=== design 1 ===
Figure 1. Cell outlines without signal wires (design 1).
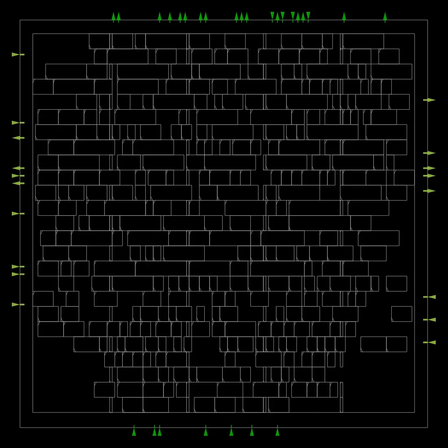
Figure 2. Clock distribution (design 1).
Bar = 20 um.
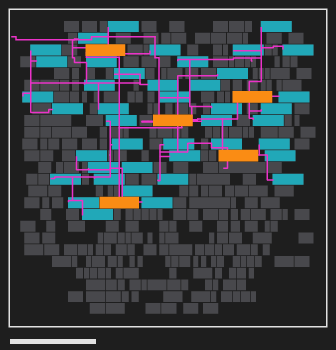
Figure 3. Cells by drive strength (design 1).
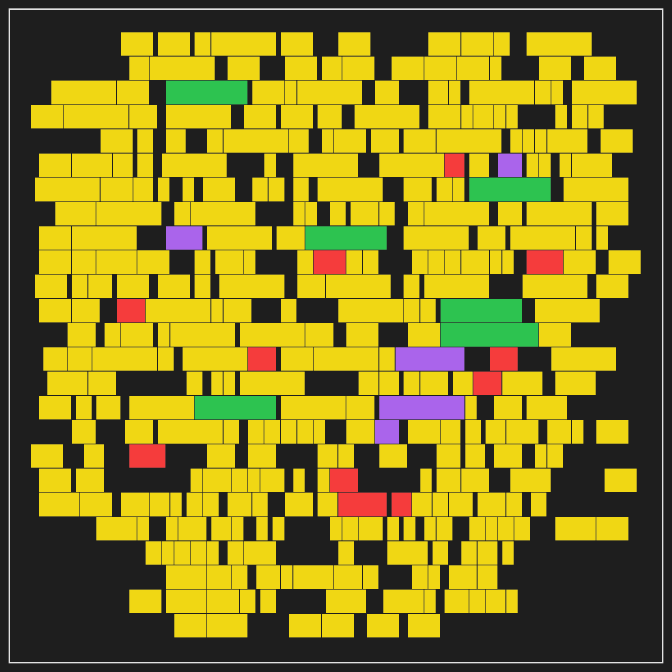
[config.mk]
export PLATFORM = sky130hd
export DESIGN_NAME = tc_prod_acc
export DESIGN_NICKNAME = d
export VERILOG_FILES = /design/src/rtl/tc_pkg.sv /design/src/rtl/tc_sat_add.sv /design/src/rtl/tc_prod_acc.sv
export SDC_FILE = /design/constraint.sdc
export NUM_CORES = 1
export LEC_CHECK = 0
export CORE_MARGIN = 2
export CORE_UTILIZATION = 55
export CTS_BUF_LIST = sky130_fd_sc_hd__clkbuf_16
export CTS_CLUSTER_SIZE = 10
export DETAILED_ROUTE_END_ITERATION = 10
export PLACE_DENSITY = 0.82
export SYNTH_ARGS = -nofsm -noshare
export SYNTH_HDL_FRONTEND = slang
export SYNTH_SLANG_ARGS = --single-unit
export TNS_END_PERCENT = 30
[constraint.sdc]
create_clock -name clk -period 8.7 [get_ports clk]
set_input_delay 1.74 -clock clk [delete_from_list [all_inputs] [get_ports clk]]
set_output_delay 1.74 -clock clk [all_outputs]
set_load 0.1 [all_outputs]
[src/rtl/tc_pkg.sv]
// Shared widths, FSM state codes and saturation bounds for the product
// accumulator stage.
package tc_pkg;

  localparam int PW_DEF = 16;
  localparam int AW_DEF = 18;

  typedef logic [0:0] state_t;
  localparam state_t ST_ACC  = 1'b0;
  localparam state_t ST_HOLD = 1'b1;

  localparam logic signed [AW_DEF-1:0] SAT_MAX = {1'b0, {(AW_DEF-1){1'b1}}};
  localparam logic signed [AW_DEF-1:0] SAT_MIN = {1'b1, {(AW_DEF-1){1'b0}}};

endpackage

[src/rtl/tc_sat_add.sv]
// Combinational signed AW + PW -> AW adder that clamps to the AW-bit range
// and flags when clamping happened.
module tc_sat_add #(
  parameter int AW = 18,
  parameter int PW = 16
) (
  input  logic [AW-1:0] a,
  input  logic [PW-1:0] b,
  output logic [AW-1:0] y,
  output logic          sat
);

  localparam logic [AW-1:0] MAXV = {1'b0, {(AW-1){1'b1}}};
  localparam logic [AW-1:0] MINV = {1'b1, {(AW-1){1'b0}}};

  logic [AW:0] s;

  // One guard bit: the two top bits disagree exactly when the AW-bit result overflowed.
  always_comb begin
    s   = {a[AW-1], a} + {{(AW+1-PW){b[PW-1]}}, b};
    sat = s[AW] ^ s[AW-1];
    y   = sat ? (s[AW] ? MINV : MAXV) : s[AW-1:0];
  end

endmodule

[src/rtl/tc_prod_acc.sv]
// Accumulates N_LEN signed products per block with per-step saturation and
// presents each block sum on a valid/ready output with a sticky overflow flag.
module tc_prod_acc
  import tc_pkg::*;
#(
  parameter int PW    = PW_DEF,
  parameter int AW    = AW_DEF,
  parameter int N_LEN = 8,
  parameter int CW    = $clog2(N_LEN)
) (
  input  logic          clk,
  input  logic          rst_n,
  input  logic [PW-1:0] p,
  input  logic          p_valid,
  output logic          p_ready,
  input  logic          clear,
  output logic [AW-1:0] sum,
  output logic          sum_valid,
  input  logic          sum_ready,
  output logic          ovf,
  output logic [CW-1:0] term_cnt
);

  localparam logic [CW-1:0] LAST_TERM = CW'(N_LEN - 1);

  state_t        state_q, state_d;
  logic [AW-1:0] acc_q, acc_d;
  logic [CW-1:0] cnt_q, cnt_d;
  logic          ovf_acc_q, ovf_acc_d;
  logic [AW-1:0] sum_q, sum_d;
  logic          ovf_q, ovf_d;
  logic          sum_valid_q, sum_valid_d;

  logic [AW-1:0] add_y;
  logic          add_sat;
  logic          accept;

  tc_sat_add #(.AW(AW), .PW(PW)) u_sat_add (
    .a   (acc_q),
    .b   (p),
    .y   (add_y),
    .sat (add_sat)
  );

  assign p_ready   = (state_q == ST_ACC) && rst_n;
  assign accept    = p_valid && p_ready;
  assign sum       = sum_q;
  assign ovf       = ovf_q;
  assign sum_valid = sum_valid_q;
  assign term_cnt  = cnt_q;

  always_comb begin
    state_d     = state_q;
    acc_d       = acc_q;
    cnt_d       = cnt_q;
    ovf_acc_d   = ovf_acc_q;
    sum_d       = sum_q;
    ovf_d       = ovf_q;
    sum_valid_d = sum_valid_q;

    // clear wins over both an accept and a sum handshake; sum/ovf data survive it
    if (clear) begin
      acc_d       = '0;
      cnt_d       = '0;
      ovf_acc_d   = 1'b0;
      sum_valid_d = 1'b0;
      state_d     = ST_ACC;
    end else if (accept) begin
      if (cnt_q == LAST_TERM) begin
        sum_d       = add_y;
        ovf_d       = ovf_acc_q | add_sat;
        sum_valid_d = 1'b1;
        state_d     = ST_HOLD;
        acc_d       = '0;
        cnt_d       = '0;
        ovf_acc_d   = 1'b0;
      end else begin
        acc_d     = add_y;
        cnt_d     = cnt_q + CW'(1);
        ovf_acc_d = ovf_acc_q | add_sat;
      end
    end else if (state_q == ST_HOLD && sum_valid_q && sum_ready) begin
      sum_valid_d = 1'b0;
      state_d     = ST_ACC;
    end
  end

  always_ff @(posedge clk) begin
    if (!rst_n) begin
      state_q     <= ST_ACC;
      acc_q       <= '0;
      cnt_q       <= '0;
      ovf_acc_q   <= 1'b0;
      sum_q       <= '0;
      ovf_q       <= 1'b0;
      sum_valid_q <= 1'b0;
    end else begin
      state_q     <= state_d;
      acc_q       <= acc_d;
      cnt_q       <= cnt_d;
      ovf_acc_q   <= ovf_acc_d;
      sum_q       <= sum_d;
      ovf_q       <= ovf_d;
      sum_valid_q <= sum_valid_d;
    end
  end

endmodule
==> report_table.html <==
<p>Metrics extracted from the flow reports.</p>
<table>
<tr><th>Metric</th><th>Value</th></tr>
<tr><th colspan="2">Logic synthesis</th></tr>
<tr><td>Number of flops mapped to enable cells by yosys</td><td>0</td></tr>
<tr><td>Seq cells post-synth</td><td>42</td></tr>
<tr><td>Most frequently used flop master after synthesis</td><td>sky130_fd_sc_hd__dfxtp_1</td></tr>
<tr><td>Fraction of synthesized cell area taken by the top area cell type</td><td>about a third</td></tr>
<tr><td>Mean post-synth cell area</td><td>8.58 sq um</td></tr>
<tr><th colspan="2">Power and ir drop</th></tr>
<tr><td>Clock network power consumption</td><td>205 uW</td></tr>
<tr><td>Pwr dens</td><td>155 nW/um^2</td></tr>
<tr><td>Highest ir drop seen on vdd</td><td>0.000108 V</td></tr>
<tr><th colspan="2">STA</th></tr>
<tr><td>Final critical-path required period</td><td>around 5.7 ns</td></tr>
<tr><td>RSZ-0062 raised after global routing</td><td>no</td></tr>
<tr><td>Setup TNS</td><td>0 ns</td></tr>
<tr><td>Final worst-path setup slack</td><td>3.00 ns</td></tr>
<tr><th colspan="2">Layout</th></tr>
<tr><td>Share of post-route cells with drive strength above 1</td><td>6.38%</td></tr>
<tr><td>Number of inserted filler cells in the final layout</td><td>~370</td></tr>
<tr><td>Area used by multi-input combinational logic</td><td>1690 sq um</td></tr>
<tr><th colspan="2">Status</th></tr>
<tr><td>Run status</td><td>complete, no violations</td></tr>
<tr><th colspan="2">Routing</th></tr>
<tr><td>Via/cell ratio</td><td>6.28</td></tr>
<tr><td>Wire length per cell</td><td>16.6 um</td></tr>
<tr><th colspan="2">Worst hold path</th></tr>
<tr><td>Hold Crit Class</td><td>register to register</td></tr>
<tr><th colspan="2">Clock tree</th></tr>
<tr><td>Count of buffers added by post-CTS timing repair for setup</td><td>0</td></tr>
<tr><th colspan="2">Critical path</th></tr>
<tr><td>Slack of the worst reg-to-reg path</td><td>5.28 ns</td></tr>
<tr><td>Max FO, Critical Path</td><td>15</td></tr>
<tr><td>Slowest stage cell on the critical path</td><td>sky130_fd_sc_hd__clkdlybuf4s50_1</td></tr>
<tr><th colspan="2">Placed design</th></tr>
<tr><td>Post-detailed-placement half-perimeter wirelength</td><td>about 5000 um</td></tr>
<tr><th colspan="2">Flow run</th></tr>
<tr><td>Tool warnings</td><td>26</td></tr>
</table>
## Picture notes: Figure 1
final non-filler cell total: 399
number of standard-cell rows in the floorplan: 25
core area: 4660 sq um

## Picture notes: Figure 2
[cyan] flip-flops | count: 42
[orange] clock-net drivers | count: 5
[magenta] clock wires | length: 495 um
routed clock nets	6

## Picture notes: Figure 3
color	size	cells	share
red	x2	11	3.2%
purple	x3 and x4	5	1.4%
green	x6 and larger	6	1.7%
yellow	x1 and smaller	323	94%


=== design 2 ===
Figure 4. Routed metal per tile (design 2).
The die is cut into 12 by 12 equal tiles; dark blue is low, red is high, scaled to the fullest tile. Values are wire area over tile area, all layers added.
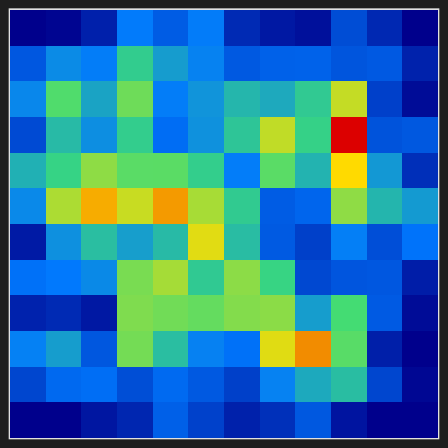
==> src/rtl/regfile_seq.sv <==
// rtl/regfile_seq.sv - register-file control sequencer for the RNBIP-2 datapath
//
// Takes one 8-bit register-transfer opcode {cls[7:6], rn[5:3], sub[2:0]} per
// instr_valid/instr_ready handshake and sequences the dual-port register file
// (we/mux_sel/write_seg/read_seg) over one or more cycles. Also owns the stack
// pointer and the memory-read handshake used by LOAD.
//
// Optional feature: define REGSEQ_MEMTO_EN to bound the LOAD wait. After
// MEM_TIMEOUT cycles without mem_ack the request is dropped and err pulses.
// Without it, LOAD waits for mem_ack indefinitely.
//
// Ports:
//   clk          in   1  clock, all state on rising edge
//   clr          in   1  asynchronous active-high reset
//   instr        in   8  opcode {cls, rn, sub}
//   instr_valid  in   1  opcode valid
//   instr_ready  out  1  high only when idle; accept on valid && ready
//   mem_ack      in   1  memory data valid (1-cycle pulse)
//   mem_rd       out  1  memory read request, held until mem_ack
//   we           out  1  regfile write enable (registered)
//   mux_sel      out  3  regfile write source select (registered)
//   write_seg    out  3  regfile write index (registered)
//   read_seg     out  3  regfile port-B read index
//   sp           out  8  stack pointer
//   rd_valid     out  1  port-B data holds the requested register this cycle
//   err          out  1  1-cycle pulse on illegal opcode or memory timeout

module regfile_seq #(
    parameter logic [7:0] SP_RESET    = 8'hFF,
    parameter int         ALU_LAT     = 1,
    parameter int         MEM_TIMEOUT = 16
) (
    input  logic       clk,
    input  logic       clr,
    input  logic [7:0] instr,
    input  logic       instr_valid,
    output logic       instr_ready,
    input  logic       mem_ack,
    output logic       mem_rd,
    output logic       we,
    output logic [2:0] mux_sel,
    output logic [2:0] write_seg,
    output logic [2:0] read_seg,
    output logic [7:0] sp,
    output logic       rd_valid,
    output logic       err
);

    typedef enum logic [2:0] {
        S_IDLE,
        S_ALU_WAIT,
        S_MEM_WAIT,
        S_WRITE,
        S_READ,
        S_RDONE,
        S_ERR
    } state_t;

    // One counter serves both wait states (ALU countdown, memory timeout),
    // so it is sized for the larger of the two limits.
    localparam int CNT_MAX = (ALU_LAT > MEM_TIMEOUT) ? ALU_LAT : MEM_TIMEOUT;
    localparam int CNT_W   = (CNT_MAX < 2) ? 1 : $clog2(CNT_MAX + 1);

    localparam logic [2:0] SUB_ALU  = 3'b011;
    localparam logic [2:0] SUB_POP  = 3'b100;
    localparam logic [2:0] SUB_R0B  = 3'b101;
    localparam logic [2:0] SUB_LOAD = 3'b110;
    localparam logic [2:0] SUB_ILL  = 3'b111;

    state_t           state, state_d;
    logic [CNT_W-1:0] wait_cnt, wait_cnt_d;
    logic [2:0]       mux_sel_d, write_seg_d, read_seg_d;
    logic [7:0]       sp_d;

    logic [1:0] cls;
    logic [2:0] rn;
    logic [2:0] sub;
    logic       accept;
    logic       mem_timeout;

    assign cls    = instr[7:6];
    assign rn     = instr[5:3];
    assign sub    = instr[2:0];
    assign accept = instr_valid && (state == S_IDLE);

    assign instr_ready = (state == S_IDLE);

`ifdef REGSEQ_MEMTO_EN
    // wait_cnt starts at 0 in the request cycle, so the last permitted cycle
    // is MEM_TIMEOUT-1; an ack in that cycle still wins.
    assign mem_timeout = (wait_cnt == CNT_W'(MEM_TIMEOUT - 1));
`else
    assign mem_timeout = 1'b0;
`endif

    // State and registered outputs. The handshake outputs are registered
    // copies of the next-state decode so they never glitch.
    always_ff @(posedge clk or posedge clr) begin
        if (clr) begin
            state     <= S_IDLE;
            wait_cnt  <= '0;
            we        <= 1'b0;
            mem_rd    <= 1'b0;
            rd_valid  <= 1'b0;
            err       <= 1'b0;
            mux_sel   <= 3'd0;
            write_seg <= 3'd0;
            read_seg  <= 3'd0;
            sp        <= SP_RESET;
        end else begin
            state     <= state_d;
            wait_cnt  <= wait_cnt_d;
            we        <= (state_d == S_WRITE);
            mem_rd    <= (state_d == S_MEM_WAIT);
            rd_valid  <= (state_d == S_RDONE);
            err       <= (state_d == S_ERR);
            mux_sel   <= mux_sel_d;
            write_seg <= write_seg_d;
            read_seg  <= read_seg_d;
            sp        <= sp_d;
        end
    end

    // Next-state logic.
    always_comb begin
        state_d = state;
        case (state)
            S_IDLE: begin
                if (instr_valid) begin
                    case (cls)
                        2'b00: begin
                            case (sub)
                                SUB_ALU:  state_d = (ALU_LAT == 0) ? S_WRITE : S_ALU_WAIT;
                                SUB_LOAD: state_d = S_MEM_WAIT;
                                SUB_ILL:  state_d = S_ERR;
                                default:  state_d = S_WRITE;
                            endcase
                        end
                        2'b01:   state_d = S_READ;
                        2'b10:   state_d = S_IDLE;   // PUSH completes at accept
                        default: state_d = S_ERR;
                    endcase
                end
            end
            S_ALU_WAIT: if (wait_cnt == '0) state_d = S_WRITE;
            S_MEM_WAIT: begin
                if (mem_ack)          state_d = S_WRITE;
                else if (mem_timeout) state_d = S_ERR;
            end
            S_READ:  state_d = S_RDONE;
            S_WRITE: state_d = S_IDLE;
            S_RDONE: state_d = S_IDLE;
            S_ERR:   state_d = S_IDLE;
            default: state_d = S_IDLE;
        endcase
    end

    // Next values of the data-carrying registers (write source/index, read
    // index, stack pointer, wait counter).
    always_comb begin
        mux_sel_d   = mux_sel;
        write_seg_d = write_seg;
        read_seg_d  = read_seg;
        sp_d        = sp;
        wait_cnt_d  = wait_cnt;

        if (accept) begin
            case (cls)
                2'b00: begin
                    if (sub != SUB_ILL) begin
                        // Source and index are captured at accept so they are
                        // already stable when we rises, whatever the path.
                        mux_sel_d   = sub;
                        write_seg_d = (sub == SUB_POP || sub == SUB_R0B) ? 3'd0 : rn;
                    end
                    if (sub == SUB_ALU)  wait_cnt_d = CNT_W'(ALU_LAT - 1);
                    if (sub == SUB_LOAD) wait_cnt_d = '0;
                end
                2'b01:   read_seg_d = rn;
                2'b10:   sp_d = sp - 8'd1;
                default: ;
            endcase
        end

        case (state)
            S_ALU_WAIT: wait_cnt_d = wait_cnt - 1'b1;
            S_MEM_WAIT: wait_cnt_d = wait_cnt + 1'b1;
            // POP releases its stack slot once the write has been captured.
            S_WRITE:    if (mux_sel == SUB_POP) sp_d = sp + 8'd1;
            default: ;
        endcase
    end

endmodule

==> config.mk <==
export PLATFORM = sky130hd
export DESIGN_NAME = regfile_seq
export DESIGN_NICKNAME = d
export VERILOG_FILES = /design/src/rtl/regfile_seq.sv
export SDC_FILE = /design/constraint.sdc
export NUM_CORES = 1
export LEC_CHECK = 0
export CORE_UTILIZATION = 49
export CTS_BUF_LIST = sky130_fd_sc_hd__clkbuf_16
export DETAILED_ROUTE_END_ITERATION = 12
export PLACE_DENSITY_LB_ADDON = 0.05
export SYNTH_ARGS = -nofsm -noshare
export SYNTH_HDL_FRONTEND = slang
export SYNTH_SLANG_ARGS = --single-unit
==> constraint.sdc <==
create_clock -name clk -period 3 [get_ports clk]
set_input_delay 0.6 -clock clk [delete_from_list [all_inputs] [get_ports clk]]
set_output_delay 0.6 -clock clk [all_outputs]
set_load 0.1 [all_outputs]
==> report_table.html <==
<p>Metrics extracted from the flow reports.</p>
<table>
<tr><th>Metric</th><th>Value</th></tr>
<tr><th colspan="2">Critical path</th></tr>
<tr><td>Maximum single-stage delay on the critical path</td><td>0.49 ns</td></tr>
<tr><td>Cell family contributing the most delay on the critical path</td><td>AND-OR/OR-AND gates</td></tr>
<tr><td>WP data arrival</td><td>2.72 ns</td></tr>
<tr><td>Total buffers and inverters traversed by the critical path</td><td>1</td></tr>
<tr><td>Type of the setup path with the least slack</td><td>register to register</td></tr>
<tr><th colspan="2">Logic synthesis</th></tr>
<tr><td>Post-synth top cells</td><td>21 x sky130_fd_sc_hd__dfrtp_1, 12 x sky130_fd_sc_hd__nor2_1, 10 x sky130_fd_sc_hd__inv_1, 9 x sky130_fd_sc_hd__ha_1</td></tr>
<tr><td>Post-synthesis cell area</td><td>1660 sq um</td></tr>
<tr><td>Seq cells post-synth</td><td>29</td></tr>
<tr><td>Mean post-synth cell area</td><td>between 10 and 15 sq um</td></tr>
<tr><th colspan="2">Layout</th></tr>
<tr><td>Number of nets at the end of the flow</td><td>214</td></tr>
<tr><td>Cell class with the largest area share</td><td>multi-input combinational cells</td></tr>
<tr><td>Sequential standard cell area</td><td>between 700 and 800 sq um</td></tr>
<tr><td>Relative area change from synthesis to final layout</td><td>27.0%</td></tr>
<tr><th colspan="2">Floorplan</th></tr>
<tr><td>Core area</td><td>around 3100 sq um</td></tr>
<tr><th colspan="2">Routing</th></tr>
<tr><td>Number of detailed-routing iterations run before antenna repair</td><td>4</td></tr>
<tr><th colspan="2">Status</th></tr>
<tr><td>Run status</td><td>complete, no violations</td></tr>
<tr><th colspan="2">Worst hold path</th></tr>
<tr><td>Hold Crit Class</td><td>register to register</td></tr>
<tr><th colspan="2">STA</th></tr>
<tr><td>Setup violation total in the final timing report</td><td>0</td></tr>
<tr><th colspan="2">GRT</th></tr>
<tr><td>Maximum number of pins on one net before global-route repair</td><td>30</td></tr>
</table>
About Figure 4:
tiles over half the peak	21%
mean over tiles	0.14
fullest tile	0.45


=== design 3 ===
--- src/rtl/chop_generator.sv ---
// Chopper waveform generator: programmable period/duty, delayed copy and post-edge hold strobe.
// Optional hold logic is built only when CHOP_HOLD_EN is defined; otherwise data_hold_o is tied low.
module chop_generator #(
  parameter int unsigned DLY_CYCLES  = 2,
  parameter int unsigned HOLD_CYCLES = 4
) (
  input  logic        clk,
  input  logic        rst_n,
  input  logic        chop_en,
  input  logic        chop_default,
  input  logic [31:0] change_count,
  input  logic [31:0] max_count,
  output logic        chop_o,
  output logic        chop_dly_o,
  output logic        data_hold_o
);

  logic [31:0]           cnt_q, cnt_d;
  logic                  chop_q, chop_d;
  logic [DLY_CYCLES-1:0] dly_q, dly_d;

  // Next-state for period counter, chop level and delay pipe
  always_comb begin
    cnt_d  = cnt_q;
    chop_d = chop_q;
    dly_d  = DLY_CYCLES'({dly_q, chop_q});
    if (!chop_en) begin
      cnt_d  = 32'd0;
      chop_d = chop_default;
    end else begin
      chop_d = (cnt_q < change_count);
      // >= lets a reduced max_count wrap immediately; max_count of 0 or 1 pins the counter
      if ((max_count <= 32'd1) || (cnt_q >= (max_count - 32'd1))) begin
        cnt_d = 32'd0;
      end else begin
        cnt_d = cnt_q + 32'd1;
      end
    end
  end

  // Counter, chop output and delay pipe registers
  always_ff @(posedge clk or negedge rst_n) begin
    if (!rst_n) begin
      cnt_q  <= 32'd0;
      chop_q <= 1'b0;
      dly_q  <= '0;
    end else begin
      cnt_q  <= cnt_d;
      chop_q <= chop_d;
      dly_q  <= dly_d;
    end
  end

  assign chop_o     = chop_q;
  assign chop_dly_o = dly_q[DLY_CYCLES-1];

`ifdef CHOP_HOLD_EN
  logic [7:0] hold_cnt_q, hold_cnt_d;
  logic       chop_prev_q;
  logic       hold_q;

  // Hold counter reloads on every chop_o edge so the strobe always spans HOLD_CYCLES from the latest edge
  always_comb begin
    hold_cnt_d = hold_cnt_q;
    if (chop_q != chop_prev_q) begin
      hold_cnt_d = 8'(HOLD_CYCLES);
    end else if (hold_cnt_q != 8'd0) begin
      hold_cnt_d = hold_cnt_q - 8'd1;
    end else begin
      hold_cnt_d = 8'd0;
    end
  end

  // Edge-detect history, hold counter and registered strobe
  always_ff @(posedge clk or negedge rst_n) begin
    if (!rst_n) begin
      chop_prev_q <= 1'b0;
      hold_cnt_q  <= 8'd0;
      hold_q      <= 1'b0;
    end else begin
      chop_prev_q <= chop_q;
      hold_cnt_q  <= hold_cnt_d;
      hold_q      <= (hold_cnt_d != 8'd0);
    end
  end

  assign data_hold_o = hold_q;
`else
  assign data_hold_o = 1'b0;
`endif

endmodule

--- config.mk ---
export PLATFORM = sky130hd
export DESIGN_NAME = chop_generator
export DESIGN_NICKNAME = d
export VERILOG_FILES = /design/src/rtl/chop_generator.sv
export SDC_FILE = /design/constraint.sdc
export NUM_CORES = 1
export LEC_CHECK = 0
export CELL_PAD_IN_SITES_DETAIL_PLACEMENT = 1
export CELL_PAD_IN_SITES_GLOBAL_PLACEMENT = 1
export CORE_UTILIZATION = 43
export CTS_CLUSTER_DIAMETER = 100
export CTS_CLUSTER_SIZE = 14
export DETAILED_ROUTE_END_ITERATION = 12
export GPL_TIMING_DRIVEN = 0
export PLACE_DENSITY = 0.87
export SLEW_MARGIN = 20
export SYNTH_ARGS = -nofsm -noshare
export SYNTH_HDL_FRONTEND = slang
export SYNTH_SLANG_ARGS = --single-unit
--- constraint.sdc ---
create_clock -name clk -period 3.43 [get_ports clk]
set_input_delay 0.5145 -clock clk [delete_from_list [all_inputs] [get_ports clk]]
set_output_delay 0.5145 -clock clk [all_outputs]
set_load 0.01 [all_outputs]
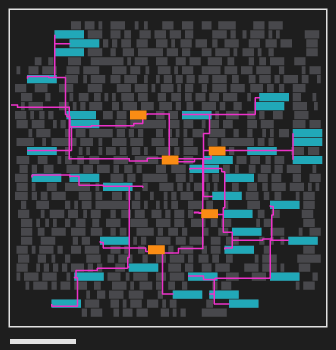
Figure 5: design 3, clock distribution.
Bar = 20 um.
[cyan] flip-flops | count: 35
[magenta] clock wires | length: 612 um
[orange] clock-net drivers | count: 5
flops lie	spread over the die

==> report_table.html <==
<p>Metrics extracted from the flow reports.</p>
<table>
<tr><th>Metric</th><th>Value</th></tr>
<tr><th colspan="2">Power and ir drop</th></tr>
<tr><td>Pwr dens</td><td>~220 nW/um^2</td></tr>
<tr><td>Switching power total</td><td>331 uW</td></tr>
<tr><td>Clock network power consumption</td><td>413 uW</td></tr>
<tr><th colspan="2">Clock tree</th></tr>
<tr><td>CTS Buffer Depth</td><td>2</td></tr>
<tr><td>Max H-tree Level</td><td>2</td></tr>
<tr><td>CTS Root Buffer Type</td><td>sky130_fd_sc_hd__clkbuf_8</td></tr>
<tr><th colspan="2">Logic synthesis</th></tr>
<tr><td>Simple-gate share of the synthesized area</td><td>between 20% and 30%</td></tr>
<tr><td>Fraction of synthesized cell area taken by the top area cell type</td><td>between 20% and 30%</td></tr>
<tr><td>Mean post-synth cell area</td><td>8.71 sq um</td></tr>
<tr><td>Multiplexer fraction of the synthesized cell area</td><td>0%</td></tr>
<tr><td>Share of the synthesized netlist area taken by xor and xnor gates</td><td>about 14%</td></tr>
<tr><td>Top cell type by total area after synthesis</td><td>sky130_fd_sc_hd__dfrtp_1</td></tr>
<tr><th colspan="2">STA</th></tr>
<tr><td>Fin Clk Skew</td><td>0.0116 ns</td></tr>
<tr><td>Final worst-path setup slack</td><td>-0.556 ns</td></tr>
<tr><td>Setup violation total in the final timing report</td><td>32</td></tr>
<tr><td>Worst slew slack as a fraction of its limit</td><td>a little under three fifths</td></tr>
<tr><td>Hold Vio Cnt, Final</td><td>0</td></tr>
<tr><td>Actual slew at the worst max-slew pin</td><td>about 0.67 ns</td></tr>
<tr><th colspan="2">Status</th></tr>
<tr><td>Violations in the final reports</td><td>negative setup slack</td></tr>
<tr><td>Run status</td><td>complete, but fails checks</td></tr>
<tr><th colspan="2">Critical path</th></tr>
<tr><td>Worst reg2reg startpoint</td><td>cnt_q[0]$_DFF_PN0_</td></tr>
<tr><td>Maximum single-stage delay on the critical path</td><td>between 0.5 and 0.6 ns</td></tr>
<tr><td>Startpoint of the most critical setup path</td><td>max_count[3]</td></tr>
<tr><td>Critical path launch point type</td><td>primary input</td></tr>
<tr><td>Capturing element type of the critical path</td><td>register</td></tr>
<tr><td>Slowest stage cell on the critical path</td><td>sky130_fd_sc_hd__clkdlybuf4s50_1</td></tr>
<tr><th colspan="2">Routing</th></tr>
<tr><td>First-iteration detailed-routing DRC count</td><td>110</td></tr>
<tr><td>Wl on met1</td><td>5110 um</td></tr>
<tr><th colspan="2">Layout</th></tr>
<tr><td>Commonest non-fill, non-tap cells in the layout</td><td>66 x sky130_fd_sc_hd__ha_1, 50 x sky130_fd_sc_hd__clkdlybuf4s50_1, 39 x sky130_fd_sc_hd__inv_1</td></tr>
<tr><td>Proportion of cell area spent on the clock network</td><td>2.27%</td></tr>
<tr><th colspan="2">Placed design</th></tr>
<tr><td>Post-placement worst setup slack</td><td>-1.30 ns</td></tr>
<tr><th colspan="2">GRT</th></tr>
<tr><td>Most heavily used metal layer in global routing</td><td>met2</td></tr>
<tr><td>Global-route wire length before repair</td><td>approximately 21000 um</td></tr>
<tr><th colspan="2">Floorplan</th></tr>
<tr><td>Die X</td><td>95.8 um</td></tr>
</table>

=== design 4 ===
Figure 6. Sequential cells grouped by signal name (design 4).
Bar = 50 um.
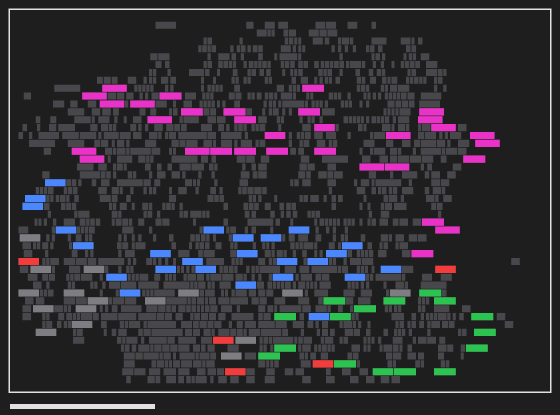
Figure 7. Clock distribution (design 4).
Bar = 50 um.
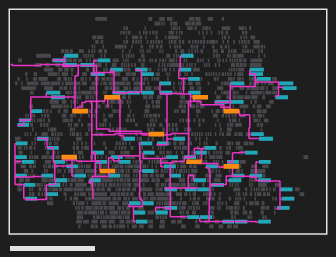
Figure 8. Routed metal per tile (design 4).
The die is cut into 37 by 26 equal tiles; dark blue is low, red is high, scaled to the fullest tile. Values are wire area over tile area, all layers added.
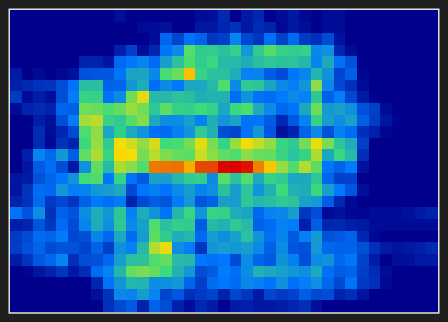
==> src/rtl/v_issue_ctrl.sv <==
// Vector issue controller: classifies decoded instructions, tracks per-unit busy and
// per-register pending state, and issues start pulses once all hazards are clear.
module v_issue_ctrl #(
  parameter int VREG_NUM    = 32,
  parameter int STALL_CNT_W = 16
) (
  input  logic                   clk,
  input  logic                   rst,
  input  logic                   instr_valid,
  output logic                   instr_ready,
  input  logic                   is_vconfig,
  input  logic [3:0]             v_alu_op,
  input  logic                   is_mul,
  input  logic [2:0]             v_red_op,
  input  logic [2:0]             v_sldu_op,
  input  logic [3:0]             v_lsu_op,
  input  logic [2:0]             v_op_sel_A,
  input  logic [1:0]             v_op_sel_B,
  input  logic [4:0]             vd,
  input  logic [4:0]             vs1,
  input  logic [4:0]             vs2,
  output logic                   start_alu,
  output logic                   start_mul,
  output logic                   start_red,
  output logic                   start_sldu,
  output logic                   start_lsu,
  output logic [3:0]             issue_op,
  output logic [4:0]             issue_vd,
  input  logic                   done_alu,
  input  logic                   done_mul,
  input  logic                   done_red,
  input  logic                   done_sldu,
  input  logic                   done_lsu,
  output logic                   cfg_we,
  output logic                   idle,
  output logic [STALL_CNT_W-1:0] stall_cnt
);
  // Unit bit order: 0=ALU 1=MUL 2=RED 3=SLDU 4=LSU
  typedef enum logic {S_RUN, S_DRAIN} state_t;
  state_t state_q, state_d;

  logic [4:0]            busy_q, busy_d, start_q, done_vec;
  logic [VREG_NUM-1:0]   pend_q, pend_d;
  logic [4:0][4:0]       rec_vd_q, rec_vd_d;
  logic [3:0]            issue_op_q, op_sel;
  logic [4:0]            issue_vd_q, unit_sel;
  logic                  cfg_we_q, is_store, is_nop, writes_vd, any_busy;
  logic                  struct_haz, raw_haz, waw_haz, accept;
  logic [STALL_CNT_W-1:0] stall_q;

  always_comb begin
    unit_sel = '0;
    op_sel   = '0;
    is_store = 1'b0;
    if (is_vconfig) begin
      unit_sel = '0;
    end else if (v_lsu_op != 4'd0) begin
      unit_sel[4] = 1'b1;
      op_sel      = v_lsu_op;
      is_store    = (v_lsu_op >= 4'd7) && (v_lsu_op <= 4'd12);
    end else if (v_red_op != 3'd0) begin
      unit_sel[2] = 1'b1;
      op_sel      = {1'b0, v_red_op};
    end else if (v_sldu_op != 3'd0) begin
      unit_sel[3] = 1'b1;
      op_sel      = {1'b0, v_sldu_op};
    end else if (is_mul) begin
      unit_sel[1] = 1'b1;
      op_sel      = 4'd1;
    end else if (v_alu_op != 4'd0) begin
      unit_sel[0] = 1'b1;
      op_sel      = v_alu_op;
    end
  end

  assign is_nop     = !is_vconfig && (unit_sel == 5'd0);
  assign writes_vd  = (unit_sel != 5'd0) && !is_store;
  assign any_busy   = |busy_q;
  // Hazards use registered state only; a same-cycle done never unblocks an issue.
  assign struct_haz = |(unit_sel & busy_q);
  assign raw_haz    = (v_op_sel_A == 3'd1 && pend_q[vs1]) ||
                      (v_op_sel_B == 2'd1 && pend_q[vs2]) ||
                      (is_store && pend_q[vd]);
  assign waw_haz    = writes_vd && pend_q[vd];

  always_ff @(posedge clk) begin
    if (rst) state_q <= S_RUN;
    else     state_q <= state_d;
  end

  always_comb begin
    state_d = state_q;
    case (state_q)
      S_RUN:   if (instr_valid && is_vconfig && any_busy) state_d = S_DRAIN;
      S_DRAIN: if (!instr_valid || (is_vconfig && !any_busy)) state_d = S_RUN;
      default: state_d = S_RUN;
    endcase
  end

  always_comb begin
    instr_ready = 1'b0;
    case (state_q)
      S_RUN: begin
        if (is_vconfig)  instr_ready = !any_busy;
        else if (is_nop) instr_ready = 1'b1;
        else             instr_ready = !struct_haz && !raw_haz && !waw_haz;
      end
      S_DRAIN: instr_ready = is_vconfig && !any_busy;
      default: instr_ready = 1'b0;
    endcase
  end

  assign accept   = instr_valid && instr_ready;
  assign done_vec = {done_lsu, done_sldu, done_red, done_mul, done_alu} & busy_q;

  // Completions retire first, then the accepted instruction claims its unit and vd.
  always_comb begin
    busy_d   = busy_q & ~done_vec;
    pend_d   = pend_q;
    rec_vd_d = rec_vd_q;
    for (int u = 0; u < 5; u++)
      if (done_vec[u]) pend_d[rec_vd_q[u]] = 1'b0;
    if (accept) begin
      busy_d = busy_d | unit_sel;
      if (writes_vd) pend_d[vd] = 1'b1;
      for (int u = 0; u < 5; u++)
        if (unit_sel[u]) rec_vd_d[u] = vd;
    end
  end

  always_ff @(posedge clk) begin
    if (rst) begin
      busy_q     <= '0;
      pend_q     <= '0;
      rec_vd_q   <= '0;
      start_q    <= '0;
      cfg_we_q   <= 1'b0;
      issue_op_q <= '0;
      issue_vd_q <= '0;
      stall_q    <= '0;
    end else begin
      busy_q   <= busy_d;
      pend_q   <= pend_d;
      rec_vd_q <= rec_vd_d;
      start_q  <= accept ? unit_sel : 5'd0;
      cfg_we_q <= accept && is_vconfig;
      if (accept && unit_sel != 5'd0) begin
        issue_op_q <= op_sel;
        issue_vd_q <= vd;
      end
      if (instr_valid && !instr_ready && stall_q != {STALL_CNT_W{1'b1}})
        stall_q <= stall_q + 1'b1;
    end
  end

  assign {start_lsu, start_sldu, start_red, start_mul, start_alu} = start_q;
  assign issue_op  = issue_op_q;
  assign issue_vd  = issue_vd_q;
  assign cfg_we    = cfg_we_q;
  assign stall_cnt = stall_q;
  assign idle      = !any_busy && (pend_q == '0) && (state_q == S_RUN);
endmodule

==> config.mk <==
export PLATFORM = sky130hd
export DESIGN_NAME = v_issue_ctrl
export DESIGN_NICKNAME = d
export VERILOG_FILES = /design/src/rtl/v_issue_ctrl.sv
export SDC_FILE = /design/constraint.sdc
export NUM_CORES = 1
export LEC_CHECK = 0
export ABC_AREA = 1
export CORE_ASPECT_RATIO = 0.7
export CORE_MARGIN = 2
export CORE_UTILIZATION = 30
export CTS_CLUSTER_DIAMETER = 200
export DETAILED_ROUTE_END_ITERATION = 10
export GPL_TIMING_DRIVEN = 0
export SYNTH_ARGS = -nofsm -noshare
export SYNTH_HDL_FRONTEND = slang
export SYNTH_SLANG_ARGS = --single-unit
==> constraint.sdc <==
create_clock -name clk -period 2.1 [get_ports clk]
set_input_delay 0.42 -clock clk [delete_from_list [all_inputs] [get_ports clk]]
set_output_delay 0.42 -clock clk [all_outputs]
set_load 0.1 [all_outputs]
==> report_table.html <==
<p>Metrics extracted from the flow reports.</p>
<table>
<tr><th>Metric</th><th>Value</th></tr>
<tr><th colspan="2">Power and ir drop</th></tr>
<tr><td>Fraction of power spent switching nets</td><td>around 34%</td></tr>
<tr><td>Highest ir drop seen on vdd</td><td>about 0.00043 V</td></tr>
<tr><td>P_seq</td><td>1.82 mW</td></tr>
<tr><th colspan="2">Flow run</th></tr>
<tr><td>Max-Cap Viols</td><td>0</td></tr>
<tr><th colspan="2">Layout</th></tr>
<tr><td>Seq/total area</td><td>18.9%</td></tr>
<tr><td>Invs w/o clock</td><td>152</td></tr>
<tr><td>Commonest non-fill, non-tap cells in the layout</td><td>285 x sky130_fd_sc_hd__nand2_1, 134 x sky130_fd_sc_hd__nor2_1, 120 x sky130_fd_sc_hd__inv_1</td></tr>
<tr><td>Non-clock buffer area fraction after layout</td><td>around 20%</td></tr>
<tr><td>Comb/total area</td><td>48.8%</td></tr>
<tr><td>Total of clock buffers placed in the layout</td><td>11</td></tr>
<tr><th colspan="2">Critical path</th></tr>
<tr><td>Critical Path Most Common Cell</td><td>sky130_fd_sc_hd__nand2_1</td></tr>
<tr><td>Worst reg2reg startpoint</td><td>busy_q[4]$_SDFF_PP0_</td></tr>
<tr><td>WP data arrival</td><td>2.03 ns</td></tr>
<tr><td>Type of the setup path with the least slack</td><td>primary input to output pin</td></tr>
<tr><th colspan="2">STA</th></tr>
<tr><td>Actual slew at the worst max-slew pin</td><td>1.12 ns</td></tr>
<tr><td>Fin Clk Skew</td><td>0.0114 ns</td></tr>
<tr><td>Worst slew slack as a fraction of its limit</td><td>25.0%</td></tr>
<tr><td>Setup violation total in the final timing report</td><td>91</td></tr>
<tr><td>Final worst-path setup slack</td><td>-0.352 ns</td></tr>
<tr><th colspan="2">Status</th></tr>
<tr><td>Violations in the final reports</td><td>negative setup slack</td></tr>
<tr><td>Run status</td><td>complete, but fails checks</td></tr>
<tr><th colspan="2">Routing</th></tr>
<tr><td>DRC violations left</td><td>0</td></tr>
<tr><td>Via/cell ratio</td><td>5.42</td></tr>
<tr><td>Detailed route wirelength on metal2</td><td>12800 um</td></tr>
<tr><th colspan="2">Logic synthesis</th></tr>
<tr><td>Fraction of synthesized cell area taken by the top area cell type</td><td>26.9%</td></tr>
<tr><td>Summed standard-cell area reported by yosys</td><td>roughly 7000 sq um</td></tr>
<tr><td>Main area contributors after synthesis</td><td>sky130_fd_sc_hd__dfxtp_1 27%, sky130_fd_sc_hd__nand2_1 18%, sky130_fd_sc_hd__nor2_1 8.9%</td></tr>
<tr><th colspan="2">Placed design</th></tr>
<tr><td>Post-detailed-placement half-perimeter wirelength</td><td>23000 um</td></tr>
<tr><th colspan="2">Floorplan</th></tr>
<tr><td>Die Outline Area</td><td>24600 sq um</td></tr>
<tr><th colspan="2">GRT</th></tr>
<tr><td>Number of global-route vias before repair</td><td>8217</td></tr>
</table>
Notes on Figure 6 above:
color	signal	flops
blue	rec_vd_q	25
green	stall_cnt	16
magenta	pend_q	32
red	start_q	5
not colored	16

Notes on Figure 7 above:
[orange] clock-net drivers | count: 9
[magenta] clock wires | length: 1460 um
[cyan] flip-flops | count: 94
routed clock nets	10
flops lie	spread over the die

Notes on Figure 8 above:
nearly empty tiles	25%
fullest tile	1.1
densest ninth of the die	center
tiles over half the peak	9.4%
mean over tiles	0.23


=== design 5 ===
==> src/rtl/multiplier_pkg.sv <==
// Shared definitions for the modular-reduction datapath: default data width,
// reduction modes and the reducer FSM state encoding.
package multiplier_pkg;

  localparam int DATA_LENGTH = 32;

  typedef enum logic [1:0] {
    GENERIC  = 2'd0,
    MERSENNE = 2'd1
  } reduce_mode_e;

  typedef enum logic [2:0] {
    IDLE    = 3'd0,
    RUN_GEN = 3'd1,
    RUN_MER = 3'd2,
    CORR    = 3'd3,
    DONE    = 3'd4
  } reduce_state_e;

endpackage

==> src/rtl/mersenne_fold.sv <==
// One fold step for a Mersenne modulus 2^k-1: v' = (v & mask) + (v >> k),
// with done_o flagging that v' already fits in k bits.
module mersenne_fold #(
  parameter int XW = 64,
  parameter int KW = 6
) (
  input  logic [XW:0]   v_i,
  input  logic [KW-1:0] k_i,
  output logic [XW:0]   v_o,
  output logic [XW:0]   mask_o,
  output logic          done_o
);

  assign mask_o = ((XW+1)'(1) << k_i) - (XW+1)'(1);
  assign v_o    = (v_i & mask_o) + (v_i >> k_i);
  assign done_o = (v_o <= mask_o);

endmodule

==> src/rtl/shiftadd_reduce_multi.sv <==
// Multi-cycle x mod m: bit-serial shift-subtract for generic moduli, or
// repeated folding for Mersenne moduli 2^k-1 followed by a final correction.
module shiftadd_reduce_multi
  import multiplier_pkg::*;
#(
  parameter int W  = DATA_LENGTH,
  parameter int XW = 2 * W
) (
  input  logic                 clk_i,
  input  logic                 rst_i,
  input  logic                 start_i,
  input  logic [1:0]           mode_i,
  input  logic [XW-1:0]        x_i,
  input  logic [W-1:0]         m_i,
  input  logic [$clog2(W):0]   m_bl_i,
  output logic [W-1:0]         result_o,
  output logic                 valid_o,
  output logic                 busy_o,
  output logic                 error_o
);

  localparam int KW = $clog2(W) + 1;
  localparam int IW = $clog2(XW);
  localparam int CW = $clog2(XW + 2);
  localparam int DW = CW + 1;

  reduce_state_e state_q, state_d;
  logic [XW-1:0] x_q, x_d;
  logic [W-1:0]  m_q, m_d;
  logic [KW-1:0] k_q, k_d;
  logic [W-1:0]  r_q, r_d;
  logic [IW-1:0] idx_q, idx_d;
  logic [XW:0]   v_q, v_d;
  logic [CW-1:0] cnt_q, cnt_d;
  logic [CW-1:0] lim_q, lim_d;
  logic [W-1:0]  result_q, result_d;
  logic          error_q, error_d;

  logic [W:0]    r_sh, r_nx;
  logic [XW:0]   start_mask;
  logic          mer_ok;
  logic [DW-1:0] k_div, lim_quot;
  logic [XW:0]   fold_v, fold_mask;
  logic          fold_done;

  mersenne_fold #(.XW(XW), .KW(KW)) u_fold (
    .v_i    (v_q),
    .k_i    (k_q),
    .v_o    (fold_v),
    .mask_o (fold_mask),
    .done_o (fold_done)
  );

  // r < m holds between steps, so the shifted value needs only one extra bit
  assign r_sh = {r_q, x_q[idx_q]};
  assign r_nx = (r_sh >= {1'b0, m_q}) ? (r_sh - {1'b0, m_q}) : r_sh;

  assign start_mask = ((XW+1)'(1) << m_bl_i) - (XW+1)'(1);
  assign mer_ok     = (m_i != '0) && ({{(XW+1-W){1'b0}}, m_i} == start_mask);
  assign k_div      = (m_bl_i == '0) ? DW'(1) : DW'(m_bl_i);
  // Fold budget ceil(XW/k)+1; a valid Mersenne operand always settles within it
  assign lim_quot   = (DW'(XW) + k_div - DW'(1)) / k_div;

  always_comb begin
    state_d  = state_q;
    x_d      = x_q;
    m_d      = m_q;
    k_d      = k_q;
    r_d      = r_q;
    idx_d    = idx_q;
    v_d      = v_q;
    cnt_d    = cnt_q;
    lim_d    = lim_q;
    result_d = result_q;
    error_d  = error_q;
    case (state_q)
      IDLE: begin
        if (start_i) begin
          x_d   = x_i;
          m_d   = m_i;
          k_d   = m_bl_i;
          r_d   = '0;
          idx_d = IW'(XW - 1);
          v_d   = {1'b0, x_i};
          cnt_d = '0;
          lim_d = CW'(lim_quot + DW'(1));
          if (reduce_mode_e'(mode_i) == MERSENNE) begin
            state_d = mer_ok ? RUN_MER : DONE;
          end else begin
            state_d = (m_i != '0) ? RUN_GEN : DONE;
          end
          if (state_d == DONE) begin
            result_d = '0;
            error_d  = 1'b1;
          end
        end
      end
      RUN_GEN: begin
        r_d   = r_nx[W-1:0];
        idx_d = idx_q - 1'b1;
        if (idx_q == '0) begin
          result_d = r_nx[W-1:0];
          error_d  = 1'b0;
          state_d  = DONE;
        end
      end
      RUN_MER: begin
        v_d   = fold_v;
        cnt_d = cnt_q + CW'(1);
        if (fold_done || (cnt_q + CW'(1) >= lim_q)) state_d = CORR;
      end
      CORR: begin
        result_d = (v_q == fold_mask) ? '0 : v_q[W-1:0];
        error_d  = 1'b0;
        state_d  = DONE;
      end
      DONE:    state_d = IDLE;
      default: state_d = IDLE;
    endcase
  end

  always_ff @(posedge clk_i or posedge rst_i) begin
    if (rst_i) begin
      state_q  <= IDLE;
      x_q      <= '0;
      m_q      <= '0;
      k_q      <= '0;
      r_q      <= '0;
      idx_q    <= '0;
      v_q      <= '0;
      cnt_q    <= '0;
      lim_q    <= '0;
      result_q <= '0;
      error_q  <= 1'b0;
    end else begin
      state_q  <= state_d;
      x_q      <= x_d;
      m_q      <= m_d;
      k_q      <= k_d;
      r_q      <= r_d;
      idx_q    <= idx_d;
      v_q      <= v_d;
      cnt_q    <= cnt_d;
      lim_q    <= lim_d;
      result_q <= result_d;
      error_q  <= error_d;
    end
  end

  assign result_o = result_q;
  assign error_o  = error_q;
  assign valid_o  = (state_q == DONE);
  assign busy_o   = (state_q != IDLE);

endmodule

==> config.mk <==
export PLATFORM = sky130hd
export DESIGN_NAME = shiftadd_reduce_multi
export DESIGN_NICKNAME = d
export VERILOG_FILES = /design/src/rtl/multiplier_pkg.sv /design/src/rtl/mersenne_fold.sv /design/src/rtl/shiftadd_reduce_multi.sv
export SDC_FILE = /design/constraint.sdc
export NUM_CORES = 1
export LEC_CHECK = 0
export ABC_AREA = 1
export CORE_AREA = 5 5 240 242
export DETAILED_ROUTE_END_ITERATION = 7
export DIE_AREA = 0 0 245 247
export GPL_TIMING_DRIVEN = 0
export PLACE_DENSITY = 0.83
export SLEW_MARGIN = 20
export SYNTH_ARGS = -nofsm -noshare
export SYNTH_HDL_FRONTEND = slang
export SYNTH_SLANG_ARGS = --single-unit
==> constraint.sdc <==
create_clock -name clk_i -period 13.2 [get_ports clk_i]
set_input_delay 1.98 -clock clk_i [delete_from_list [all_inputs] [get_ports clk_i]]
set_output_delay 1.98 -clock clk_i [all_outputs]
set_load 0.03 [all_outputs]
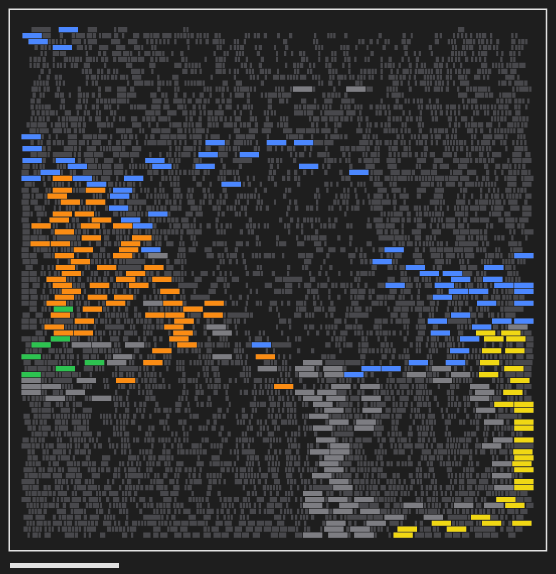
Figure 9: design 5, sequential cells grouped by signal name.
Bar = 50 um.
color	signal	flops
green	cnt_q	7
blue	v_q	65
orange	x_q	64
yellow	result_o	32

==> report_table.html <==
<p>Metrics extracted from the flow reports.</p>
<table>
<tr><th>Metric</th><th>Value</th></tr>
<tr><th colspan="2">Layout</th></tr>
<tr><td>Commonest non-fill, non-tap cells in the layout</td><td>1312 x sky130_fd_sc_hd__nand2_1, 601 x sky130_fd_sc_hd__inv_1, 490 x sky130_fd_sc_hd__nor2_1</td></tr>
<tr><td>Proportion of cell area spent on the clock network</td><td>2.90%</td></tr>
<tr><td>Number of inserted filler cells in the final layout</td><td>5405</td></tr>
<tr><th colspan="2">Status</th></tr>
<tr><td>Run status</td><td>complete, no violations</td></tr>
<tr><th colspan="2">STA</th></tr>
<tr><td>Final critical-path required period</td><td>12.32 ns</td></tr>
<tr><td>Min Hold Slack</td><td>0.470 ns</td></tr>
<tr><th colspan="2">GRT</th></tr>
<tr><td>GRT Util Overall</td><td>43.0%</td></tr>
<tr><th colspan="2">Logic synthesis</th></tr>
<tr><td>FFs w/ async S/R, synth</td><td>100%</td></tr>
<tr><td>Seq cells post-synth</td><td>255</td></tr>
<tr><td>Mean post-synth cell area</td><td>6.25 sq um</td></tr>
<tr><th colspan="2">Power and ir drop</th></tr>
<tr><td>Clock group share of total power</td><td>41.9%</td></tr>
<tr><td>Internal Power</td><td>1.39 mW</td></tr>
<tr><th colspan="2">Clock tree</th></tr>
<tr><td>CTS clk-pin slew, worst paths</td><td>0.06 ns</td></tr>
<tr><th colspan="2">Critical path</th></tr>
<tr><td>Type of the setup path with the least slack</td><td>primary input to register</td></tr>
<tr><td>Startpoint of the most critical setup path</td><td>m_bl_i[4]</td></tr>
<tr><th colspan="2">Routing</th></tr>
<tr><td>First-iteration detailed-routing DRC count</td><td>approximately 5.3k</td></tr>
</table>
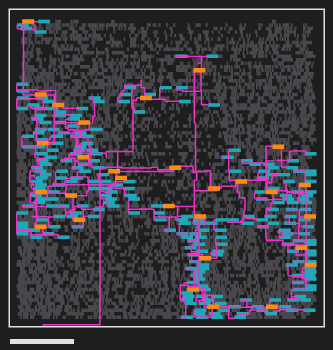
Figure 10: design 5, clock distribution.
Bar = 50 um.
[magenta] clock wires | length: 3700 um
[cyan] flip-flops | count: 255
[orange] clock-net drivers | count: 29
routed clock nets	30


=== design 6 ===
==> src/rtl/mdll_pkg.sv <==
// Shared types and default constants for the MDLL digital loop controller.
// Vote encoding doubles as the step-direction record kept by the tracker.
package mdll_pkg;

  typedef enum logic [1:0] {
    IDLE = 2'b00,
    ACQ  = 2'b01,
    LOCK = 2'b10
  } state_e;

  typedef enum logic [1:0] {
    VOTE_NONE = 2'b00,
    VOTE_UP   = 2'b01,
    VOTE_DN   = 2'b10
  } vote_e;

  localparam int CODE_W_DEF    = 6;
  localparam int CODE_INIT_DEF = 32;
  localparam int FILT_TH_DEF   = 8;
  localparam int ACC_W_DEF     = 5;
  localparam int LOCK_REV_DEF  = 4;

  // Both-high is the PD self-reset transient, so it votes like neither.
  function automatic vote_e vote_of(input logic up, input logic dn);
    vote_e v;
    case ({up, dn})
      2'b10:   v = VOTE_UP;
      2'b01:   v = VOTE_DN;
      default: v = VOTE_NONE;
    endcase
    return v;
  endfunction

endpackage

==> src/rtl/mdll_loop_ctrl_if.sv <==
// Phase-detector inputs and delay-line control outputs of the loop controller.
// The controller takes the slave view; the driving environment takes the master view.
interface mdll_loop_ctrl_if
  import mdll_pkg::*;
#(
  parameter int CODE_W = CODE_W_DEF
);
  logic              lead;
  logic              lag;
  logic              en;
  logic [CODE_W-1:0] dly_code;
  logic              update;
  logic              locked;
  logic              sat_hi;
  logic              sat_lo;

  modport master (
    output lead, lag, en,
    input  dly_code, update, locked, sat_hi, sat_lo
  );

  modport slave (
    input  lead, lag, en,
    output dly_code, update, locked, sat_hi, sat_lo
  );
endinterface

==> src/rtl/mdll_sync2.sv <==
// Two-flop synchroniser for the asynchronous phase-detector flags.
module mdll_sync2 (
  input  logic clk,
  input  logic rst,
  input  logic d,
  output logic q
);
  logic meta_q;
  logic sync_q;

  // Metastability chain; both stages clear on reset.
  always_ff @(posedge clk or posedge rst) begin
    if (rst) begin
      meta_q <= 1'b0;
      sync_q <= 1'b0;
    end else begin
      meta_q <= d;
      sync_q <= meta_q;
    end
  end

  assign q = sync_q;
endmodule

==> src/rtl/mdll_loop_ctrl.sv <==
// MDLL loop controller: synchronises lead/lag, majority-filters the votes into
// code steps, tracks direction reversals for lock, and drives the delay code.
module mdll_loop_ctrl
  import mdll_pkg::*;
#(
  parameter int CODE_W    = CODE_W_DEF,
  parameter int CODE_INIT = CODE_INIT_DEF,
  parameter int FILT_TH   = FILT_TH_DEF,
  parameter int ACC_W     = ACC_W_DEF,
  parameter int LOCK_REV  = LOCK_REV_DEF
) (
  input  logic           clk_in,
  input  logic           rst,
  mdll_loop_ctrl_if.slave bus
);
  localparam int REV_W = $clog2(LOCK_REV + 1);
  localparam logic [REV_W-1:0]        REV_MAX  = REV_W'(LOCK_REV);
  localparam logic [CODE_W-1:0]       CODE_MAX = {CODE_W{1'b1}};
  localparam logic [CODE_W-1:0]       CODE_RST = CODE_W'(CODE_INIT);
  localparam logic signed [ACC_W:0]   TH_POS   = (ACC_W + 1)'(FILT_TH);
  localparam logic signed [ACC_W:0]   TH_NEG   = -TH_POS;
  localparam logic signed [ACC_W:0]   INC_UP   = (ACC_W + 1)'(1);
  localparam logic signed [ACC_W:0]   INC_DN   = -INC_UP;

  logic lead_s;
  logic lag_s;

  mdll_sync2 u_sync_lead (.clk(clk_in), .rst(rst), .d(bus.lead), .q(lead_s));
  mdll_sync2 u_sync_lag  (.clk(clk_in), .rst(rst), .d(bus.lag),  .q(lag_s));

  state_e                  state_q, state_d;
  logic signed [ACC_W-1:0] acc_q, acc_d;
  logic [CODE_W-1:0]       code_q, code_d;
  logic [REV_W-1:0]        rev_q, rev_d;
  vote_e                   last_dir_q, last_dir_d;
  logic                    update_q, update_d;
  logic                    locked_q, locked_d;

  vote_e                   vote;
  logic signed [ACC_W:0]   inc;
  logic signed [ACC_W:0]   acc_sum;
  logic                    step;
  vote_e                   step_dir;

  // Vote and accumulate; a dropped enable suppresses the vote, so it wins over a crossing.
  always_comb begin
    vote     = VOTE_NONE;
    inc      = '0;
    step     = 1'b0;
    step_dir = VOTE_NONE;
    if (bus.en && (state_q != IDLE)) begin
      vote = vote_of(lead_s, lag_s);
    end else begin
      vote = VOTE_NONE;
    end
    case (vote)
      VOTE_UP: inc = INC_UP;
      VOTE_DN: inc = INC_DN;
      default: inc = '0;
    endcase
    acc_sum = {acc_q[ACC_W-1], acc_q} + inc;
    if (acc_sum >= TH_POS) begin
      step     = 1'b1;
      step_dir = VOTE_UP;
    end else if (acc_sum <= TH_NEG) begin
      step     = 1'b1;
      step_dir = VOTE_DN;
    end else begin
      step     = 1'b0;
      step_dir = VOTE_NONE;
    end
  end

  // FSM, code register and direction tracker next-state.
  always_comb begin
    state_d    = state_q;
    acc_d      = acc_q;
    code_d     = code_q;
    rev_d      = rev_q;
    last_dir_d = last_dir_q;
    update_d   = 1'b0;
    locked_d   = locked_q;
    case (state_q)
      IDLE: begin
        acc_d      = '0;
        rev_d      = '0;
        last_dir_d = VOTE_NONE;
        locked_d   = 1'b0;
        if (bus.en) begin
          state_d = ACQ;
        end else begin
          state_d = IDLE;
        end
      end
      ACQ, LOCK: begin
        if (!bus.en) begin
          state_d    = IDLE;
          acc_d      = '0;
          rev_d      = '0;
          last_dir_d = VOTE_NONE;
          locked_d   = 1'b0;
        end else if (step) begin
          acc_d      = '0;
          last_dir_d = step_dir;
          // A step at a rail leaves the code alone but still feeds the tracker.
          if ((step_dir == VOTE_UP) && (code_q != CODE_MAX)) begin
            code_d   = code_q + CODE_W'(1);
            update_d = 1'b1;
          end else if ((step_dir == VOTE_DN) && (code_q != '0)) begin
            code_d   = code_q - CODE_W'(1);
            update_d = 1'b1;
          end else begin
            code_d   = code_q;
            update_d = 1'b0;
          end
          if (last_dir_q == VOTE_NONE) begin
            rev_d = rev_q;
          end else if (last_dir_q != step_dir) begin
            rev_d = (rev_q == REV_MAX) ? rev_q : rev_q + REV_W'(1);
          end else begin
            rev_d = '0;
          end
          if (state_q == ACQ) begin
            if (rev_d == REV_MAX) begin
              state_d  = LOCK;
              locked_d = 1'b1;
            end else begin
              state_d  = ACQ;
            end
          end else begin
            if (last_dir_q == step_dir) begin
              state_d  = ACQ;
              locked_d = 1'b0;
              rev_d    = '0;
            end else begin
              state_d  = LOCK;
            end
          end
        end else begin
          acc_d = acc_sum[ACC_W-1:0];
        end
      end
      default: begin
        state_d    = IDLE;
        acc_d      = '0;
        rev_d      = '0;
        last_dir_d = VOTE_NONE;
        locked_d   = 1'b0;
      end
    endcase
  end

  // State registers with asynchronous reset.
  always_ff @(posedge clk_in or posedge rst) begin
    if (rst) begin
      state_q    <= IDLE;
      acc_q      <= '0;
      code_q     <= CODE_RST;
      rev_q      <= '0;
      last_dir_q <= VOTE_NONE;
      update_q   <= 1'b0;
      locked_q   <= 1'b0;
    end else begin
      state_q    <= state_d;
      acc_q      <= acc_d;
      code_q     <= code_d;
      rev_q      <= rev_d;
      last_dir_q <= last_dir_d;
      update_q   <= update_d;
      locked_q   <= locked_d;
    end
  end

  assign bus.dly_code = code_q;
  assign bus.update   = update_q;
  assign bus.locked   = locked_q;
  assign bus.sat_hi   = (code_q == CODE_MAX);
  assign bus.sat_lo   = (code_q == '0);
endmodule

==> src/flat_wrapper.sv <==
// flat-port wrapper written by rule: the top's interface ports become plain ports
module mdll_loop_ctrl_flat import mdll_pkg::*;
#(
  parameter int CODE_W    = CODE_W_DEF,
  parameter int CODE_INIT = CODE_INIT_DEF,
  parameter int FILT_TH   = FILT_TH_DEF,
  parameter int ACC_W     = ACC_W_DEF,
  parameter int LOCK_REV  = LOCK_REV_DEF
)
  (clk_in, rst, bus_lead, bus_lag, bus_en, bus_dly_code, bus_update, bus_locked, bus_sat_hi, bus_sat_lo);
  mdll_loop_ctrl_if #(.CODE_W(CODE_W)) bus_i ();
  input  logic clk_in;
  input  logic rst;
  input wire logic [$bits(bus_i.lead)-1:0] bus_lead;
  input wire logic [$bits(bus_i.lag)-1:0] bus_lag;
  input wire logic [$bits(bus_i.en)-1:0] bus_en;
  output wire logic [$bits(bus_i.dly_code)-1:0] bus_dly_code;
  output wire logic [$bits(bus_i.update)-1:0] bus_update;
  output wire logic [$bits(bus_i.locked)-1:0] bus_locked;
  output wire logic [$bits(bus_i.sat_hi)-1:0] bus_sat_hi;
  output wire logic [$bits(bus_i.sat_lo)-1:0] bus_sat_lo;
  assign bus_i.lead = bus_lead;
  assign bus_i.lag = bus_lag;
  assign bus_i.en = bus_en;
  assign bus_dly_code = bus_i.dly_code;
  assign bus_update = bus_i.update;
  assign bus_locked = bus_i.locked;
  assign bus_sat_hi = bus_i.sat_hi;
  assign bus_sat_lo = bus_i.sat_lo;
  mdll_loop_ctrl #(.CODE_W(CODE_W), .CODE_INIT(CODE_INIT), .FILT_TH(FILT_TH), .ACC_W(ACC_W), .LOCK_REV(LOCK_REV)) u_core (.clk_in(clk_in), .rst(rst), .bus(bus_i));
endmodule
==> config.mk <==
export PLATFORM = sky130hd
export DESIGN_NAME = mdll_loop_ctrl_flat
export DESIGN_NICKNAME = d
export VERILOG_FILES = /design/src/rtl/mdll_pkg.sv /design/src/rtl/mdll_loop_ctrl_if.sv /design/src/rtl/mdll_sync2.sv /design/src/rtl/mdll_loop_ctrl.sv /design/src/flat_wrapper.sv
export SDC_FILE = /design/constraint.sdc
export NUM_CORES = 1
export LEC_CHECK = 0
export ABC_AREA = 1
export CAP_MARGIN = 20
export CORE_ASPECT_RATIO = 1.25
export CORE_MARGIN = 2
export CORE_UTILIZATION = 30
export CTS_CLUSTER_DIAMETER = 100
export CTS_CLUSTER_SIZE = 14
export DETAILED_ROUTE_END_ITERATION = 10
export GPL_ROUTABILITY_DRIVEN = 0
export PLACE_DENSITY = 0.56
export SYNTH_ARGS = -nofsm -noshare
export SYNTH_HDL_FRONTEND = slang
export SYNTH_SLANG_ARGS = --single-unit
==> constraint.sdc <==
create_clock -name clk_in -period 5.15 [get_ports clk_in]
set_input_delay 0.515 -clock clk_in [delete_from_list [all_inputs] [get_ports clk_in]]
set_output_delay 0.515 -clock clk_in [all_outputs]
set_load 0.1 [all_outputs]
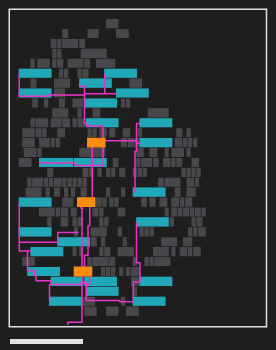
Figure 11: design 6, clock distribution.
Bar = 20 um.
[cyan] flip-flops | count: 24
[magenta] clock wires | length: 313 um
[orange] clock-net drivers | count: 3
routed clock nets	4

==> report_table.html <==
<p>Metrics extracted from the flow reports.</p>
<table>
<tr><th>Metric</th><th>Value</th></tr>
<tr><th colspan="2">Floorplan</th></tr>
<tr><td>Number of standard-cell rows in the floorplan</td><td>30</td></tr>
<tr><td>Die Outline Area</td><td>about 6000 sq um</td></tr>
<tr><td>TAP cells</td><td>approximately 64</td></tr>
<tr><th colspan="2">Layout</th></tr>
<tr><td>Sequential standard cell area</td><td>between 600 and 700 sq um</td></tr>
<tr><td>Number of logic gates</td><td>~140</td></tr>
<tr><td>Highest-count logic cell in the final layout</td><td>sky130_fd_sc_hd__nand2_1</td></tr>
<tr><td>Comb/total area</td><td>around 46%</td></tr>
<tr><td>Proportion of cell area spent on the clock network</td><td>2.39%</td></tr>
<tr><td>Finished Cell Area</td><td>1890 sq um</td></tr>
<tr><td>Flip-flop count of the largest register, all copies and words added</td><td>6</td></tr>
<tr><th colspan="2">Clock tree</th></tr>
<tr><td>Post_cts resized</td><td>0</td></tr>
<tr><td>CTS clk-pin slew, worst paths</td><td>~0.08 ns</td></tr>
<tr><td>CTS Root Buffer Type</td><td>sky130_fd_sc_hd__clkbuf_8</td></tr>
<tr><td>Hold-fix buffers at CTS</td><td>0</td></tr>
<tr><td>Max H-tree Level</td><td>1</td></tr>
<tr><td>Number of sinks handled by clock tree synthesis</td><td>24</td></tr>
<tr><th colspan="2">Status</th></tr>
<tr><td>Run status</td><td>complete, no violations</td></tr>
<tr><th colspan="2">Critical path</th></tr>
<tr><td>WP data arrival</td><td>4.52 ns</td></tr>
<tr><th colspan="2">Flow run</th></tr>
<tr><td>Tool warnings</td><td>30</td></tr>
<tr><th colspan="2">Power and ir drop</th></tr>
<tr><td>Combinational cell fraction of total power</td><td>61.2%</td></tr>
<tr><td>Static leakage power</td><td>0.972 nW</td></tr>
<tr><td>Highest ir drop seen on vdd</td><td>between 0.0004 and 0.0005 V</td></tr>
<tr><th colspan="2">STA</th></tr>
<tr><td>Fin Clk Skew</td><td>0.00111 ns</td></tr>
<tr><td>Final worst-path setup slack</td><td>0.826 ns</td></tr>
<tr><td>Fmax</td><td>~230 MHz</td></tr>
<tr><td>Hold Vio Cnt, Final</td><td>0</td></tr>
<tr><th colspan="2">Logic synthesis</th></tr>
<tr><td>Portion of the post-synthesis area used by sequential elements</td><td>about 37%</td></tr>
<tr><td>Multiplexer fraction of the synthesized cell area</td><td>0.915%</td></tr>
<tr><td>Post-synthesis instance total</td><td>about 210</td></tr>
<tr><td>Mean post-synth cell area</td><td>7.82 sq um</td></tr>
<tr><th colspan="2">Placed design</th></tr>
<tr><td>Buffers added on ports</td><td>14</td></tr>
<tr><td>Standard cell area after detailed placement</td><td>1840 sq um</td></tr>
<tr><th colspan="2">GRT</th></tr>
<tr><td>Number of global-route vias before repair</td><td>1378</td></tr>
<tr><td>GR Util met2</td><td>between 20% and 30%</td></tr>
<tr><th colspan="2">Worst hold path</th></tr>
<tr><td>Hold_sp</td><td>u_core.u_sync_lead.meta_q$_DFF_PP0_</td></tr>
</table>

=== design 7 ===
Figure 12. Cell outlines without signal wires (design 7).
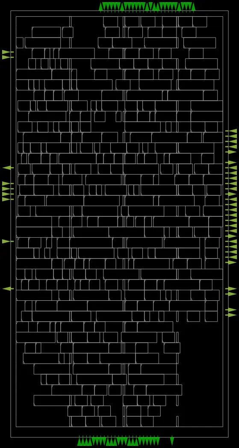
Figure 13. Routed metal per tile (design 7).
The die is cut into 11 by 22 equal tiles; dark blue is low, red is high, scaled to the fullest tile. Values are wire area over tile area, all layers added.
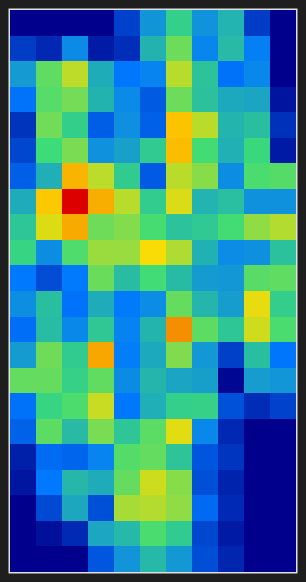
## config.mk

```make
export PLATFORM = sky130hd
export DESIGN_NAME = meas_sequencer
export DESIGN_NICKNAME = d
export VERILOG_FILES = /design/src/rtl/meas_sequencer.sv
export SDC_FILE = /design/constraint.sdc
export NUM_CORES = 1
export LEC_CHECK = 0
export CAP_MARGIN = 10
export CORE_ASPECT_RATIO = 2
export CORE_UTILIZATION = 42
export CTS_BUF_LIST = sky130_fd_sc_hd__clkbuf_8
export DETAILED_ROUTE_END_ITERATION = 10
export PLACE_DENSITY = 0.77
export SYNTH_ARGS = -nofsm -noshare
export SYNTH_HDL_FRONTEND = slang
export SYNTH_SLANG_ARGS = --single-unit
```

## constraint.sdc

```tcl
create_clock -name clk -period 1.6 [get_ports clk]
set_input_delay 0.4 -clock clk [delete_from_list [all_inputs] [get_ports clk]]
set_output_delay 0.4 -clock clk [all_outputs]
set_load 0.02 [all_outputs]
```

## src/rtl/meas_sequencer.sv

```systemverilog
// meas_sequencer: round-robin arbiter sharing one DAC + charge ADC front-end
// among NCH search engines. Each grant loads the DAC, waits for it to settle,
// runs one measurement and returns the result to the granted channel.
//
// state    | meaning
// ---------+--------------------------------------------------------------
// S_IDLE   | front-end free, arbitrate among pending requests
// S_LOAD   | dac_load strobe out, DAC latches the captured code
// S_SETTLE | counting DAC settle cycles
// S_MEAS   | meas_start strobe out, arm measurement timeout
// S_WAIT   | waiting for meas_done or timeout
// S_DONE   | q_valid (and timeout_err on abort) strobe to the owner
module meas_sequencer #(
  parameter int BUS_WIDTH = 10,
  parameter int NCH       = 4,
  parameter int SETTLE    = 8,
  parameter int TIMEOUT   = 255
) (
  input  logic                     clk,
  input  logic                     rst,
  input  logic [NCH-1:0]           req,
  input  logic [NCH*BUS_WIDTH-1:0] i_ref_req,
  input  logic                     meas_done,
  input  logic [BUS_WIDTH-1:0]     q_meas,
  output logic [BUS_WIDTH-1:0]     dac_code,
  output logic                     dac_load,
  output logic                     meas_start,
  output logic [NCH-1:0]           grant,
  output logic [BUS_WIDTH-1:0]     q_out,
  output logic [NCH-1:0]           q_valid,
  output logic                     timeout_err,
  output logic                     busy
);

  localparam int CH_W = $clog2(NCH);
  // Both timers are down-counters loaded with (length - 1) and end at zero.
  localparam int ST_W = (SETTLE > 1) ? $clog2(SETTLE) : 1;
  localparam int TO_W = (TIMEOUT > 1) ? $clog2(TIMEOUT) : 1;
  localparam logic [ST_W-1:0] ST_LD = ST_W'((SETTLE > 0) ? SETTLE - 1 : 0);
  localparam logic [TO_W-1:0] TO_LD = TO_W'(TIMEOUT - 1);

  typedef enum logic [2:0] {
    S_IDLE, S_LOAD, S_SETTLE, S_MEAS, S_WAIT, S_DONE
  } state_t;

  state_t            state;
  logic [CH_W-1:0]   ptr;
  logic [CH_W-1:0]   ch;
  logic [ST_W-1:0]   st_cnt;
  logic [TO_W-1:0]   to_cnt;
  logic [CH_W-1:0]   pick;
  logic              found;

  // Round-robin pick: first pending request at or after ptr, wrapping.
  always_comb begin
    found = 1'b0;
    pick  = ptr;
    for (int i = 0; i < NCH; i++) begin
      if (!found && req[(int'(ptr) + i) % NCH]) begin
        found = 1'b1;
        pick  = CH_W'((int'(ptr) + i) % NCH);
      end
    end
  end

  // Sequencer FSM; every output is a register so nothing leaks combinationally.
  always_ff @(posedge clk or negedge rst) begin
    if (!rst) begin
      state       <= S_IDLE;
      ptr         <= '0;
      ch          <= '0;
      st_cnt      <= '0;
      to_cnt      <= '0;
      dac_code    <= '0;
      dac_load    <= 1'b0;
      meas_start  <= 1'b0;
      grant       <= '0;
      q_out       <= '0;
      q_valid     <= '0;
      timeout_err <= 1'b0;
      busy        <= 1'b0;
    end else begin
      dac_load    <= 1'b0;
      meas_start  <= 1'b0;
      q_valid     <= '0;
      timeout_err <= 1'b0;
      case (state)
        S_IDLE: begin
          if (found) begin
            // i_ref_req is only looked at here; later changes are ignored.
            ch       <= pick;
            grant    <= NCH'(1) << pick;
            dac_code <= i_ref_req[pick*BUS_WIDTH +: BUS_WIDTH];
            dac_load <= 1'b1;
            busy     <= 1'b1;
            state    <= S_LOAD;
          end
        end
        S_LOAD: begin
          if (SETTLE == 0) begin
            meas_start <= 1'b1;
            state      <= S_MEAS;
          end else begin
            st_cnt <= ST_LD;
            state  <= S_SETTLE;
          end
        end
        S_SETTLE: begin
          if (st_cnt == '0) begin
            meas_start <= 1'b1;
            state      <= S_MEAS;
          end else begin
            st_cnt <= st_cnt - 1'b1;
          end
        end
        S_MEAS: begin
          to_cnt <= TO_LD;
          state  <= S_WAIT;
        end
        S_WAIT: begin
          // A result arriving on the last allowed cycle still counts.
          if (meas_done) begin
            q_out   <= q_meas;
            q_valid <= grant;
            state   <= S_DONE;
          end else if (to_cnt == '0) begin
            q_out       <= '0;
            q_valid     <= grant;
            timeout_err <= 1'b1;
            state       <= S_DONE;
          end else begin
            to_cnt <= to_cnt - 1'b1;
          end
        end
        S_DONE: begin
          grant <= '0;
          busy  <= 1'b0;
          ptr   <= CH_W'((int'(ch) + 1) % NCH);
          state <= S_IDLE;
        end
        default: state <= S_IDLE;
      endcase
    end
  end

endmodule

```

==> report_table.html <==
<p>Metrics extracted from the flow reports.</p>
<table>
<tr><th>Metric</th><th>Value</th></tr>
<tr><th colspan="2">Layout</th></tr>
<tr><td>Final non-filler cell total</td><td>417</td></tr>
<tr><td>Cell class with the largest area share</td><td>multi-input combinational cells</td></tr>
<tr><td>Area used by multi-input combinational logic</td><td>1450 sq um</td></tr>
<tr><td>Total inserted antenna cells</td><td>0</td></tr>
<tr><th colspan="2">Logic synthesis</th></tr>
<tr><td>Syn_nets</td><td>285</td></tr>
<tr><td>Number of warning messages in the yosys log</td><td>0</td></tr>
<tr><td>Ys cells</td><td>225</td></tr>
<tr><td>FFs w/ async S/R, synth</td><td>100%</td></tr>
<tr><td>Prevailing logic family in the synthesized netlist</td><td>simple AND/OR/NAND/NOR gates</td></tr>
<tr><th colspan="2">GRT</th></tr>
<tr><td>Most heavily used metal layer in global routing</td><td>met2</td></tr>
<tr><th colspan="2">Power and ir drop</th></tr>
<tr><td>Sequential share of power</td><td>a little under a third</td></tr>
<tr><td>Fraction of power spent switching nets</td><td>40.2%</td></tr>
<tr><td>Static leakage power</td><td>1.83 nW</td></tr>
<tr><td>P_seq</td><td>between 2 and 2.5 mW</td></tr>
<tr><th colspan="2">STA</th></tr>
<tr><td>Final worst-path setup slack</td><td>-0.291 ns</td></tr>
<tr><td>Hold Vio Cnt, Final</td><td>0</td></tr>
<tr><td>Setup violation total in the final timing report</td><td>32</td></tr>
<tr><th colspan="2">Critical path</th></tr>
<tr><td>Slack of the worst reg-to-reg path</td><td>-0.29 ns</td></tr>
<tr><td>Capturing element type of the critical path</td><td>register</td></tr>
<tr><td>Logic depth of the worst register-to-register path</td><td>6</td></tr>
<tr><td>Slowest stage cell on the critical path</td><td>sky130_fd_sc_hd__or4_4</td></tr>
<tr><th colspan="2">Placed design</th></tr>
<tr><td>Number of placed cells counting well taps</td><td>396</td></tr>
<tr><th colspan="2">Floorplan</th></tr>
<tr><td>Die Outline Area</td><td>just over 6000 sq um</td></tr>
<tr><th colspan="2">Clock tree</th></tr>
<tr><td>Number of buffers inserted during clock tree synthesis</td><td>5</td></tr>
<tr><th colspan="2">Status</th></tr>
<tr><td>Run status</td><td>complete, but fails checks</td></tr>
<tr><td>Violations in the final reports</td><td>negative setup slack</td></tr>
</table>
## Picture notes: Figure 12
FF+latch count: 50
number of standard-cell rows in the floorplan: 39
Seq/total area: 30.2%

## Picture notes: Figure 13
tiles over half the peak	28%
emptiest ninth of the die	lower right
nearly empty tiles	10%
mean over tiles	0.18
fullest tile	0.51


=== design 8 ===
**config.mk**
```make
export PLATFORM = sky130hd
export DESIGN_NAME = pixel_layer_counter
export DESIGN_NICKNAME = d
export VERILOG_FILES = /design/src/rtl/pixel_layer_counter.sv
export SDC_FILE = /design/constraint.sdc
export NUM_CORES = 1
export LEC_CHECK = 0
export ABC_AREA = 0
export CAP_MARGIN = 40
export CORE_MARGIN = 2
export CORE_UTILIZATION = 56
export DETAILED_ROUTE_END_ITERATION = 10
export DONT_BUFFER_PORTS = 1
export MAX_ROUTING_LAYER = met4
export PLACE_DENSITY = 0.8
export SYNTH_ARGS = -nofsm -noshare
export SYNTH_HDL_FRONTEND = slang
export SYNTH_SLANG_ARGS = --single-unit
```
**constraint.sdc**
```tcl
create_clock -name clk_in -period 1.75 [get_ports clk_in]
set_input_delay 0.35 -clock clk_in [delete_from_list [all_inputs] [get_ports clk_in]]
set_output_delay 0.35 -clock clk_in [all_outputs]
set_load 0.01 [all_outputs]
```
**src/rtl/pixel_layer_counter.sv**
```systemverilog
// Purpose: gates frame start to the command window and walks (x, y, layer) tuples, layer innermost.
// Latency: frame_req at N -> first tuple valid at N+2; one tuple per cycle thereafter.
// Backpressure: out_ready low holds every out_* stable; out_valid stays high until the last tuple is taken.
module pixel_layer_counter #(
    parameter int H_PIXELS = 320,
    parameter int V_PIXELS = 240,
    parameter int LAYERS   = 4,
    parameter int XW       = 9,
    parameter int YW       = 8,
    parameter int LW       = 2
) (
    input  logic          clk_in,
    input  logic          rst_n,
    input  logic          frame_req,
    input  logic          cmd_pending,
    output logic          cmd_window,
    output logic          busy,
    output logic          out_valid,
    input  logic          out_ready,
    output logic [XW-1:0] out_x,
    output logic [YW-1:0] out_y,
    output logic [LW-1:0] out_layer,
    output logic          out_first_layer,
    output logic          out_last_layer,
    output logic          out_last_pixel,
    output logic          frame_done,
    output logic          frame_overrun,
    output logic [15:0]   frame_count
);

    typedef enum logic [1:0] {
        S_IDLE   = 2'd0,
        S_RENDER = 2'd1,
        S_DONE   = 2'd2
    } state_t;

    localparam logic [XW-1:0] X_LAST = XW'(H_PIXELS - 1);
    localparam logic [YW-1:0] Y_LAST = YW'(V_PIXELS - 1);
    localparam logic [LW-1:0] L_LAST = LW'(LAYERS - 1);
    localparam logic [XW-1:0] X_ONE  = XW'(1);
    localparam logic [YW-1:0] Y_ONE  = YW'(1);
    localparam logic [LW-1:0] L_ONE  = LW'(1);

    state_t        state_q, state_d;
    logic          req_pending_q, req_pending_d;
    logic [XW-1:0] x_q, x_d;
    logic [YW-1:0] y_q, y_d;
    logic [LW-1:0] layer_q, layer_d;
    logic          overrun_q, overrun_d;
    logic [15:0]   frame_count_q;
    logic          count_inc;
    logic          start;
    logic          last_pixel;

    assign last_pixel = (x_q == X_LAST) && (y_q == Y_LAST) && (layer_q == L_LAST);

    // Next-state, counter advance and request latch; a request arriving in the
    // same cycle the latch is consumed re-arms it instead of being dropped.
    always_comb begin
        state_d       = state_q;
        x_d           = x_q;
        y_d           = y_q;
        layer_d       = layer_q;
        count_inc     = 1'b0;
        start         = 1'b0;
        case (state_q)
            S_IDLE: begin
                if (req_pending_q && !cmd_pending) begin
                    state_d = S_RENDER;
                    start   = 1'b1;
                    x_d     = '0;
                    y_d     = '0;
                    layer_d = '0;
                end
            end
            S_RENDER: begin
                if (out_ready) begin
                    if (last_pixel) begin
                        state_d   = S_DONE;
                        count_inc = 1'b1;
                        x_d       = '0;
                        y_d       = '0;
                        layer_d   = '0;
                    end else if (layer_q == L_LAST) begin
                        layer_d = '0;
                        if (x_q == X_LAST) begin
                            x_d = '0;
                            y_d = y_q + Y_ONE;
                        end else begin
                            x_d = x_q + X_ONE;
                        end
                    end else begin
                        layer_d = layer_q + L_ONE;
                    end
                end
            end
            S_DONE: begin
                state_d = S_IDLE;
            end
            default: begin
                state_d = S_IDLE;
            end
        endcase
        req_pending_d = frame_req || (req_pending_q && !start);
        overrun_d     = frame_req && req_pending_q && !start;
    end

    // State, counters and request latch; reset aborts any frame in flight.
    always_ff @(posedge clk_in or negedge rst_n) begin
        if (!rst_n) begin
            state_q       <= S_IDLE;
            req_pending_q <= 1'b0;
            x_q           <= '0;
            y_q           <= '0;
            layer_q       <= '0;
            overrun_q     <= 1'b0;
            frame_count_q <= 16'd0;
        end else begin
            state_q       <= state_d;
            req_pending_q <= req_pending_d;
            x_q           <= x_d;
            y_q           <= y_d;
            layer_q       <= layer_d;
            overrun_q     <= overrun_d;
            if (count_inc) begin
                frame_count_q <= frame_count_q + 16'd1;
            end
        end
    end

    assign cmd_window      = (state_q == S_IDLE);
    assign busy            = (state_q == S_RENDER) || (state_q == S_DONE);
    assign out_valid       = (state_q == S_RENDER);
    assign frame_done      = (state_q == S_DONE);
    assign frame_overrun   = overrun_q;
    assign frame_count     = frame_count_q;
    assign out_x           = x_q;
    assign out_y           = y_q;
    assign out_layer       = layer_q;
    assign out_first_layer = (layer_q == '0);
    assign out_last_layer  = (layer_q == L_LAST);
    assign out_last_pixel  = last_pixel;

endmodule

```
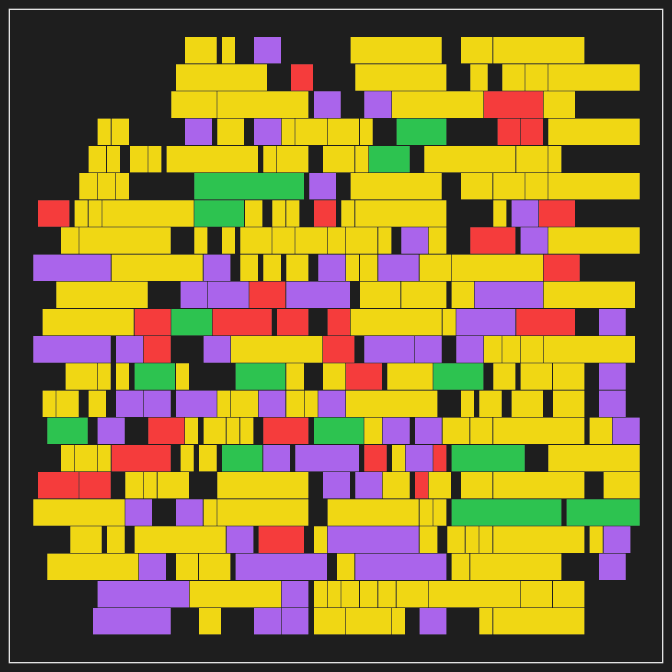
Figure 14: design 8, cells by drive strength.
color	size	cells	share
green	x6 and larger	14	5.2%
yellow	x1 and smaller	170	64%
purple	x3 and x4	56	21%
red	x2	27	10%

==> report_table.html <==
<p>Metrics extracted from the flow reports.</p>
<table>
<tr><th>Metric</th><th>Value</th></tr>
<tr><th colspan="2">Layout</th></tr>
<tr><td>Number of logic gates</td><td>161</td></tr>
<tr><td>Total inserted antenna cells</td><td>0</td></tr>
<tr><td>Share of post-route cells with drive strength above 1</td><td>36.3%</td></tr>
<tr><td>Cell class with the largest area share</td><td>multi-input combinational cells</td></tr>
<tr><td>Proportion of cell area spent on the clock network</td><td>approximately 4.7%</td></tr>
<tr><th colspan="2">Worst hold path</th></tr>
<tr><td>Hold_sp</td><td>frame_req</td></tr>
<tr><td>Hold Crit Class</td><td>primary input to register</td></tr>
<tr><th colspan="2">Logic synthesis</th></tr>
<tr><td>Prevailing logic family in the synthesized netlist</td><td>simple AND/OR/NAND/NOR gates</td></tr>
<tr><td>Number of warning messages in the yosys log</td><td>0</td></tr>
<tr><td>FFs w/ async S/R, synth</td><td>100%</td></tr>
<tr><th colspan="2">Floorplan</th></tr>
<tr><td>Core area</td><td>between 3000 and 4000 sq um</td></tr>
<tr><th colspan="2">Status</th></tr>
<tr><td>Violations in the final reports</td><td>negative setup slack</td></tr>
<tr><td>Run status</td><td>complete, but fails checks</td></tr>
<tr><th colspan="2">Clock tree</th></tr>
<tr><td>Count of buffers added by post-CTS timing repair for setup</td><td>0</td></tr>
<tr><td>Worst-Skew Late Latency</td><td>0.29 ns</td></tr>
<tr><td>Max H-tree Level</td><td>2</td></tr>
<tr><td>Number of buffers inserted during clock tree synthesis</td><td>5</td></tr>
<tr><th colspan="2">STA</th></tr>
<tr><td>Setup violation total in the final timing report</td><td>11</td></tr>
<tr><td>Setup TNS</td><td>-0.283 ns</td></tr>
<tr><td>Final worst-path setup slack</td><td>-0.0628 ns</td></tr>
<tr><td>Final Max Slew Viols</td><td>0</td></tr>
<tr><th colspan="2">Routing</th></tr>
<tr><td>Wire length per cell</td><td>18.2 um</td></tr>
<tr><td>Routed wl met3</td><td>around 350 um</td></tr>
<tr><td>First-iteration detailed-routing DRC count</td><td>about 120</td></tr>
<tr><th colspan="2">GRT</th></tr>
<tr><td>Most heavily used metal layer in global routing</td><td>met2</td></tr>
<tr><td>Global-route wire length before repair</td><td>8420 um</td></tr>
<tr><th colspan="2">Power and ir drop</th></tr>
<tr><td>Pwr dens</td><td>about 1200 nW/um^2</td></tr>
<tr><th colspan="2">Critical path</th></tr>
<tr><td>Startpoint of the most critical setup path</td><td>out_x[5]$_DFFE_PN0P_</td></tr>
<tr><td>CP Cell Sequence</td><td>nand3_2 -&gt; or4_4 -&gt; nor3b_4 -&gt; nand2_2 -&gt; xnor2_2</td></tr>
<tr><th colspan="2">Placed design</th></tr>
<tr><td>Buffers added on ports</td><td>0</td></tr>
</table>

=== design 9 ===
===== config.mk =====
export PLATFORM = sky130hd
export DESIGN_NAME = conv_seq_ctrl
export DESIGN_NICKNAME = d
export VERILOG_FILES = /design/src/rtl/conv_seq_ctrl.sv
export SDC_FILE = /design/constraint.sdc
export NUM_CORES = 1
export LEC_CHECK = 0
export ABC_AREA = 0
export ABC_CLOCK_PERIOD_IN_PS = 1600
export CAP_MARGIN = 25
export CORE_UTILIZATION = 23
export CTS_CLUSTER_SIZE = 40
export DETAILED_ROUTE_END_ITERATION = 6
export GPL_ROUTABILITY_DRIVEN = 0
export PLACE_DENSITY = 0.55
export SETUP_SLACK_MARGIN = 0.3
export SYNTH_ARGS = -nofsm -noshare
export SYNTH_HDL_FRONTEND = slang
export SYNTH_SLANG_ARGS = --single-unit

===== constraint.sdc =====
create_clock -name clk -period 1.6 [get_ports clk]
set_input_delay 0.16 -clock clk [delete_from_list [all_inputs] [get_ports clk]]
set_output_delay 0.16 -clock clk [all_outputs]
set_load 0.01 [all_outputs]

===== src/rtl/conv_seq_ctrl.sv =====
// conv_seq_ctrl: sequencer for the dual-channel fp16 3x3 conv engine.
// Loads 9 weight words, streams ifmap tiles, forwards engine results.
//
// Ports:
//   clk, rst          clock, synchronous active-high reset
//   start, abort      run control (abort has priority)
//   busy, done        run status; busy gates host buffer writes
//   buf_rd_*          buffer read port (data valid 1 cycle after en)
//   eng_wgt_valid     weight word presented on eng_data/eng_idx
//   eng_ifm_valid     ifmap word presented on eng_data/eng_idx
//   eng_tile_go       pulse: tile loaded, start compute
//   eng_res_*         engine result strobe and fp16 value
//   dout_valid        pulse per forwarded result on ofmap_out
//   res_err           sticky: result strobe outside result window
module conv_seq_ctrl #(
   parameter int                TILE_NUM     = 30,
   parameter int                TILE_WORDS   = 16,
   parameter int                WGT_WORDS    = 9,
   parameter int                RES_PER_TILE = 4,
   parameter int                ADDR_W       = 12,
   parameter logic [ADDR_W-1:0] IFM_BASE     = 12'd1,
   parameter logic [ADDR_W-1:0] WGT_BASE     = 12'd4079
) (
   input  logic              clk,
   input  logic              rst,
   input  logic              start,
   input  logic              abort,
   output logic              busy,
   output logic              done,
   output logic              buf_rd_en,
   output logic [ADDR_W-1:0] buf_rd_addr,
   input  logic [31:0]       buf_rd_data,
   output logic              eng_wgt_valid,
   output logic              eng_ifm_valid,
   output logic [31:0]       eng_data,
   output logic [3:0]        eng_idx,
   output logic              eng_tile_go,
   input  logic              eng_res_valid,
   input  logic [15:0]       eng_res_data,
   output logic              dout_valid,
   output logic [31:0]       ofmap_out,
   output logic              res_err
);

   localparam int TW = (TILE_NUM > 1) ? $clog2(TILE_NUM) : 1;
   localparam int RW = $clog2(RES_PER_TILE) + 1;

   localparam logic [3:0]        WGT_LAST  = 4'(WGT_WORDS - 1);
   localparam logic [3:0]        WRD_LAST  = 4'(TILE_WORDS - 1);
   localparam logic [TW-1:0]     TILE_LAST = TW'(TILE_NUM - 1);
   localparam logic [RW-1:0]     RES_LAST  = RW'(RES_PER_TILE - 1);
   localparam logic [ADDR_W-1:0] STRIDE    = ADDR_W'(TILE_WORDS);

   typedef enum logic [2:0] {
      S_IDLE,
      S_LD_WGT,
      S_LD_TILE,
      S_FLUSH,
      S_GO,
      S_WAIT_RES,
      S_DONE
   } state_t;

   state_t state;
   state_t nxt;

   logic [TW-1:0] tile_cnt;
   logic [3:0]    word_cnt;
   logic [RW-1:0] res_cnt;

   // Delayed copy of the read strobe, phase and index; tags the
   // data returned by the buffer one cycle after each read.
   logic          pipe_vld;
   logic          pipe_wgt;
   logic [3:0]    pipe_idx;

   logic          idle_like;
   logic          go_ok;
   logic          in_res;
   logic          res_last;
   logic          tile_last;
   logic [ADDR_W-1:0] ifm_addr;
   logic [ADDR_W-1:0] wgt_addr;

   assign idle_like = (state == S_IDLE) || (state == S_DONE);
   assign go_ok     = idle_like && start && !abort;
   assign in_res    = (state == S_WAIT_RES);
   assign res_last  = eng_res_valid && (res_cnt == RES_LAST);
   assign tile_last = (tile_cnt == TILE_LAST);

   assign wgt_addr = WGT_BASE + ADDR_W'(word_cnt);
   assign ifm_addr = IFM_BASE
                   + ADDR_W'(tile_cnt) * STRIDE
                   + ADDR_W'(word_cnt);

   // State register
   always_ff @(posedge clk) begin
      if (rst)
         state <= S_IDLE;
      else
         state <= nxt;
   end

   // Next-state logic
   always_comb begin
      nxt = state;
      if (abort) begin
         nxt = S_IDLE;
      end else begin
         unique case (state)
            S_IDLE, S_DONE: begin
               if (start)
                  nxt = S_LD_WGT;
            end
            S_LD_WGT: begin
               if (word_cnt == WGT_LAST)
                  nxt = S_LD_TILE;
            end
            S_LD_TILE: begin
               if (word_cnt == WRD_LAST)
                  nxt = S_FLUSH;
            end
            S_FLUSH: nxt = S_GO;
            S_GO:    nxt = S_WAIT_RES;
            S_WAIT_RES: begin
               if (res_last)
                  nxt = tile_last ? S_DONE : S_LD_TILE;
            end
            default: nxt = S_IDLE;
         endcase
      end
   end

   // Output decode
   always_comb begin
      busy        = 1'b1;
      done        = 1'b0;
      buf_rd_en   = 1'b0;
      buf_rd_addr = '0;
      eng_tile_go = 1'b0;
      unique case (state)
         S_IDLE: begin
            busy = 1'b0;
         end
         S_DONE: begin
            busy = 1'b0;
            done = 1'b1;
         end
         S_LD_WGT: begin
            buf_rd_en   = 1'b1;
            buf_rd_addr = wgt_addr;
         end
         S_LD_TILE: begin
            buf_rd_en   = 1'b1;
            buf_rd_addr = ifm_addr;
         end
         S_GO: begin
            eng_tile_go = 1'b1;
         end
         S_FLUSH, S_WAIT_RES: begin
         end
         default: begin
            busy = 1'b0;
         end
      endcase
   end

   // Run counters
   always_ff @(posedge clk) begin
      if (rst || abort) begin
         tile_cnt <= '0;
         word_cnt <= '0;
         res_cnt  <= '0;
      end else begin
         unique case (state)
            S_IDLE, S_DONE: begin
               if (start) begin
                  tile_cnt <= '0;
                  word_cnt <= '0;
                  res_cnt  <= '0;
               end
            end
            S_LD_WGT: begin
               if (word_cnt == WGT_LAST)
                  word_cnt <= '0;
               else
                  word_cnt <= word_cnt + 4'd1;
            end
            S_LD_TILE: begin
               if (word_cnt == WRD_LAST)
                  word_cnt <= '0;
               else
                  word_cnt <= word_cnt + 4'd1;
            end
            S_WAIT_RES: begin
               if (res_last) begin
                  res_cnt <= '0;
                  if (!tile_last)
                     tile_cnt <= tile_cnt + 1'b1;
               end else if (eng_res_valid) begin
                  res_cnt <= res_cnt + 1'b1;
               end
            end
            default: begin
            end
         endcase
      end
   end

   // Read-data tagging; abort kills the tag of an in-flight read.
   always_ff @(posedge clk) begin
      if (rst || abort) begin
         pipe_vld <= 1'b0;
         pipe_wgt <= 1'b0;
         pipe_idx <= '0;
      end else begin
         pipe_vld <= buf_rd_en;
         pipe_wgt <= (state == S_LD_WGT);
         pipe_idx <= word_cnt;
      end
   end

   assign eng_data      = buf_rd_data;
   assign eng_wgt_valid = pipe_vld && pipe_wgt;
   assign eng_ifm_valid = pipe_vld && !pipe_wgt;
   assign eng_idx       = pipe_vld ? pipe_idx : 4'd0;

   // Result forwarding and stray-result flag. A stray strobe on the
   // same cycle as an accepted start still sets the flag.
   always_ff @(posedge clk) begin
      if (rst) begin
         dout_valid <= 1'b0;
         ofmap_out  <= '0;
         res_err    <= 1'b0;
      end else begin
         dout_valid <= 1'b0;
         if (in_res && eng_res_valid && !abort) begin
            dout_valid <= 1'b1;
            ofmap_out  <= {16'h0, eng_res_data};
         end
         if (go_ok)
            res_err <= 1'b0;
         if (eng_res_valid && !in_res)
            res_err <= 1'b1;
      end
   end

endmodule


==> report_table.html <==
<p>Metrics extracted from the flow reports.</p>
<table>
<tr><th>Metric</th><th>Value</th></tr>
<tr><th colspan="2">Critical path</th></tr>
<tr><td>Slowest stage cell on the critical path</td><td>sky130_fd_sc_hd__or3b_4</td></tr>
<tr><td>Slack of the worst reg-to-reg path</td><td>-0.14 ns</td></tr>
<tr><td>Maximum single-stage delay on the critical path</td><td>0.42 ns</td></tr>
<tr><td>Total buffers and inverters traversed by the critical path</td><td>3</td></tr>
<tr><td>WP data arrival</td><td>1.60 ns</td></tr>
<tr><th colspan="2">GRT</th></tr>
<tr><td>Initial antenna violation count</td><td>0</td></tr>
<tr><td>GRT Residual Overflow</td><td>0</td></tr>
<tr><td>Global routing usage on met1</td><td>14.8%</td></tr>
<tr><td>Maximum number of pins on one net before global-route repair</td><td>18</td></tr>
<tr><th colspan="2">Logic synthesis</th></tr>
<tr><td>Yosys adder share</td><td>~3.1%</td></tr>
<tr><td>Prevailing logic family in the synthesized netlist</td><td>simple AND/OR/NAND/NOR gates</td></tr>
<tr><td>Mean post-synth cell area</td><td>8.00 sq um</td></tr>
<tr><td>Top cell type by total area after synthesis</td><td>sky130_fd_sc_hd__dfxtp_1</td></tr>
<tr><th colspan="2">Layout</th></tr>
<tr><td>Cell class with the largest area share</td><td>multi-input combinational cells</td></tr>
<tr><td>Seq/total area</td><td>between 20 and 25%</td></tr>
<tr><td>Flip-flop count of the largest register, all copies and words added</td><td>16</td></tr>
<tr><td>Relative area change from synthesis to final layout</td><td>63.4%</td></tr>
<tr><th colspan="2">Routing</th></tr>
<tr><td>Wl on met1</td><td>3040 um</td></tr>
<tr><th colspan="2">Clock tree</th></tr>
<tr><td>Post_cts resized</td><td>145</td></tr>
<tr><td>Worst-Skew Late Latency</td><td>0.29 ns</td></tr>
<tr><th colspan="2">Status</th></tr>
<tr><td>Run status</td><td>complete, but fails checks</td></tr>
<tr><td>Violations in the final reports</td><td>negative setup slack</td></tr>
<tr><th colspan="2">STA</th></tr>
<tr><td>Final Max Slew Viols</td><td>0</td></tr>
<tr><td>Setup TNS</td><td>-2.97 ns</td></tr>
<tr><td>Fin Clk Skew</td><td>about 0.007 ns</td></tr>
<tr><td>Final worst-path setup slack</td><td>-0.163 ns</td></tr>
<tr><td>Setup violation total in the final timing report</td><td>between 40 and 50</td></tr>
<tr><th colspan="2">Floorplan</th></tr>
<tr><td>Die X</td><td>104 um</td></tr>
<tr><td>I/O pin cnt</td><td>around 140</td></tr>
<tr><th colspan="2">Power and ir drop</th></tr>
<tr><td>Fraction of power spent switching nets</td><td>around 27%</td></tr>
<tr><td>Internal Power</td><td>around 1.5 mW</td></tr>
<tr><td>Clock group share of total power</td><td>33.9%</td></tr>
<tr><th colspan="2">Worst hold path</th></tr>
<tr><td>Hold depth</td><td>0</td></tr>
<tr><th colspan="2">Flow run</th></tr>
<tr><td>Tool warnings</td><td>32</td></tr>
</table>
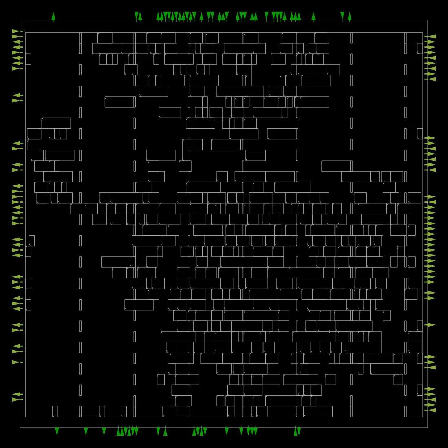
Figure 15: design 9, cell outlines without signal wires.
final non-filler cell total: 537
FF+latch count: 39
TAP cells: 133
number of standard-cell rows in the floorplan: 36
number of inserted filler cells in the final layout: 1012


=== design 10 ===
<file path="config.mk">
export PLATFORM = sky130hd
export DESIGN_NAME = iir_biquad_seq_flat
export DESIGN_NICKNAME = d
export VERILOG_FILES = /design/src/rtl/iir_biquad_seq_if.sv /design/src/rtl/iir_biquad_seq.sv /design/src/flat_wrapper.sv
export SDC_FILE = /design/constraint.sdc
export NUM_CORES = 1
export LEC_CHECK = 0
export CAP_MARGIN = 40
export CELL_PAD_IN_SITES_DETAIL_PLACEMENT = 1
export CELL_PAD_IN_SITES_GLOBAL_PLACEMENT = 2
export CORE_UTILIZATION = 37
export CTS_CLUSTER_DIAMETER = 80
export DETAILED_ROUTE_END_ITERATION = 8
export GPL_ROUTABILITY_DRIVEN = 0
export PLACE_DENSITY = 0.81
export SKIP_CTS_REPAIR_TIMING = 1
export SYNTH_ARGS = -nofsm -noshare
export SYNTH_HDL_FRONTEND = slang
export SYNTH_SLANG_ARGS = --single-unit
export TNS_END_PERCENT = 5
</file>
<file path="constraint.sdc">
create_clock -name clk -period 2.2 [get_ports clk]
set_input_delay 0.66 -clock clk [delete_from_list [all_inputs] [get_ports clk]]
set_output_delay 0.66 -clock clk [all_outputs]
set_load 0.02 [all_outputs]
</file>
<file path="src/rtl/iir_biquad_seq_if.sv">
// rtl/iir_biquad_seq_if.sv - sample handshake and mux bus of the biquad sequencer
interface iir_biquad_seq_if #(
  parameter int N = 20
);
  logic         start;
  logic [N-1:0] Uk_in;
  logic [N-1:0] muxS;
  logic [N-1:0] muxC;
  logic [N-1:0] muxZ;
  logic [2:0]   controlS;
  logic [1:0]   controlC;
  logic [2:0]   controlZ;
  logic [N-1:0] Uk;
  logic [N-1:0] fk;
  logic [N-1:0] fk1;
  logic [N-1:0] fk2;
  logic [N-1:0] yk;
  logic [N-1:0] acum1;
  logic [N-1:0] acum2;
  logic [N-1:0] acum3;
  logic         busy;
  logic         done;

  // Host and operand mux side
  modport master (
    output start, Uk_in, muxS, muxC, muxZ,
    input  controlS, controlC, controlZ,
    input  Uk, fk, fk1, fk2, yk, acum1, acum2, acum3,
    input  busy, done
  );

  // Sequencer side
  modport slave (
    input  start, Uk_in, muxS, muxC, muxZ,
    output controlS, controlC, controlZ,
    output Uk, fk, fk1, fk2, yk, acum1, acum2, acum3,
    output busy, done
  );
endinterface

</file>
<file path="src/rtl/iir_biquad_seq.sv">
// rtl/iir_biquad_seq.sv - direct-form-II biquad sequencer, MAC and state registers
module iir_biquad_seq #(
  parameter int N = 20,
  parameter int F = 14
) (
  input logic             clk,
  input logic             reset_n,
  iir_biquad_seq_if.slave bus
);

  typedef enum logic [2:0] {
    ST_IDLE = 3'd0,
    ST_S1   = 3'd1,
    ST_S2   = 3'd2,
    ST_S3   = 3'd3,
    ST_S4   = 3'd4,
    ST_S5   = 3'd5,
    ST_UPD  = 3'd6
  } state_t;

  // Saturation rails expressed in the widened sum width
  localparam logic signed [2*N:0] C_SUM_MAX = {{(N+2){1'b0}}, {(N-1){1'b1}}};
  localparam logic signed [2*N:0] C_SUM_MIN = {{(N+2){1'b1}}, {(N-1){1'b0}}};

  state_t r_state;
  state_t w_next;

  logic [2:0] w_ctl_s;
  logic [1:0] w_ctl_c;
  logic [2:0] w_ctl_z;
  logic       w_busy;
  logic       w_done;

  logic [N-1:0] r_uk;
  logic [N-1:0] r_fk;
  logic [N-1:0] r_fk1;
  logic [N-1:0] r_fk2;
  logic [N-1:0] r_yk;
  logic [N-1:0] r_acum1;
  logic [N-1:0] r_acum2;
  logic [N-1:0] r_acum3;

  logic signed [2*N-1:0] w_s_ext;
  logic signed [2*N-1:0] w_c_ext;
  logic signed [2*N-1:0] w_prod;
  logic signed [2*N-1:0] w_shift;
  logic signed [2*N:0]   w_z_ext;
  logic signed [2*N:0]   w_sum;
  logic [N-1:0]          w_mac;

  // Operands are widened to the full product width so the low 2N bits are exact
  assign w_s_ext = {{N{bus.muxS[N-1]}}, bus.muxS};
  assign w_c_ext = {{N{bus.muxC[N-1]}}, bus.muxC};
  assign w_prod  = w_s_ext * w_c_ext;
  // Arithmetic shift floors toward -inf, matching the fixed-point convention
  assign w_shift = w_prod >>> F;
  assign w_z_ext = {{(N+1){bus.muxZ[N-1]}}, bus.muxZ};
  assign w_sum   = {w_shift[2*N-1], w_shift} + w_z_ext;

  // Clamp the accumulated sum to the N-bit signed range
  always_comb begin
    w_mac = w_sum[N-1:0];
    if (w_sum > C_SUM_MAX) begin
      w_mac = {1'b0, {(N-1){1'b1}}};
    end else if (w_sum < C_SUM_MIN) begin
      w_mac = {1'b1, {(N-1){1'b0}}};
    end
  end

  // Next state and mux controls decoded from the current step
  always_comb begin
    w_next  = ST_IDLE;
    w_ctl_s = 3'b000;
    w_ctl_c = 2'b00;
    w_ctl_z = 3'b000;
    w_busy  = 1'b0;
    w_done  = 1'b0;
    case (r_state)
      ST_IDLE: begin
        w_next = bus.start ? ST_S1 : ST_IDLE;
      end
      ST_S1: begin
        w_ctl_s = 3'b001; w_ctl_c = 2'b01; w_ctl_z = 3'b001;
        w_busy  = 1'b1;
        w_next  = ST_S2;
      end
      ST_S2: begin
        w_ctl_s = 3'b010; w_ctl_c = 2'b10; w_ctl_z = 3'b011;
        w_busy  = 1'b1;
        w_next  = ST_S3;
      end
      ST_S3: begin
        w_ctl_s = 3'b011; w_ctl_c = 2'b11; w_ctl_z = 3'b000;
        w_busy  = 1'b1;
        w_next  = ST_S4;
      end
      ST_S4: begin
        w_ctl_s = 3'b100; w_ctl_c = 2'b01; w_ctl_z = 3'b100;
        w_busy  = 1'b1;
        w_next  = ST_S5;
      end
      ST_S5: begin
        w_ctl_s = 3'b101; w_ctl_c = 2'b10; w_ctl_z = 3'b101;
        w_busy  = 1'b1;
        w_next  = ST_UPD;
      end
      ST_UPD: begin
        w_busy = 1'b1;
        w_done = 1'b1;
        w_next = ST_IDLE;
      end
      default: begin
        w_next = ST_IDLE;
      end
    endcase
  end

  // Step register; a reset abandons any sample in flight
  always_ff @(posedge clk or negedge reset_n) begin
    if (!reset_n) begin
      r_state <= ST_IDLE;
    end else begin
      r_state <= w_next;
    end
  end

  // Each step writes only its own destination register
  always_ff @(posedge clk or negedge reset_n) begin
    if (!reset_n) begin
      r_uk    <= '0;
      r_fk    <= '0;
      r_fk1   <= '0;
      r_fk2   <= '0;
      r_yk    <= '0;
      r_acum1 <= '0;
      r_acum2 <= '0;
      r_acum3 <= '0;
    end else begin
      case (r_state)
        ST_IDLE: if (bus.start) r_uk <= bus.Uk_in;
        ST_S1:   r_acum1 <= w_mac;
        ST_S2:   r_fk    <= w_mac;
        ST_S3:   r_acum2 <= w_mac;
        ST_S4:   r_acum3 <= w_mac;
        ST_S5:   r_yk    <= w_mac;
        ST_UPD: begin
          r_fk2 <= r_fk1;
          r_fk1 <= r_fk;
        end
        default: ;
      endcase
    end
  end

  assign bus.controlS = w_ctl_s;
  assign bus.controlC = w_ctl_c;
  assign bus.controlZ = w_ctl_z;
  assign bus.busy     = w_busy;
  assign bus.done     = w_done;
  assign bus.Uk       = r_uk;
  assign bus.fk       = r_fk;
  assign bus.fk1      = r_fk1;
  assign bus.fk2      = r_fk2;
  assign bus.yk       = r_yk;
  assign bus.acum1    = r_acum1;
  assign bus.acum2    = r_acum2;
  assign bus.acum3    = r_acum3;

endmodule

</file>
<file path="src/flat_wrapper.sv">
// flat-port wrapper written by rule: the top's interface ports become plain ports
module iir_biquad_seq_flat 
#(
  parameter int N = 20,
  parameter int F = 14
)
  (clk, reset_n, bus_start, bus_Uk_in, bus_muxS, bus_muxC, bus_muxZ, bus_controlS, bus_controlC, bus_controlZ, bus_Uk, bus_fk, bus_fk1, bus_fk2, bus_yk, bus_acum1, bus_acum2, bus_acum3, bus_busy, bus_done);
  iir_biquad_seq_if #(.N(N)) bus_i ();
  input logic clk;
  input logic reset_n;
  input wire logic [$bits(bus_i.start)-1:0] bus_start;
  input wire logic [$bits(bus_i.Uk_in)-1:0] bus_Uk_in;
  input wire logic [$bits(bus_i.muxS)-1:0] bus_muxS;
  input wire logic [$bits(bus_i.muxC)-1:0] bus_muxC;
  input wire logic [$bits(bus_i.muxZ)-1:0] bus_muxZ;
  output wire logic [$bits(bus_i.controlS)-1:0] bus_controlS;
  output wire logic [$bits(bus_i.controlC)-1:0] bus_controlC;
  output wire logic [$bits(bus_i.controlZ)-1:0] bus_controlZ;
  output wire logic [$bits(bus_i.Uk)-1:0] bus_Uk;
  output wire logic [$bits(bus_i.fk)-1:0] bus_fk;
  output wire logic [$bits(bus_i.fk1)-1:0] bus_fk1;
  output wire logic [$bits(bus_i.fk2)-1:0] bus_fk2;
  output wire logic [$bits(bus_i.yk)-1:0] bus_yk;
  output wire logic [$bits(bus_i.acum1)-1:0] bus_acum1;
  output wire logic [$bits(bus_i.acum2)-1:0] bus_acum2;
  output wire logic [$bits(bus_i.acum3)-1:0] bus_acum3;
  output wire logic [$bits(bus_i.busy)-1:0] bus_busy;
  output wire logic [$bits(bus_i.done)-1:0] bus_done;
  assign bus_i.start = bus_start;
  assign bus_i.Uk_in = bus_Uk_in;
  assign bus_i.muxS = bus_muxS;
  assign bus_i.muxC = bus_muxC;
  assign bus_i.muxZ = bus_muxZ;
  assign bus_controlS = bus_i.controlS;
  assign bus_controlC = bus_i.controlC;
  assign bus_controlZ = bus_i.controlZ;
  assign bus_Uk = bus_i.Uk;
  assign bus_fk = bus_i.fk;
  assign bus_fk1 = bus_i.fk1;
  assign bus_fk2 = bus_i.fk2;
  assign bus_yk = bus_i.yk;
  assign bus_acum1 = bus_i.acum1;
  assign bus_acum2 = bus_i.acum2;
  assign bus_acum3 = bus_i.acum3;
  assign bus_busy = bus_i.busy;
  assign bus_done = bus_i.done;
  iir_biquad_seq #(.N(N), .F(F)) u_core (.clk(clk), .reset_n(reset_n), .bus(bus_i));
endmodule
</file>
==> report_table.html <==
<p>Metrics extracted from the flow reports.</p>
<table>
<tr><th>Metric</th><th>Value</th></tr>
<tr><th colspan="2">Status</th></tr>
<tr><td>Run status</td><td>complete, but fails checks</td></tr>
<tr><td>Violations in the final reports</td><td>negative setup slack</td></tr>
<tr><th colspan="2">STA</th></tr>
<tr><td>Final worst-path setup slack</td><td>-7.09 ns</td></tr>
<tr><td>Period utilisation layout</td><td>422%</td></tr>
<tr><td>Setup violation total in the final timing report</td><td>101</td></tr>
<tr><th colspan="2">Logic synthesis</th></tr>
<tr><td>Mean post-synth cell area</td><td>9.20 sq um</td></tr>
<tr><td>Seq cells post-synth</td><td>around 160</td></tr>
<tr><td>Simple-gate share of the synthesized area</td><td>16.5%</td></tr>
<tr><th colspan="2">Critical path</th></tr>
<tr><td>Total buffers and inverters traversed by the critical path</td><td>11</td></tr>
<tr><td>Capturing point of the worst reg2reg path</td><td>u_core.bus.Uk[12]$_DFFE_PN0P_</td></tr>
<tr><td>Maximum single-stage delay on the critical path</td><td>approximately 0.56 ns</td></tr>
<tr><td>Capturing element type of the critical path</td><td>register</td></tr>
<tr><th colspan="2">Floorplan</th></tr>
<tr><td>Number of standard-cell rows in the floorplan</td><td>~90</td></tr>
<tr><td>I/O pin cnt</td><td>around 250</td></tr>
<tr><th colspan="2">Layout</th></tr>
<tr><td>Total inserted antenna cells</td><td>0</td></tr>
<tr><td>Comb/total area</td><td>55.1%</td></tr>
<tr><th colspan="2">Flow run</th></tr>
<tr><td>Max-Cap Viols</td><td>0</td></tr>
<tr><th colspan="2">Routing</th></tr>
<tr><td>Wl on met1</td><td>32500 um</td></tr>
<tr><th colspan="2">GRT</th></tr>
<tr><td>Global-route wire length before repair</td><td>119000 um</td></tr>
<tr><th colspan="2">Clock tree</th></tr>
<tr><td>Number of sinks handled by clock tree synthesis</td><td>163</td></tr>
<tr><th colspan="2">Placed design</th></tr>
<tr><td>Standard cell area after detailed placement</td><td>29200 sq um</td></tr>
</table>
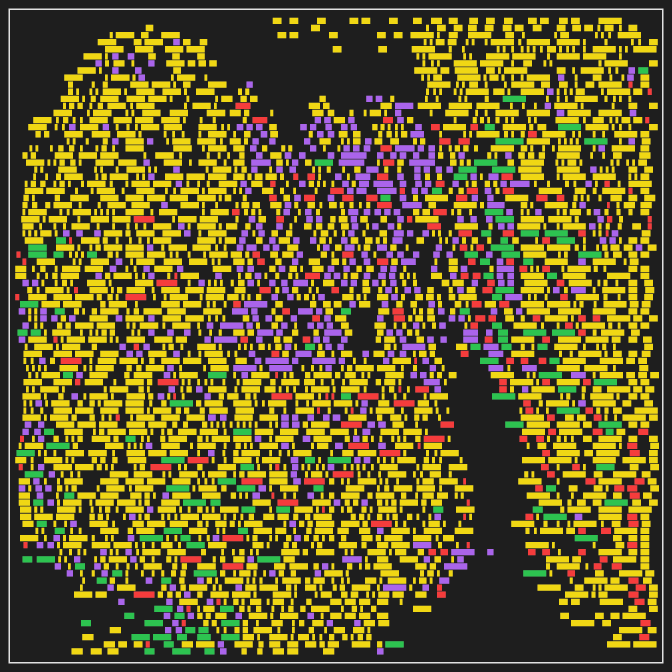
Figure 16: design 10, cells by drive strength.
color	size	cells	share
yellow	x1 and smaller	2336	75%
red	x2	197	6.3%
green	x6 and larger	126	4.1%
purple	x3 and x4	451	15%

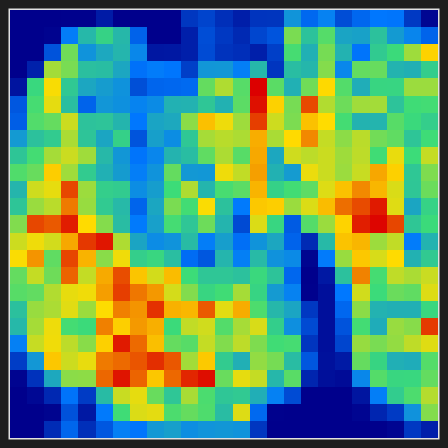
Figure 17: design 10, routed metal per tile.
The die is cut into 25 by 25 equal tiles; dark blue is low, red is high, scaled to the fullest tile. Values are wire area over tile area, all layers added.
tiles over half the peak	47%
fullest tile	0.43
mean over tiles	0.20
nearly empty tiles	7.4%


=== design 11 ===
Figure 18. Routed metal per tile (design 11).
The die is cut into 26 by 26 equal tiles; dark blue is low, red is high, scaled to the fullest tile. Values are wire area over tile area, all layers added.
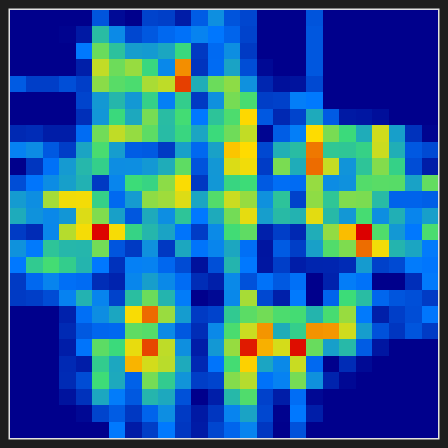
### src/rtl/packet_error_monitor.sv
// packet_error_monitor
// Watches per-source error strobes against a frame-valid envelope, flags each
// invalid frame exactly once (including errors that arrive shortly after the
// frame ends), keeps a drop indication for the rest of the errored frame and
// maintains saturating per-source and per-frame error statistics.
module packet_error_monitor #(
    parameter int NUM_SRC  = 4,
    parameter int CNT_W    = 16,
    parameter int LATE_WIN = 2
) (
    input  logic                     clk,
    input  logic                     rst,
    input  logic                     frame_valid_i,
    input  logic [NUM_SRC-1:0]       err_src_i,
    input  logic [NUM_SRC-1:0]       err_mask_i,
    input  logic                     cnt_clear_i,
    output logic                     error_pulse_o,
    output logic                     drop_o,
    output logic [NUM_SRC-1:0]       error_cause_o,
    output logic [NUM_SRC*CNT_W-1:0] err_cnt_o,
    output logic [CNT_W-1:0]         bad_frame_cnt_o
);

    localparam logic [1:0] ST_IDLE = 2'd0;
    localparam logic [1:0] ST_GOOD = 2'd1;
    localparam logic [1:0] ST_BAD  = 2'd2;
    localparam logic [1:0] ST_TAIL = 2'd3;

    // Last tail-counter value before the late-error window closes.
    localparam int         TAIL_LAST_I = (LATE_WIN > 0) ? (LATE_WIN - 1) : 0;
    localparam logic [3:0] TAIL_LAST   = TAIL_LAST_I[3:0];
    localparam logic       HAS_TAIL    = (LATE_WIN > 0);

    // Saturating increment: a counter at all-ones stays there.
    function automatic logic [CNT_W-1:0] sat_inc(input logic [CNT_W-1:0] v);
        logic [CNT_W-1:0] r;
        if (&v) begin
            r = v;
        end else begin
            r = v + {{(CNT_W-1){1'b0}}, 1'b1};
        end
        return r;
    endfunction

    logic [1:0]         state_q;
    logic [1:0]         state_d;
    logic [3:0]         tail_q;
    logic [3:0]         tail_d;
    logic [NUM_SRC-1:0] qual_s;
    logic               err_s;
    logic               pulse_s;
    logic [NUM_SRC-1:0] cause_q;
    logic [NUM_SRC-1:0] cause_d;
    logic [CNT_W-1:0]   cnt_q [NUM_SRC];
    logic [CNT_W-1:0]   cnt_d [NUM_SRC];
    logic [CNT_W-1:0]   bad_q;
    logic [CNT_W-1:0]   bad_d;

    // A masked source never contributes, even in a cycle where the mask changes.
    assign qual_s = err_src_i & err_mask_i;
    assign err_s  = |qual_s;

    // Frame tracking: decides the one-per-frame pulse and the next state.
    always_comb begin
        state_d = state_q;
        tail_d  = 4'd0;
        pulse_s = 1'b0;
        case (state_q)
            ST_IDLE: begin
                if (frame_valid_i) begin
                    if (err_s) begin
                        pulse_s = 1'b1;
                        state_d = ST_BAD;
                    end else begin
                        state_d = ST_GOOD;
                    end
                end else begin
                    state_d = ST_IDLE;
                end
            end
            ST_GOOD: begin
                if (err_s) begin
                    pulse_s = 1'b1;
                    if (frame_valid_i) begin
                        state_d = ST_BAD;
                    end else begin
                        state_d = ST_IDLE;
                    end
                end else if (frame_valid_i) begin
                    state_d = ST_GOOD;
                end else if (HAS_TAIL) begin
                    state_d = ST_TAIL;
                end else begin
                    state_d = ST_IDLE;
                end
            end
            ST_BAD: begin
                // Already flagged: further errors in this frame are silent.
                if (frame_valid_i) begin
                    state_d = ST_BAD;
                end else begin
                    state_d = ST_IDLE;
                end
            end
            ST_TAIL: begin
                if (err_s) begin
                    // Late error belongs to the frame that just ended; a frame
                    // starting in this very cycle inherits the drop.
                    pulse_s = 1'b1;
                    if (frame_valid_i) begin
                        state_d = ST_BAD;
                    end else begin
                        state_d = ST_IDLE;
                    end
                end else if (frame_valid_i) begin
                    state_d = ST_GOOD;
                end else if (tail_q == TAIL_LAST) begin
                    state_d = ST_IDLE;
                end else begin
                    state_d = ST_TAIL;
                    tail_d  = tail_q + 4'd1;
                end
            end
            default: begin
                state_d = ST_IDLE;
            end
        endcase
    end

    // Statistics and cause capture; a clear overrides any same-cycle increment.
    always_comb begin
        bad_d = bad_q;
        for (int i = 0; i < NUM_SRC; i++) begin
            cnt_d[i] = cnt_q[i];
        end
        if (cnt_clear_i) begin
            bad_d = '0;
            for (int i = 0; i < NUM_SRC; i++) begin
                cnt_d[i] = '0;
            end
        end else if (pulse_s) begin
            bad_d = sat_inc(bad_q);
            for (int i = 0; i < NUM_SRC; i++) begin
                if (qual_s[i]) begin
                    cnt_d[i] = sat_inc(cnt_q[i]);
                end else begin
                    cnt_d[i] = cnt_q[i];
                end
            end
        end else begin
            bad_d = bad_q;
        end
        if (pulse_s) begin
            cause_d = qual_s;
        end else begin
            cause_d = cause_q;
        end
    end

    // State, tail counter, cause and counters; reset overrides everything.
    always_ff @(posedge clk) begin
        if (rst) begin
            state_q <= ST_IDLE;
            tail_q  <= 4'd0;
            cause_q <= '0;
            bad_q   <= '0;
            for (int i = 0; i < NUM_SRC; i++) begin
                cnt_q[i] <= '0;
            end
        end else begin
            state_q <= state_d;
            tail_q  <= tail_d;
            cause_q <= cause_d;
            bad_q   <= bad_d;
            for (int i = 0; i < NUM_SRC; i++) begin
                cnt_q[i] <= cnt_d[i];
            end
        end
    end

    // Pack the per-source counters onto the flat output bus.
    always_comb begin
        err_cnt_o = '0;
        for (int i = 0; i < NUM_SRC; i++) begin
            err_cnt_o[i*CNT_W +: CNT_W] = cnt_q[i];
        end
    end

    assign error_pulse_o   = pulse_s;
    assign drop_o          = pulse_s | (state_q == ST_BAD);
    assign error_cause_o   = cause_q;
    assign bad_frame_cnt_o = bad_q;

endmodule

### config.mk
export PLATFORM = sky130hd
export DESIGN_NAME = packet_error_monitor
export DESIGN_NICKNAME = d
export VERILOG_FILES = /design/src/rtl/packet_error_monitor.sv
export SDC_FILE = /design/constraint.sdc
export NUM_CORES = 1
export LEC_CHECK = 0
export CAP_MARGIN = 30
export CORE_MARGIN = 4
export CORE_UTILIZATION = 30
export DETAILED_ROUTE_END_ITERATION = 7
export HOLD_SLACK_MARGIN = 0.1
export PLACE_DENSITY = 0.63
export SLEW_MARGIN = 10
export SYNTH_ARGS = -nofsm -noshare
export SYNTH_HDL_FRONTEND = slang
export SYNTH_SLANG_ARGS = --single-unit
### constraint.sdc
create_clock -name clk -period 3.8 [get_ports clk]
set_clock_uncertainty 0.1 [all_clocks]
set_input_delay 0.76 -clock clk [delete_from_list [all_inputs] [get_ports clk]]
set_output_delay 0.76 -clock clk [all_outputs]
set_load 0.005 [all_outputs]
==> report_table.html <==
<p>Metrics extracted from the flow reports.</p>
<table>
<tr><th>Metric</th><th>Value</th></tr>
<tr><th colspan="2">Worst hold path</th></tr>
<tr><td>Worst hold path endpoint</td><td>error_cause_o[2]$_SDFFE_PP0P_</td></tr>
<tr><th colspan="2">Layout</th></tr>
<tr><td>Number of logic gates</td><td>414</td></tr>
<tr><td>Comb/total area</td><td>42.1%</td></tr>
<tr><td>Cell class with the largest area share</td><td>multi-input combinational cells</td></tr>
<tr><th colspan="2">Critical path</th></tr>
<tr><td>Total buffers and inverters traversed by the critical path</td><td>4</td></tr>
<tr><td>Capturing point of the worst reg2reg path</td><td>cnt_q[1][2]$_SDFFE_PP0P_</td></tr>
<tr><td>Logic depth of the worst register-to-register path</td><td>6</td></tr>
<tr><th colspan="2">Routing</th></tr>
<tr><td>DRC violations left</td><td>0</td></tr>
<tr><td>Routed wl met3</td><td>820 um</td></tr>
<tr><td>Wire length per cell</td><td>15.2 um</td></tr>
<tr><td>Detailed route wirelength on metal2</td><td>between 6000 and 7000 um</td></tr>
<tr><th colspan="2">Placed design</th></tr>
<tr><td>Post-placement worst setup slack</td><td>-0.337 ns</td></tr>
<tr><td>Standard cell area after detailed placement</td><td>about 5800 sq um</td></tr>
<tr><th colspan="2">Clock tree</th></tr>
<tr><td>Count of buffers added by post-CTS timing repair for setup</td><td>0</td></tr>
<tr><td>Max H-tree Level</td><td>3</td></tr>
<tr><th colspan="2">Power and ir drop</th></tr>
<tr><td>Combinational cell fraction of total power</td><td>6.7%</td></tr>
<tr><td>P_seq</td><td>roughly 960 uW</td></tr>
<tr><th colspan="2">Status</th></tr>
<tr><td>Run status</td><td>complete, no violations</td></tr>
<tr><th colspan="2">Flow run</th></tr>
<tr><td>Max-Cap Viols</td><td>0</td></tr>
<tr><th colspan="2">Logic synthesis</th></tr>
<tr><td>Summed standard-cell area reported by yosys</td><td>approximately 4500 sq um</td></tr>
<tr><td>Yosys adder share</td><td>2.24%</td></tr>
<tr><td>Mean post-synth cell area</td><td>between 8 and 9 sq um</td></tr>
<tr><th colspan="2">Floorplan</th></tr>
<tr><td>Pre-Place Util</td><td>between 30% and 40%</td></tr>
<tr><th colspan="2">STA</th></tr>
<tr><td>Hold Vio Cnt, Final</td><td>0</td></tr>
</table>
About Figure 18:
emptiest ninth of the die	upper right
nearly empty tiles	24%
mean over tiles	0.12
fullest tile	0.46
tiles over half the peak	19%



==> layout pictures side by side <==
Clock distribution.
shot_01.png
Bar = 100 um.
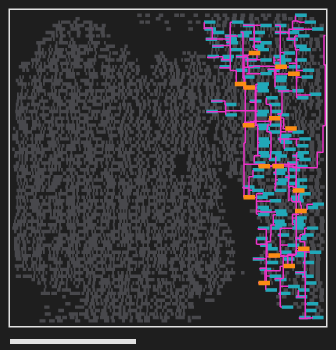
shot_02.png
Bar = 20 um.
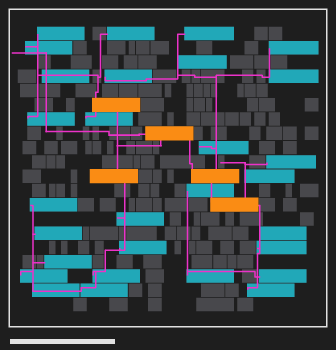
shot_03.png
Bar = 20 um.
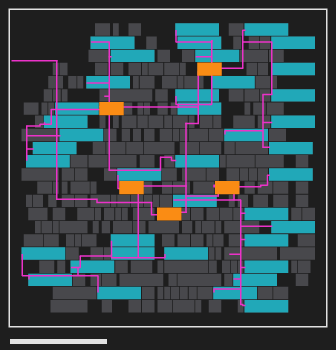
shot_04.png
Bar = 20 um.
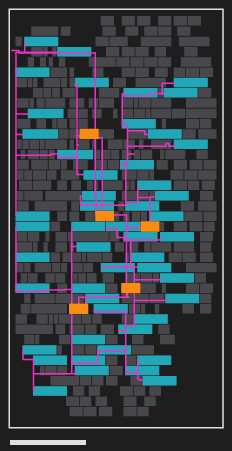
shot_05.png
Bar = 20 um.
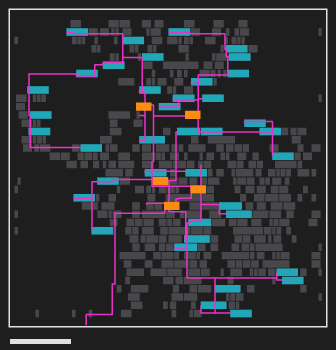
shot_06.png
Bar = 50 um.
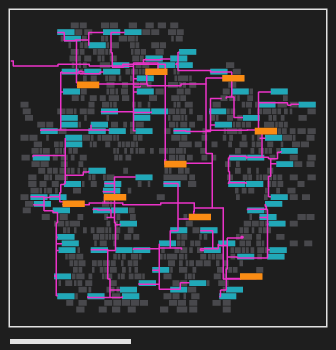
shot_01.png is design 10.
shot_04.png is design 7.
shot_05.png is design 9.
shot_03.png is design 8.
shot_06.png is design 11.
shot_02.png is design 2.


## Gallery

Sequential cells grouped by signal name.
panel A
Bar = 20 um.
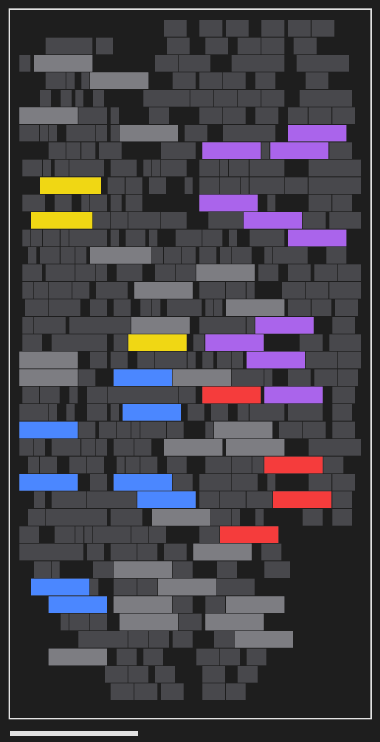
panel B
Bar = 20 um.
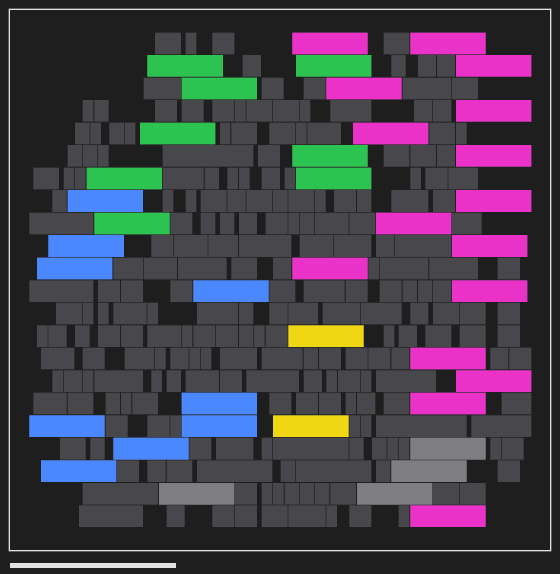
panel C
Bar = 20 um.
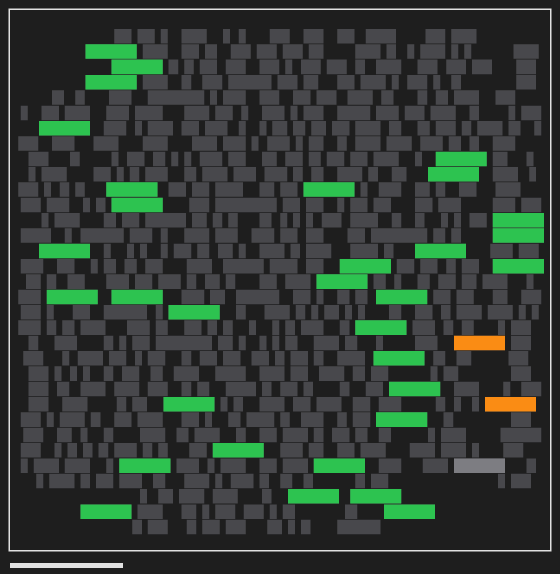
panel D
Bar = 20 um.
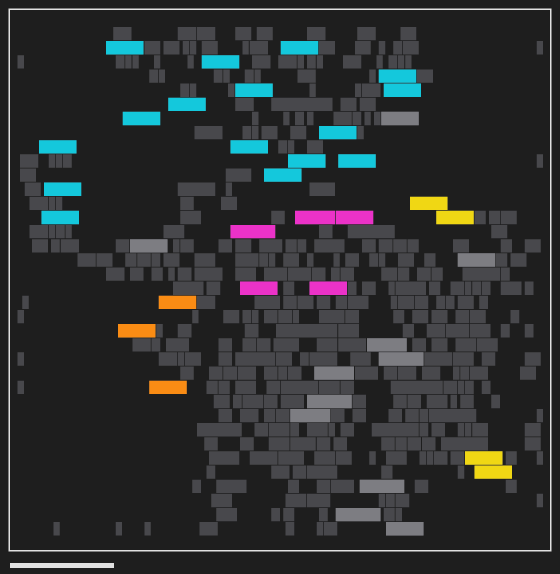
panel E
Bar = 20 um.
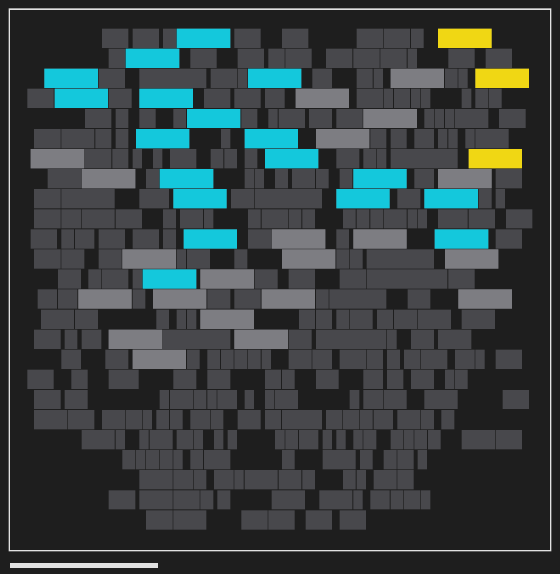
panel F
Bar = 50 um.
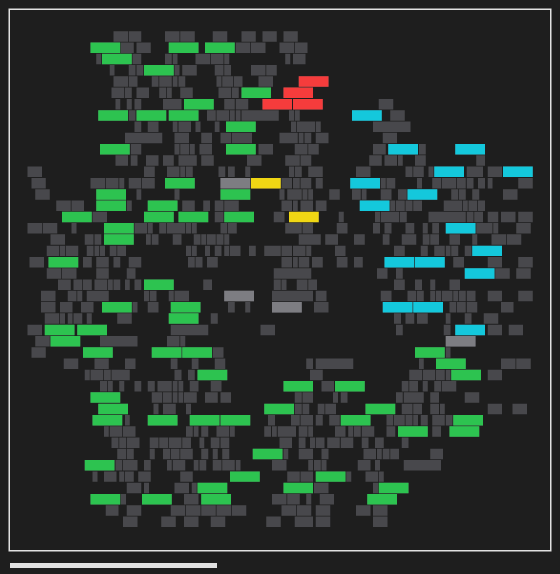
| picture | from |
|---|---|
| panel E | design 1 |
| panel F | design 11 |
| panel C | design 3 |
| panel A | design 7 |
| panel D | design 9 |
| panel B | design 8 |
- most cells: panel F
- smallest die: panel B

Key to panel B:
color	signal	flops
yellow	state_q	2
green	out_y	8
blue	out_x	9
magenta	frame_count	16

Power is estimated from default activity; no workload was simulated.
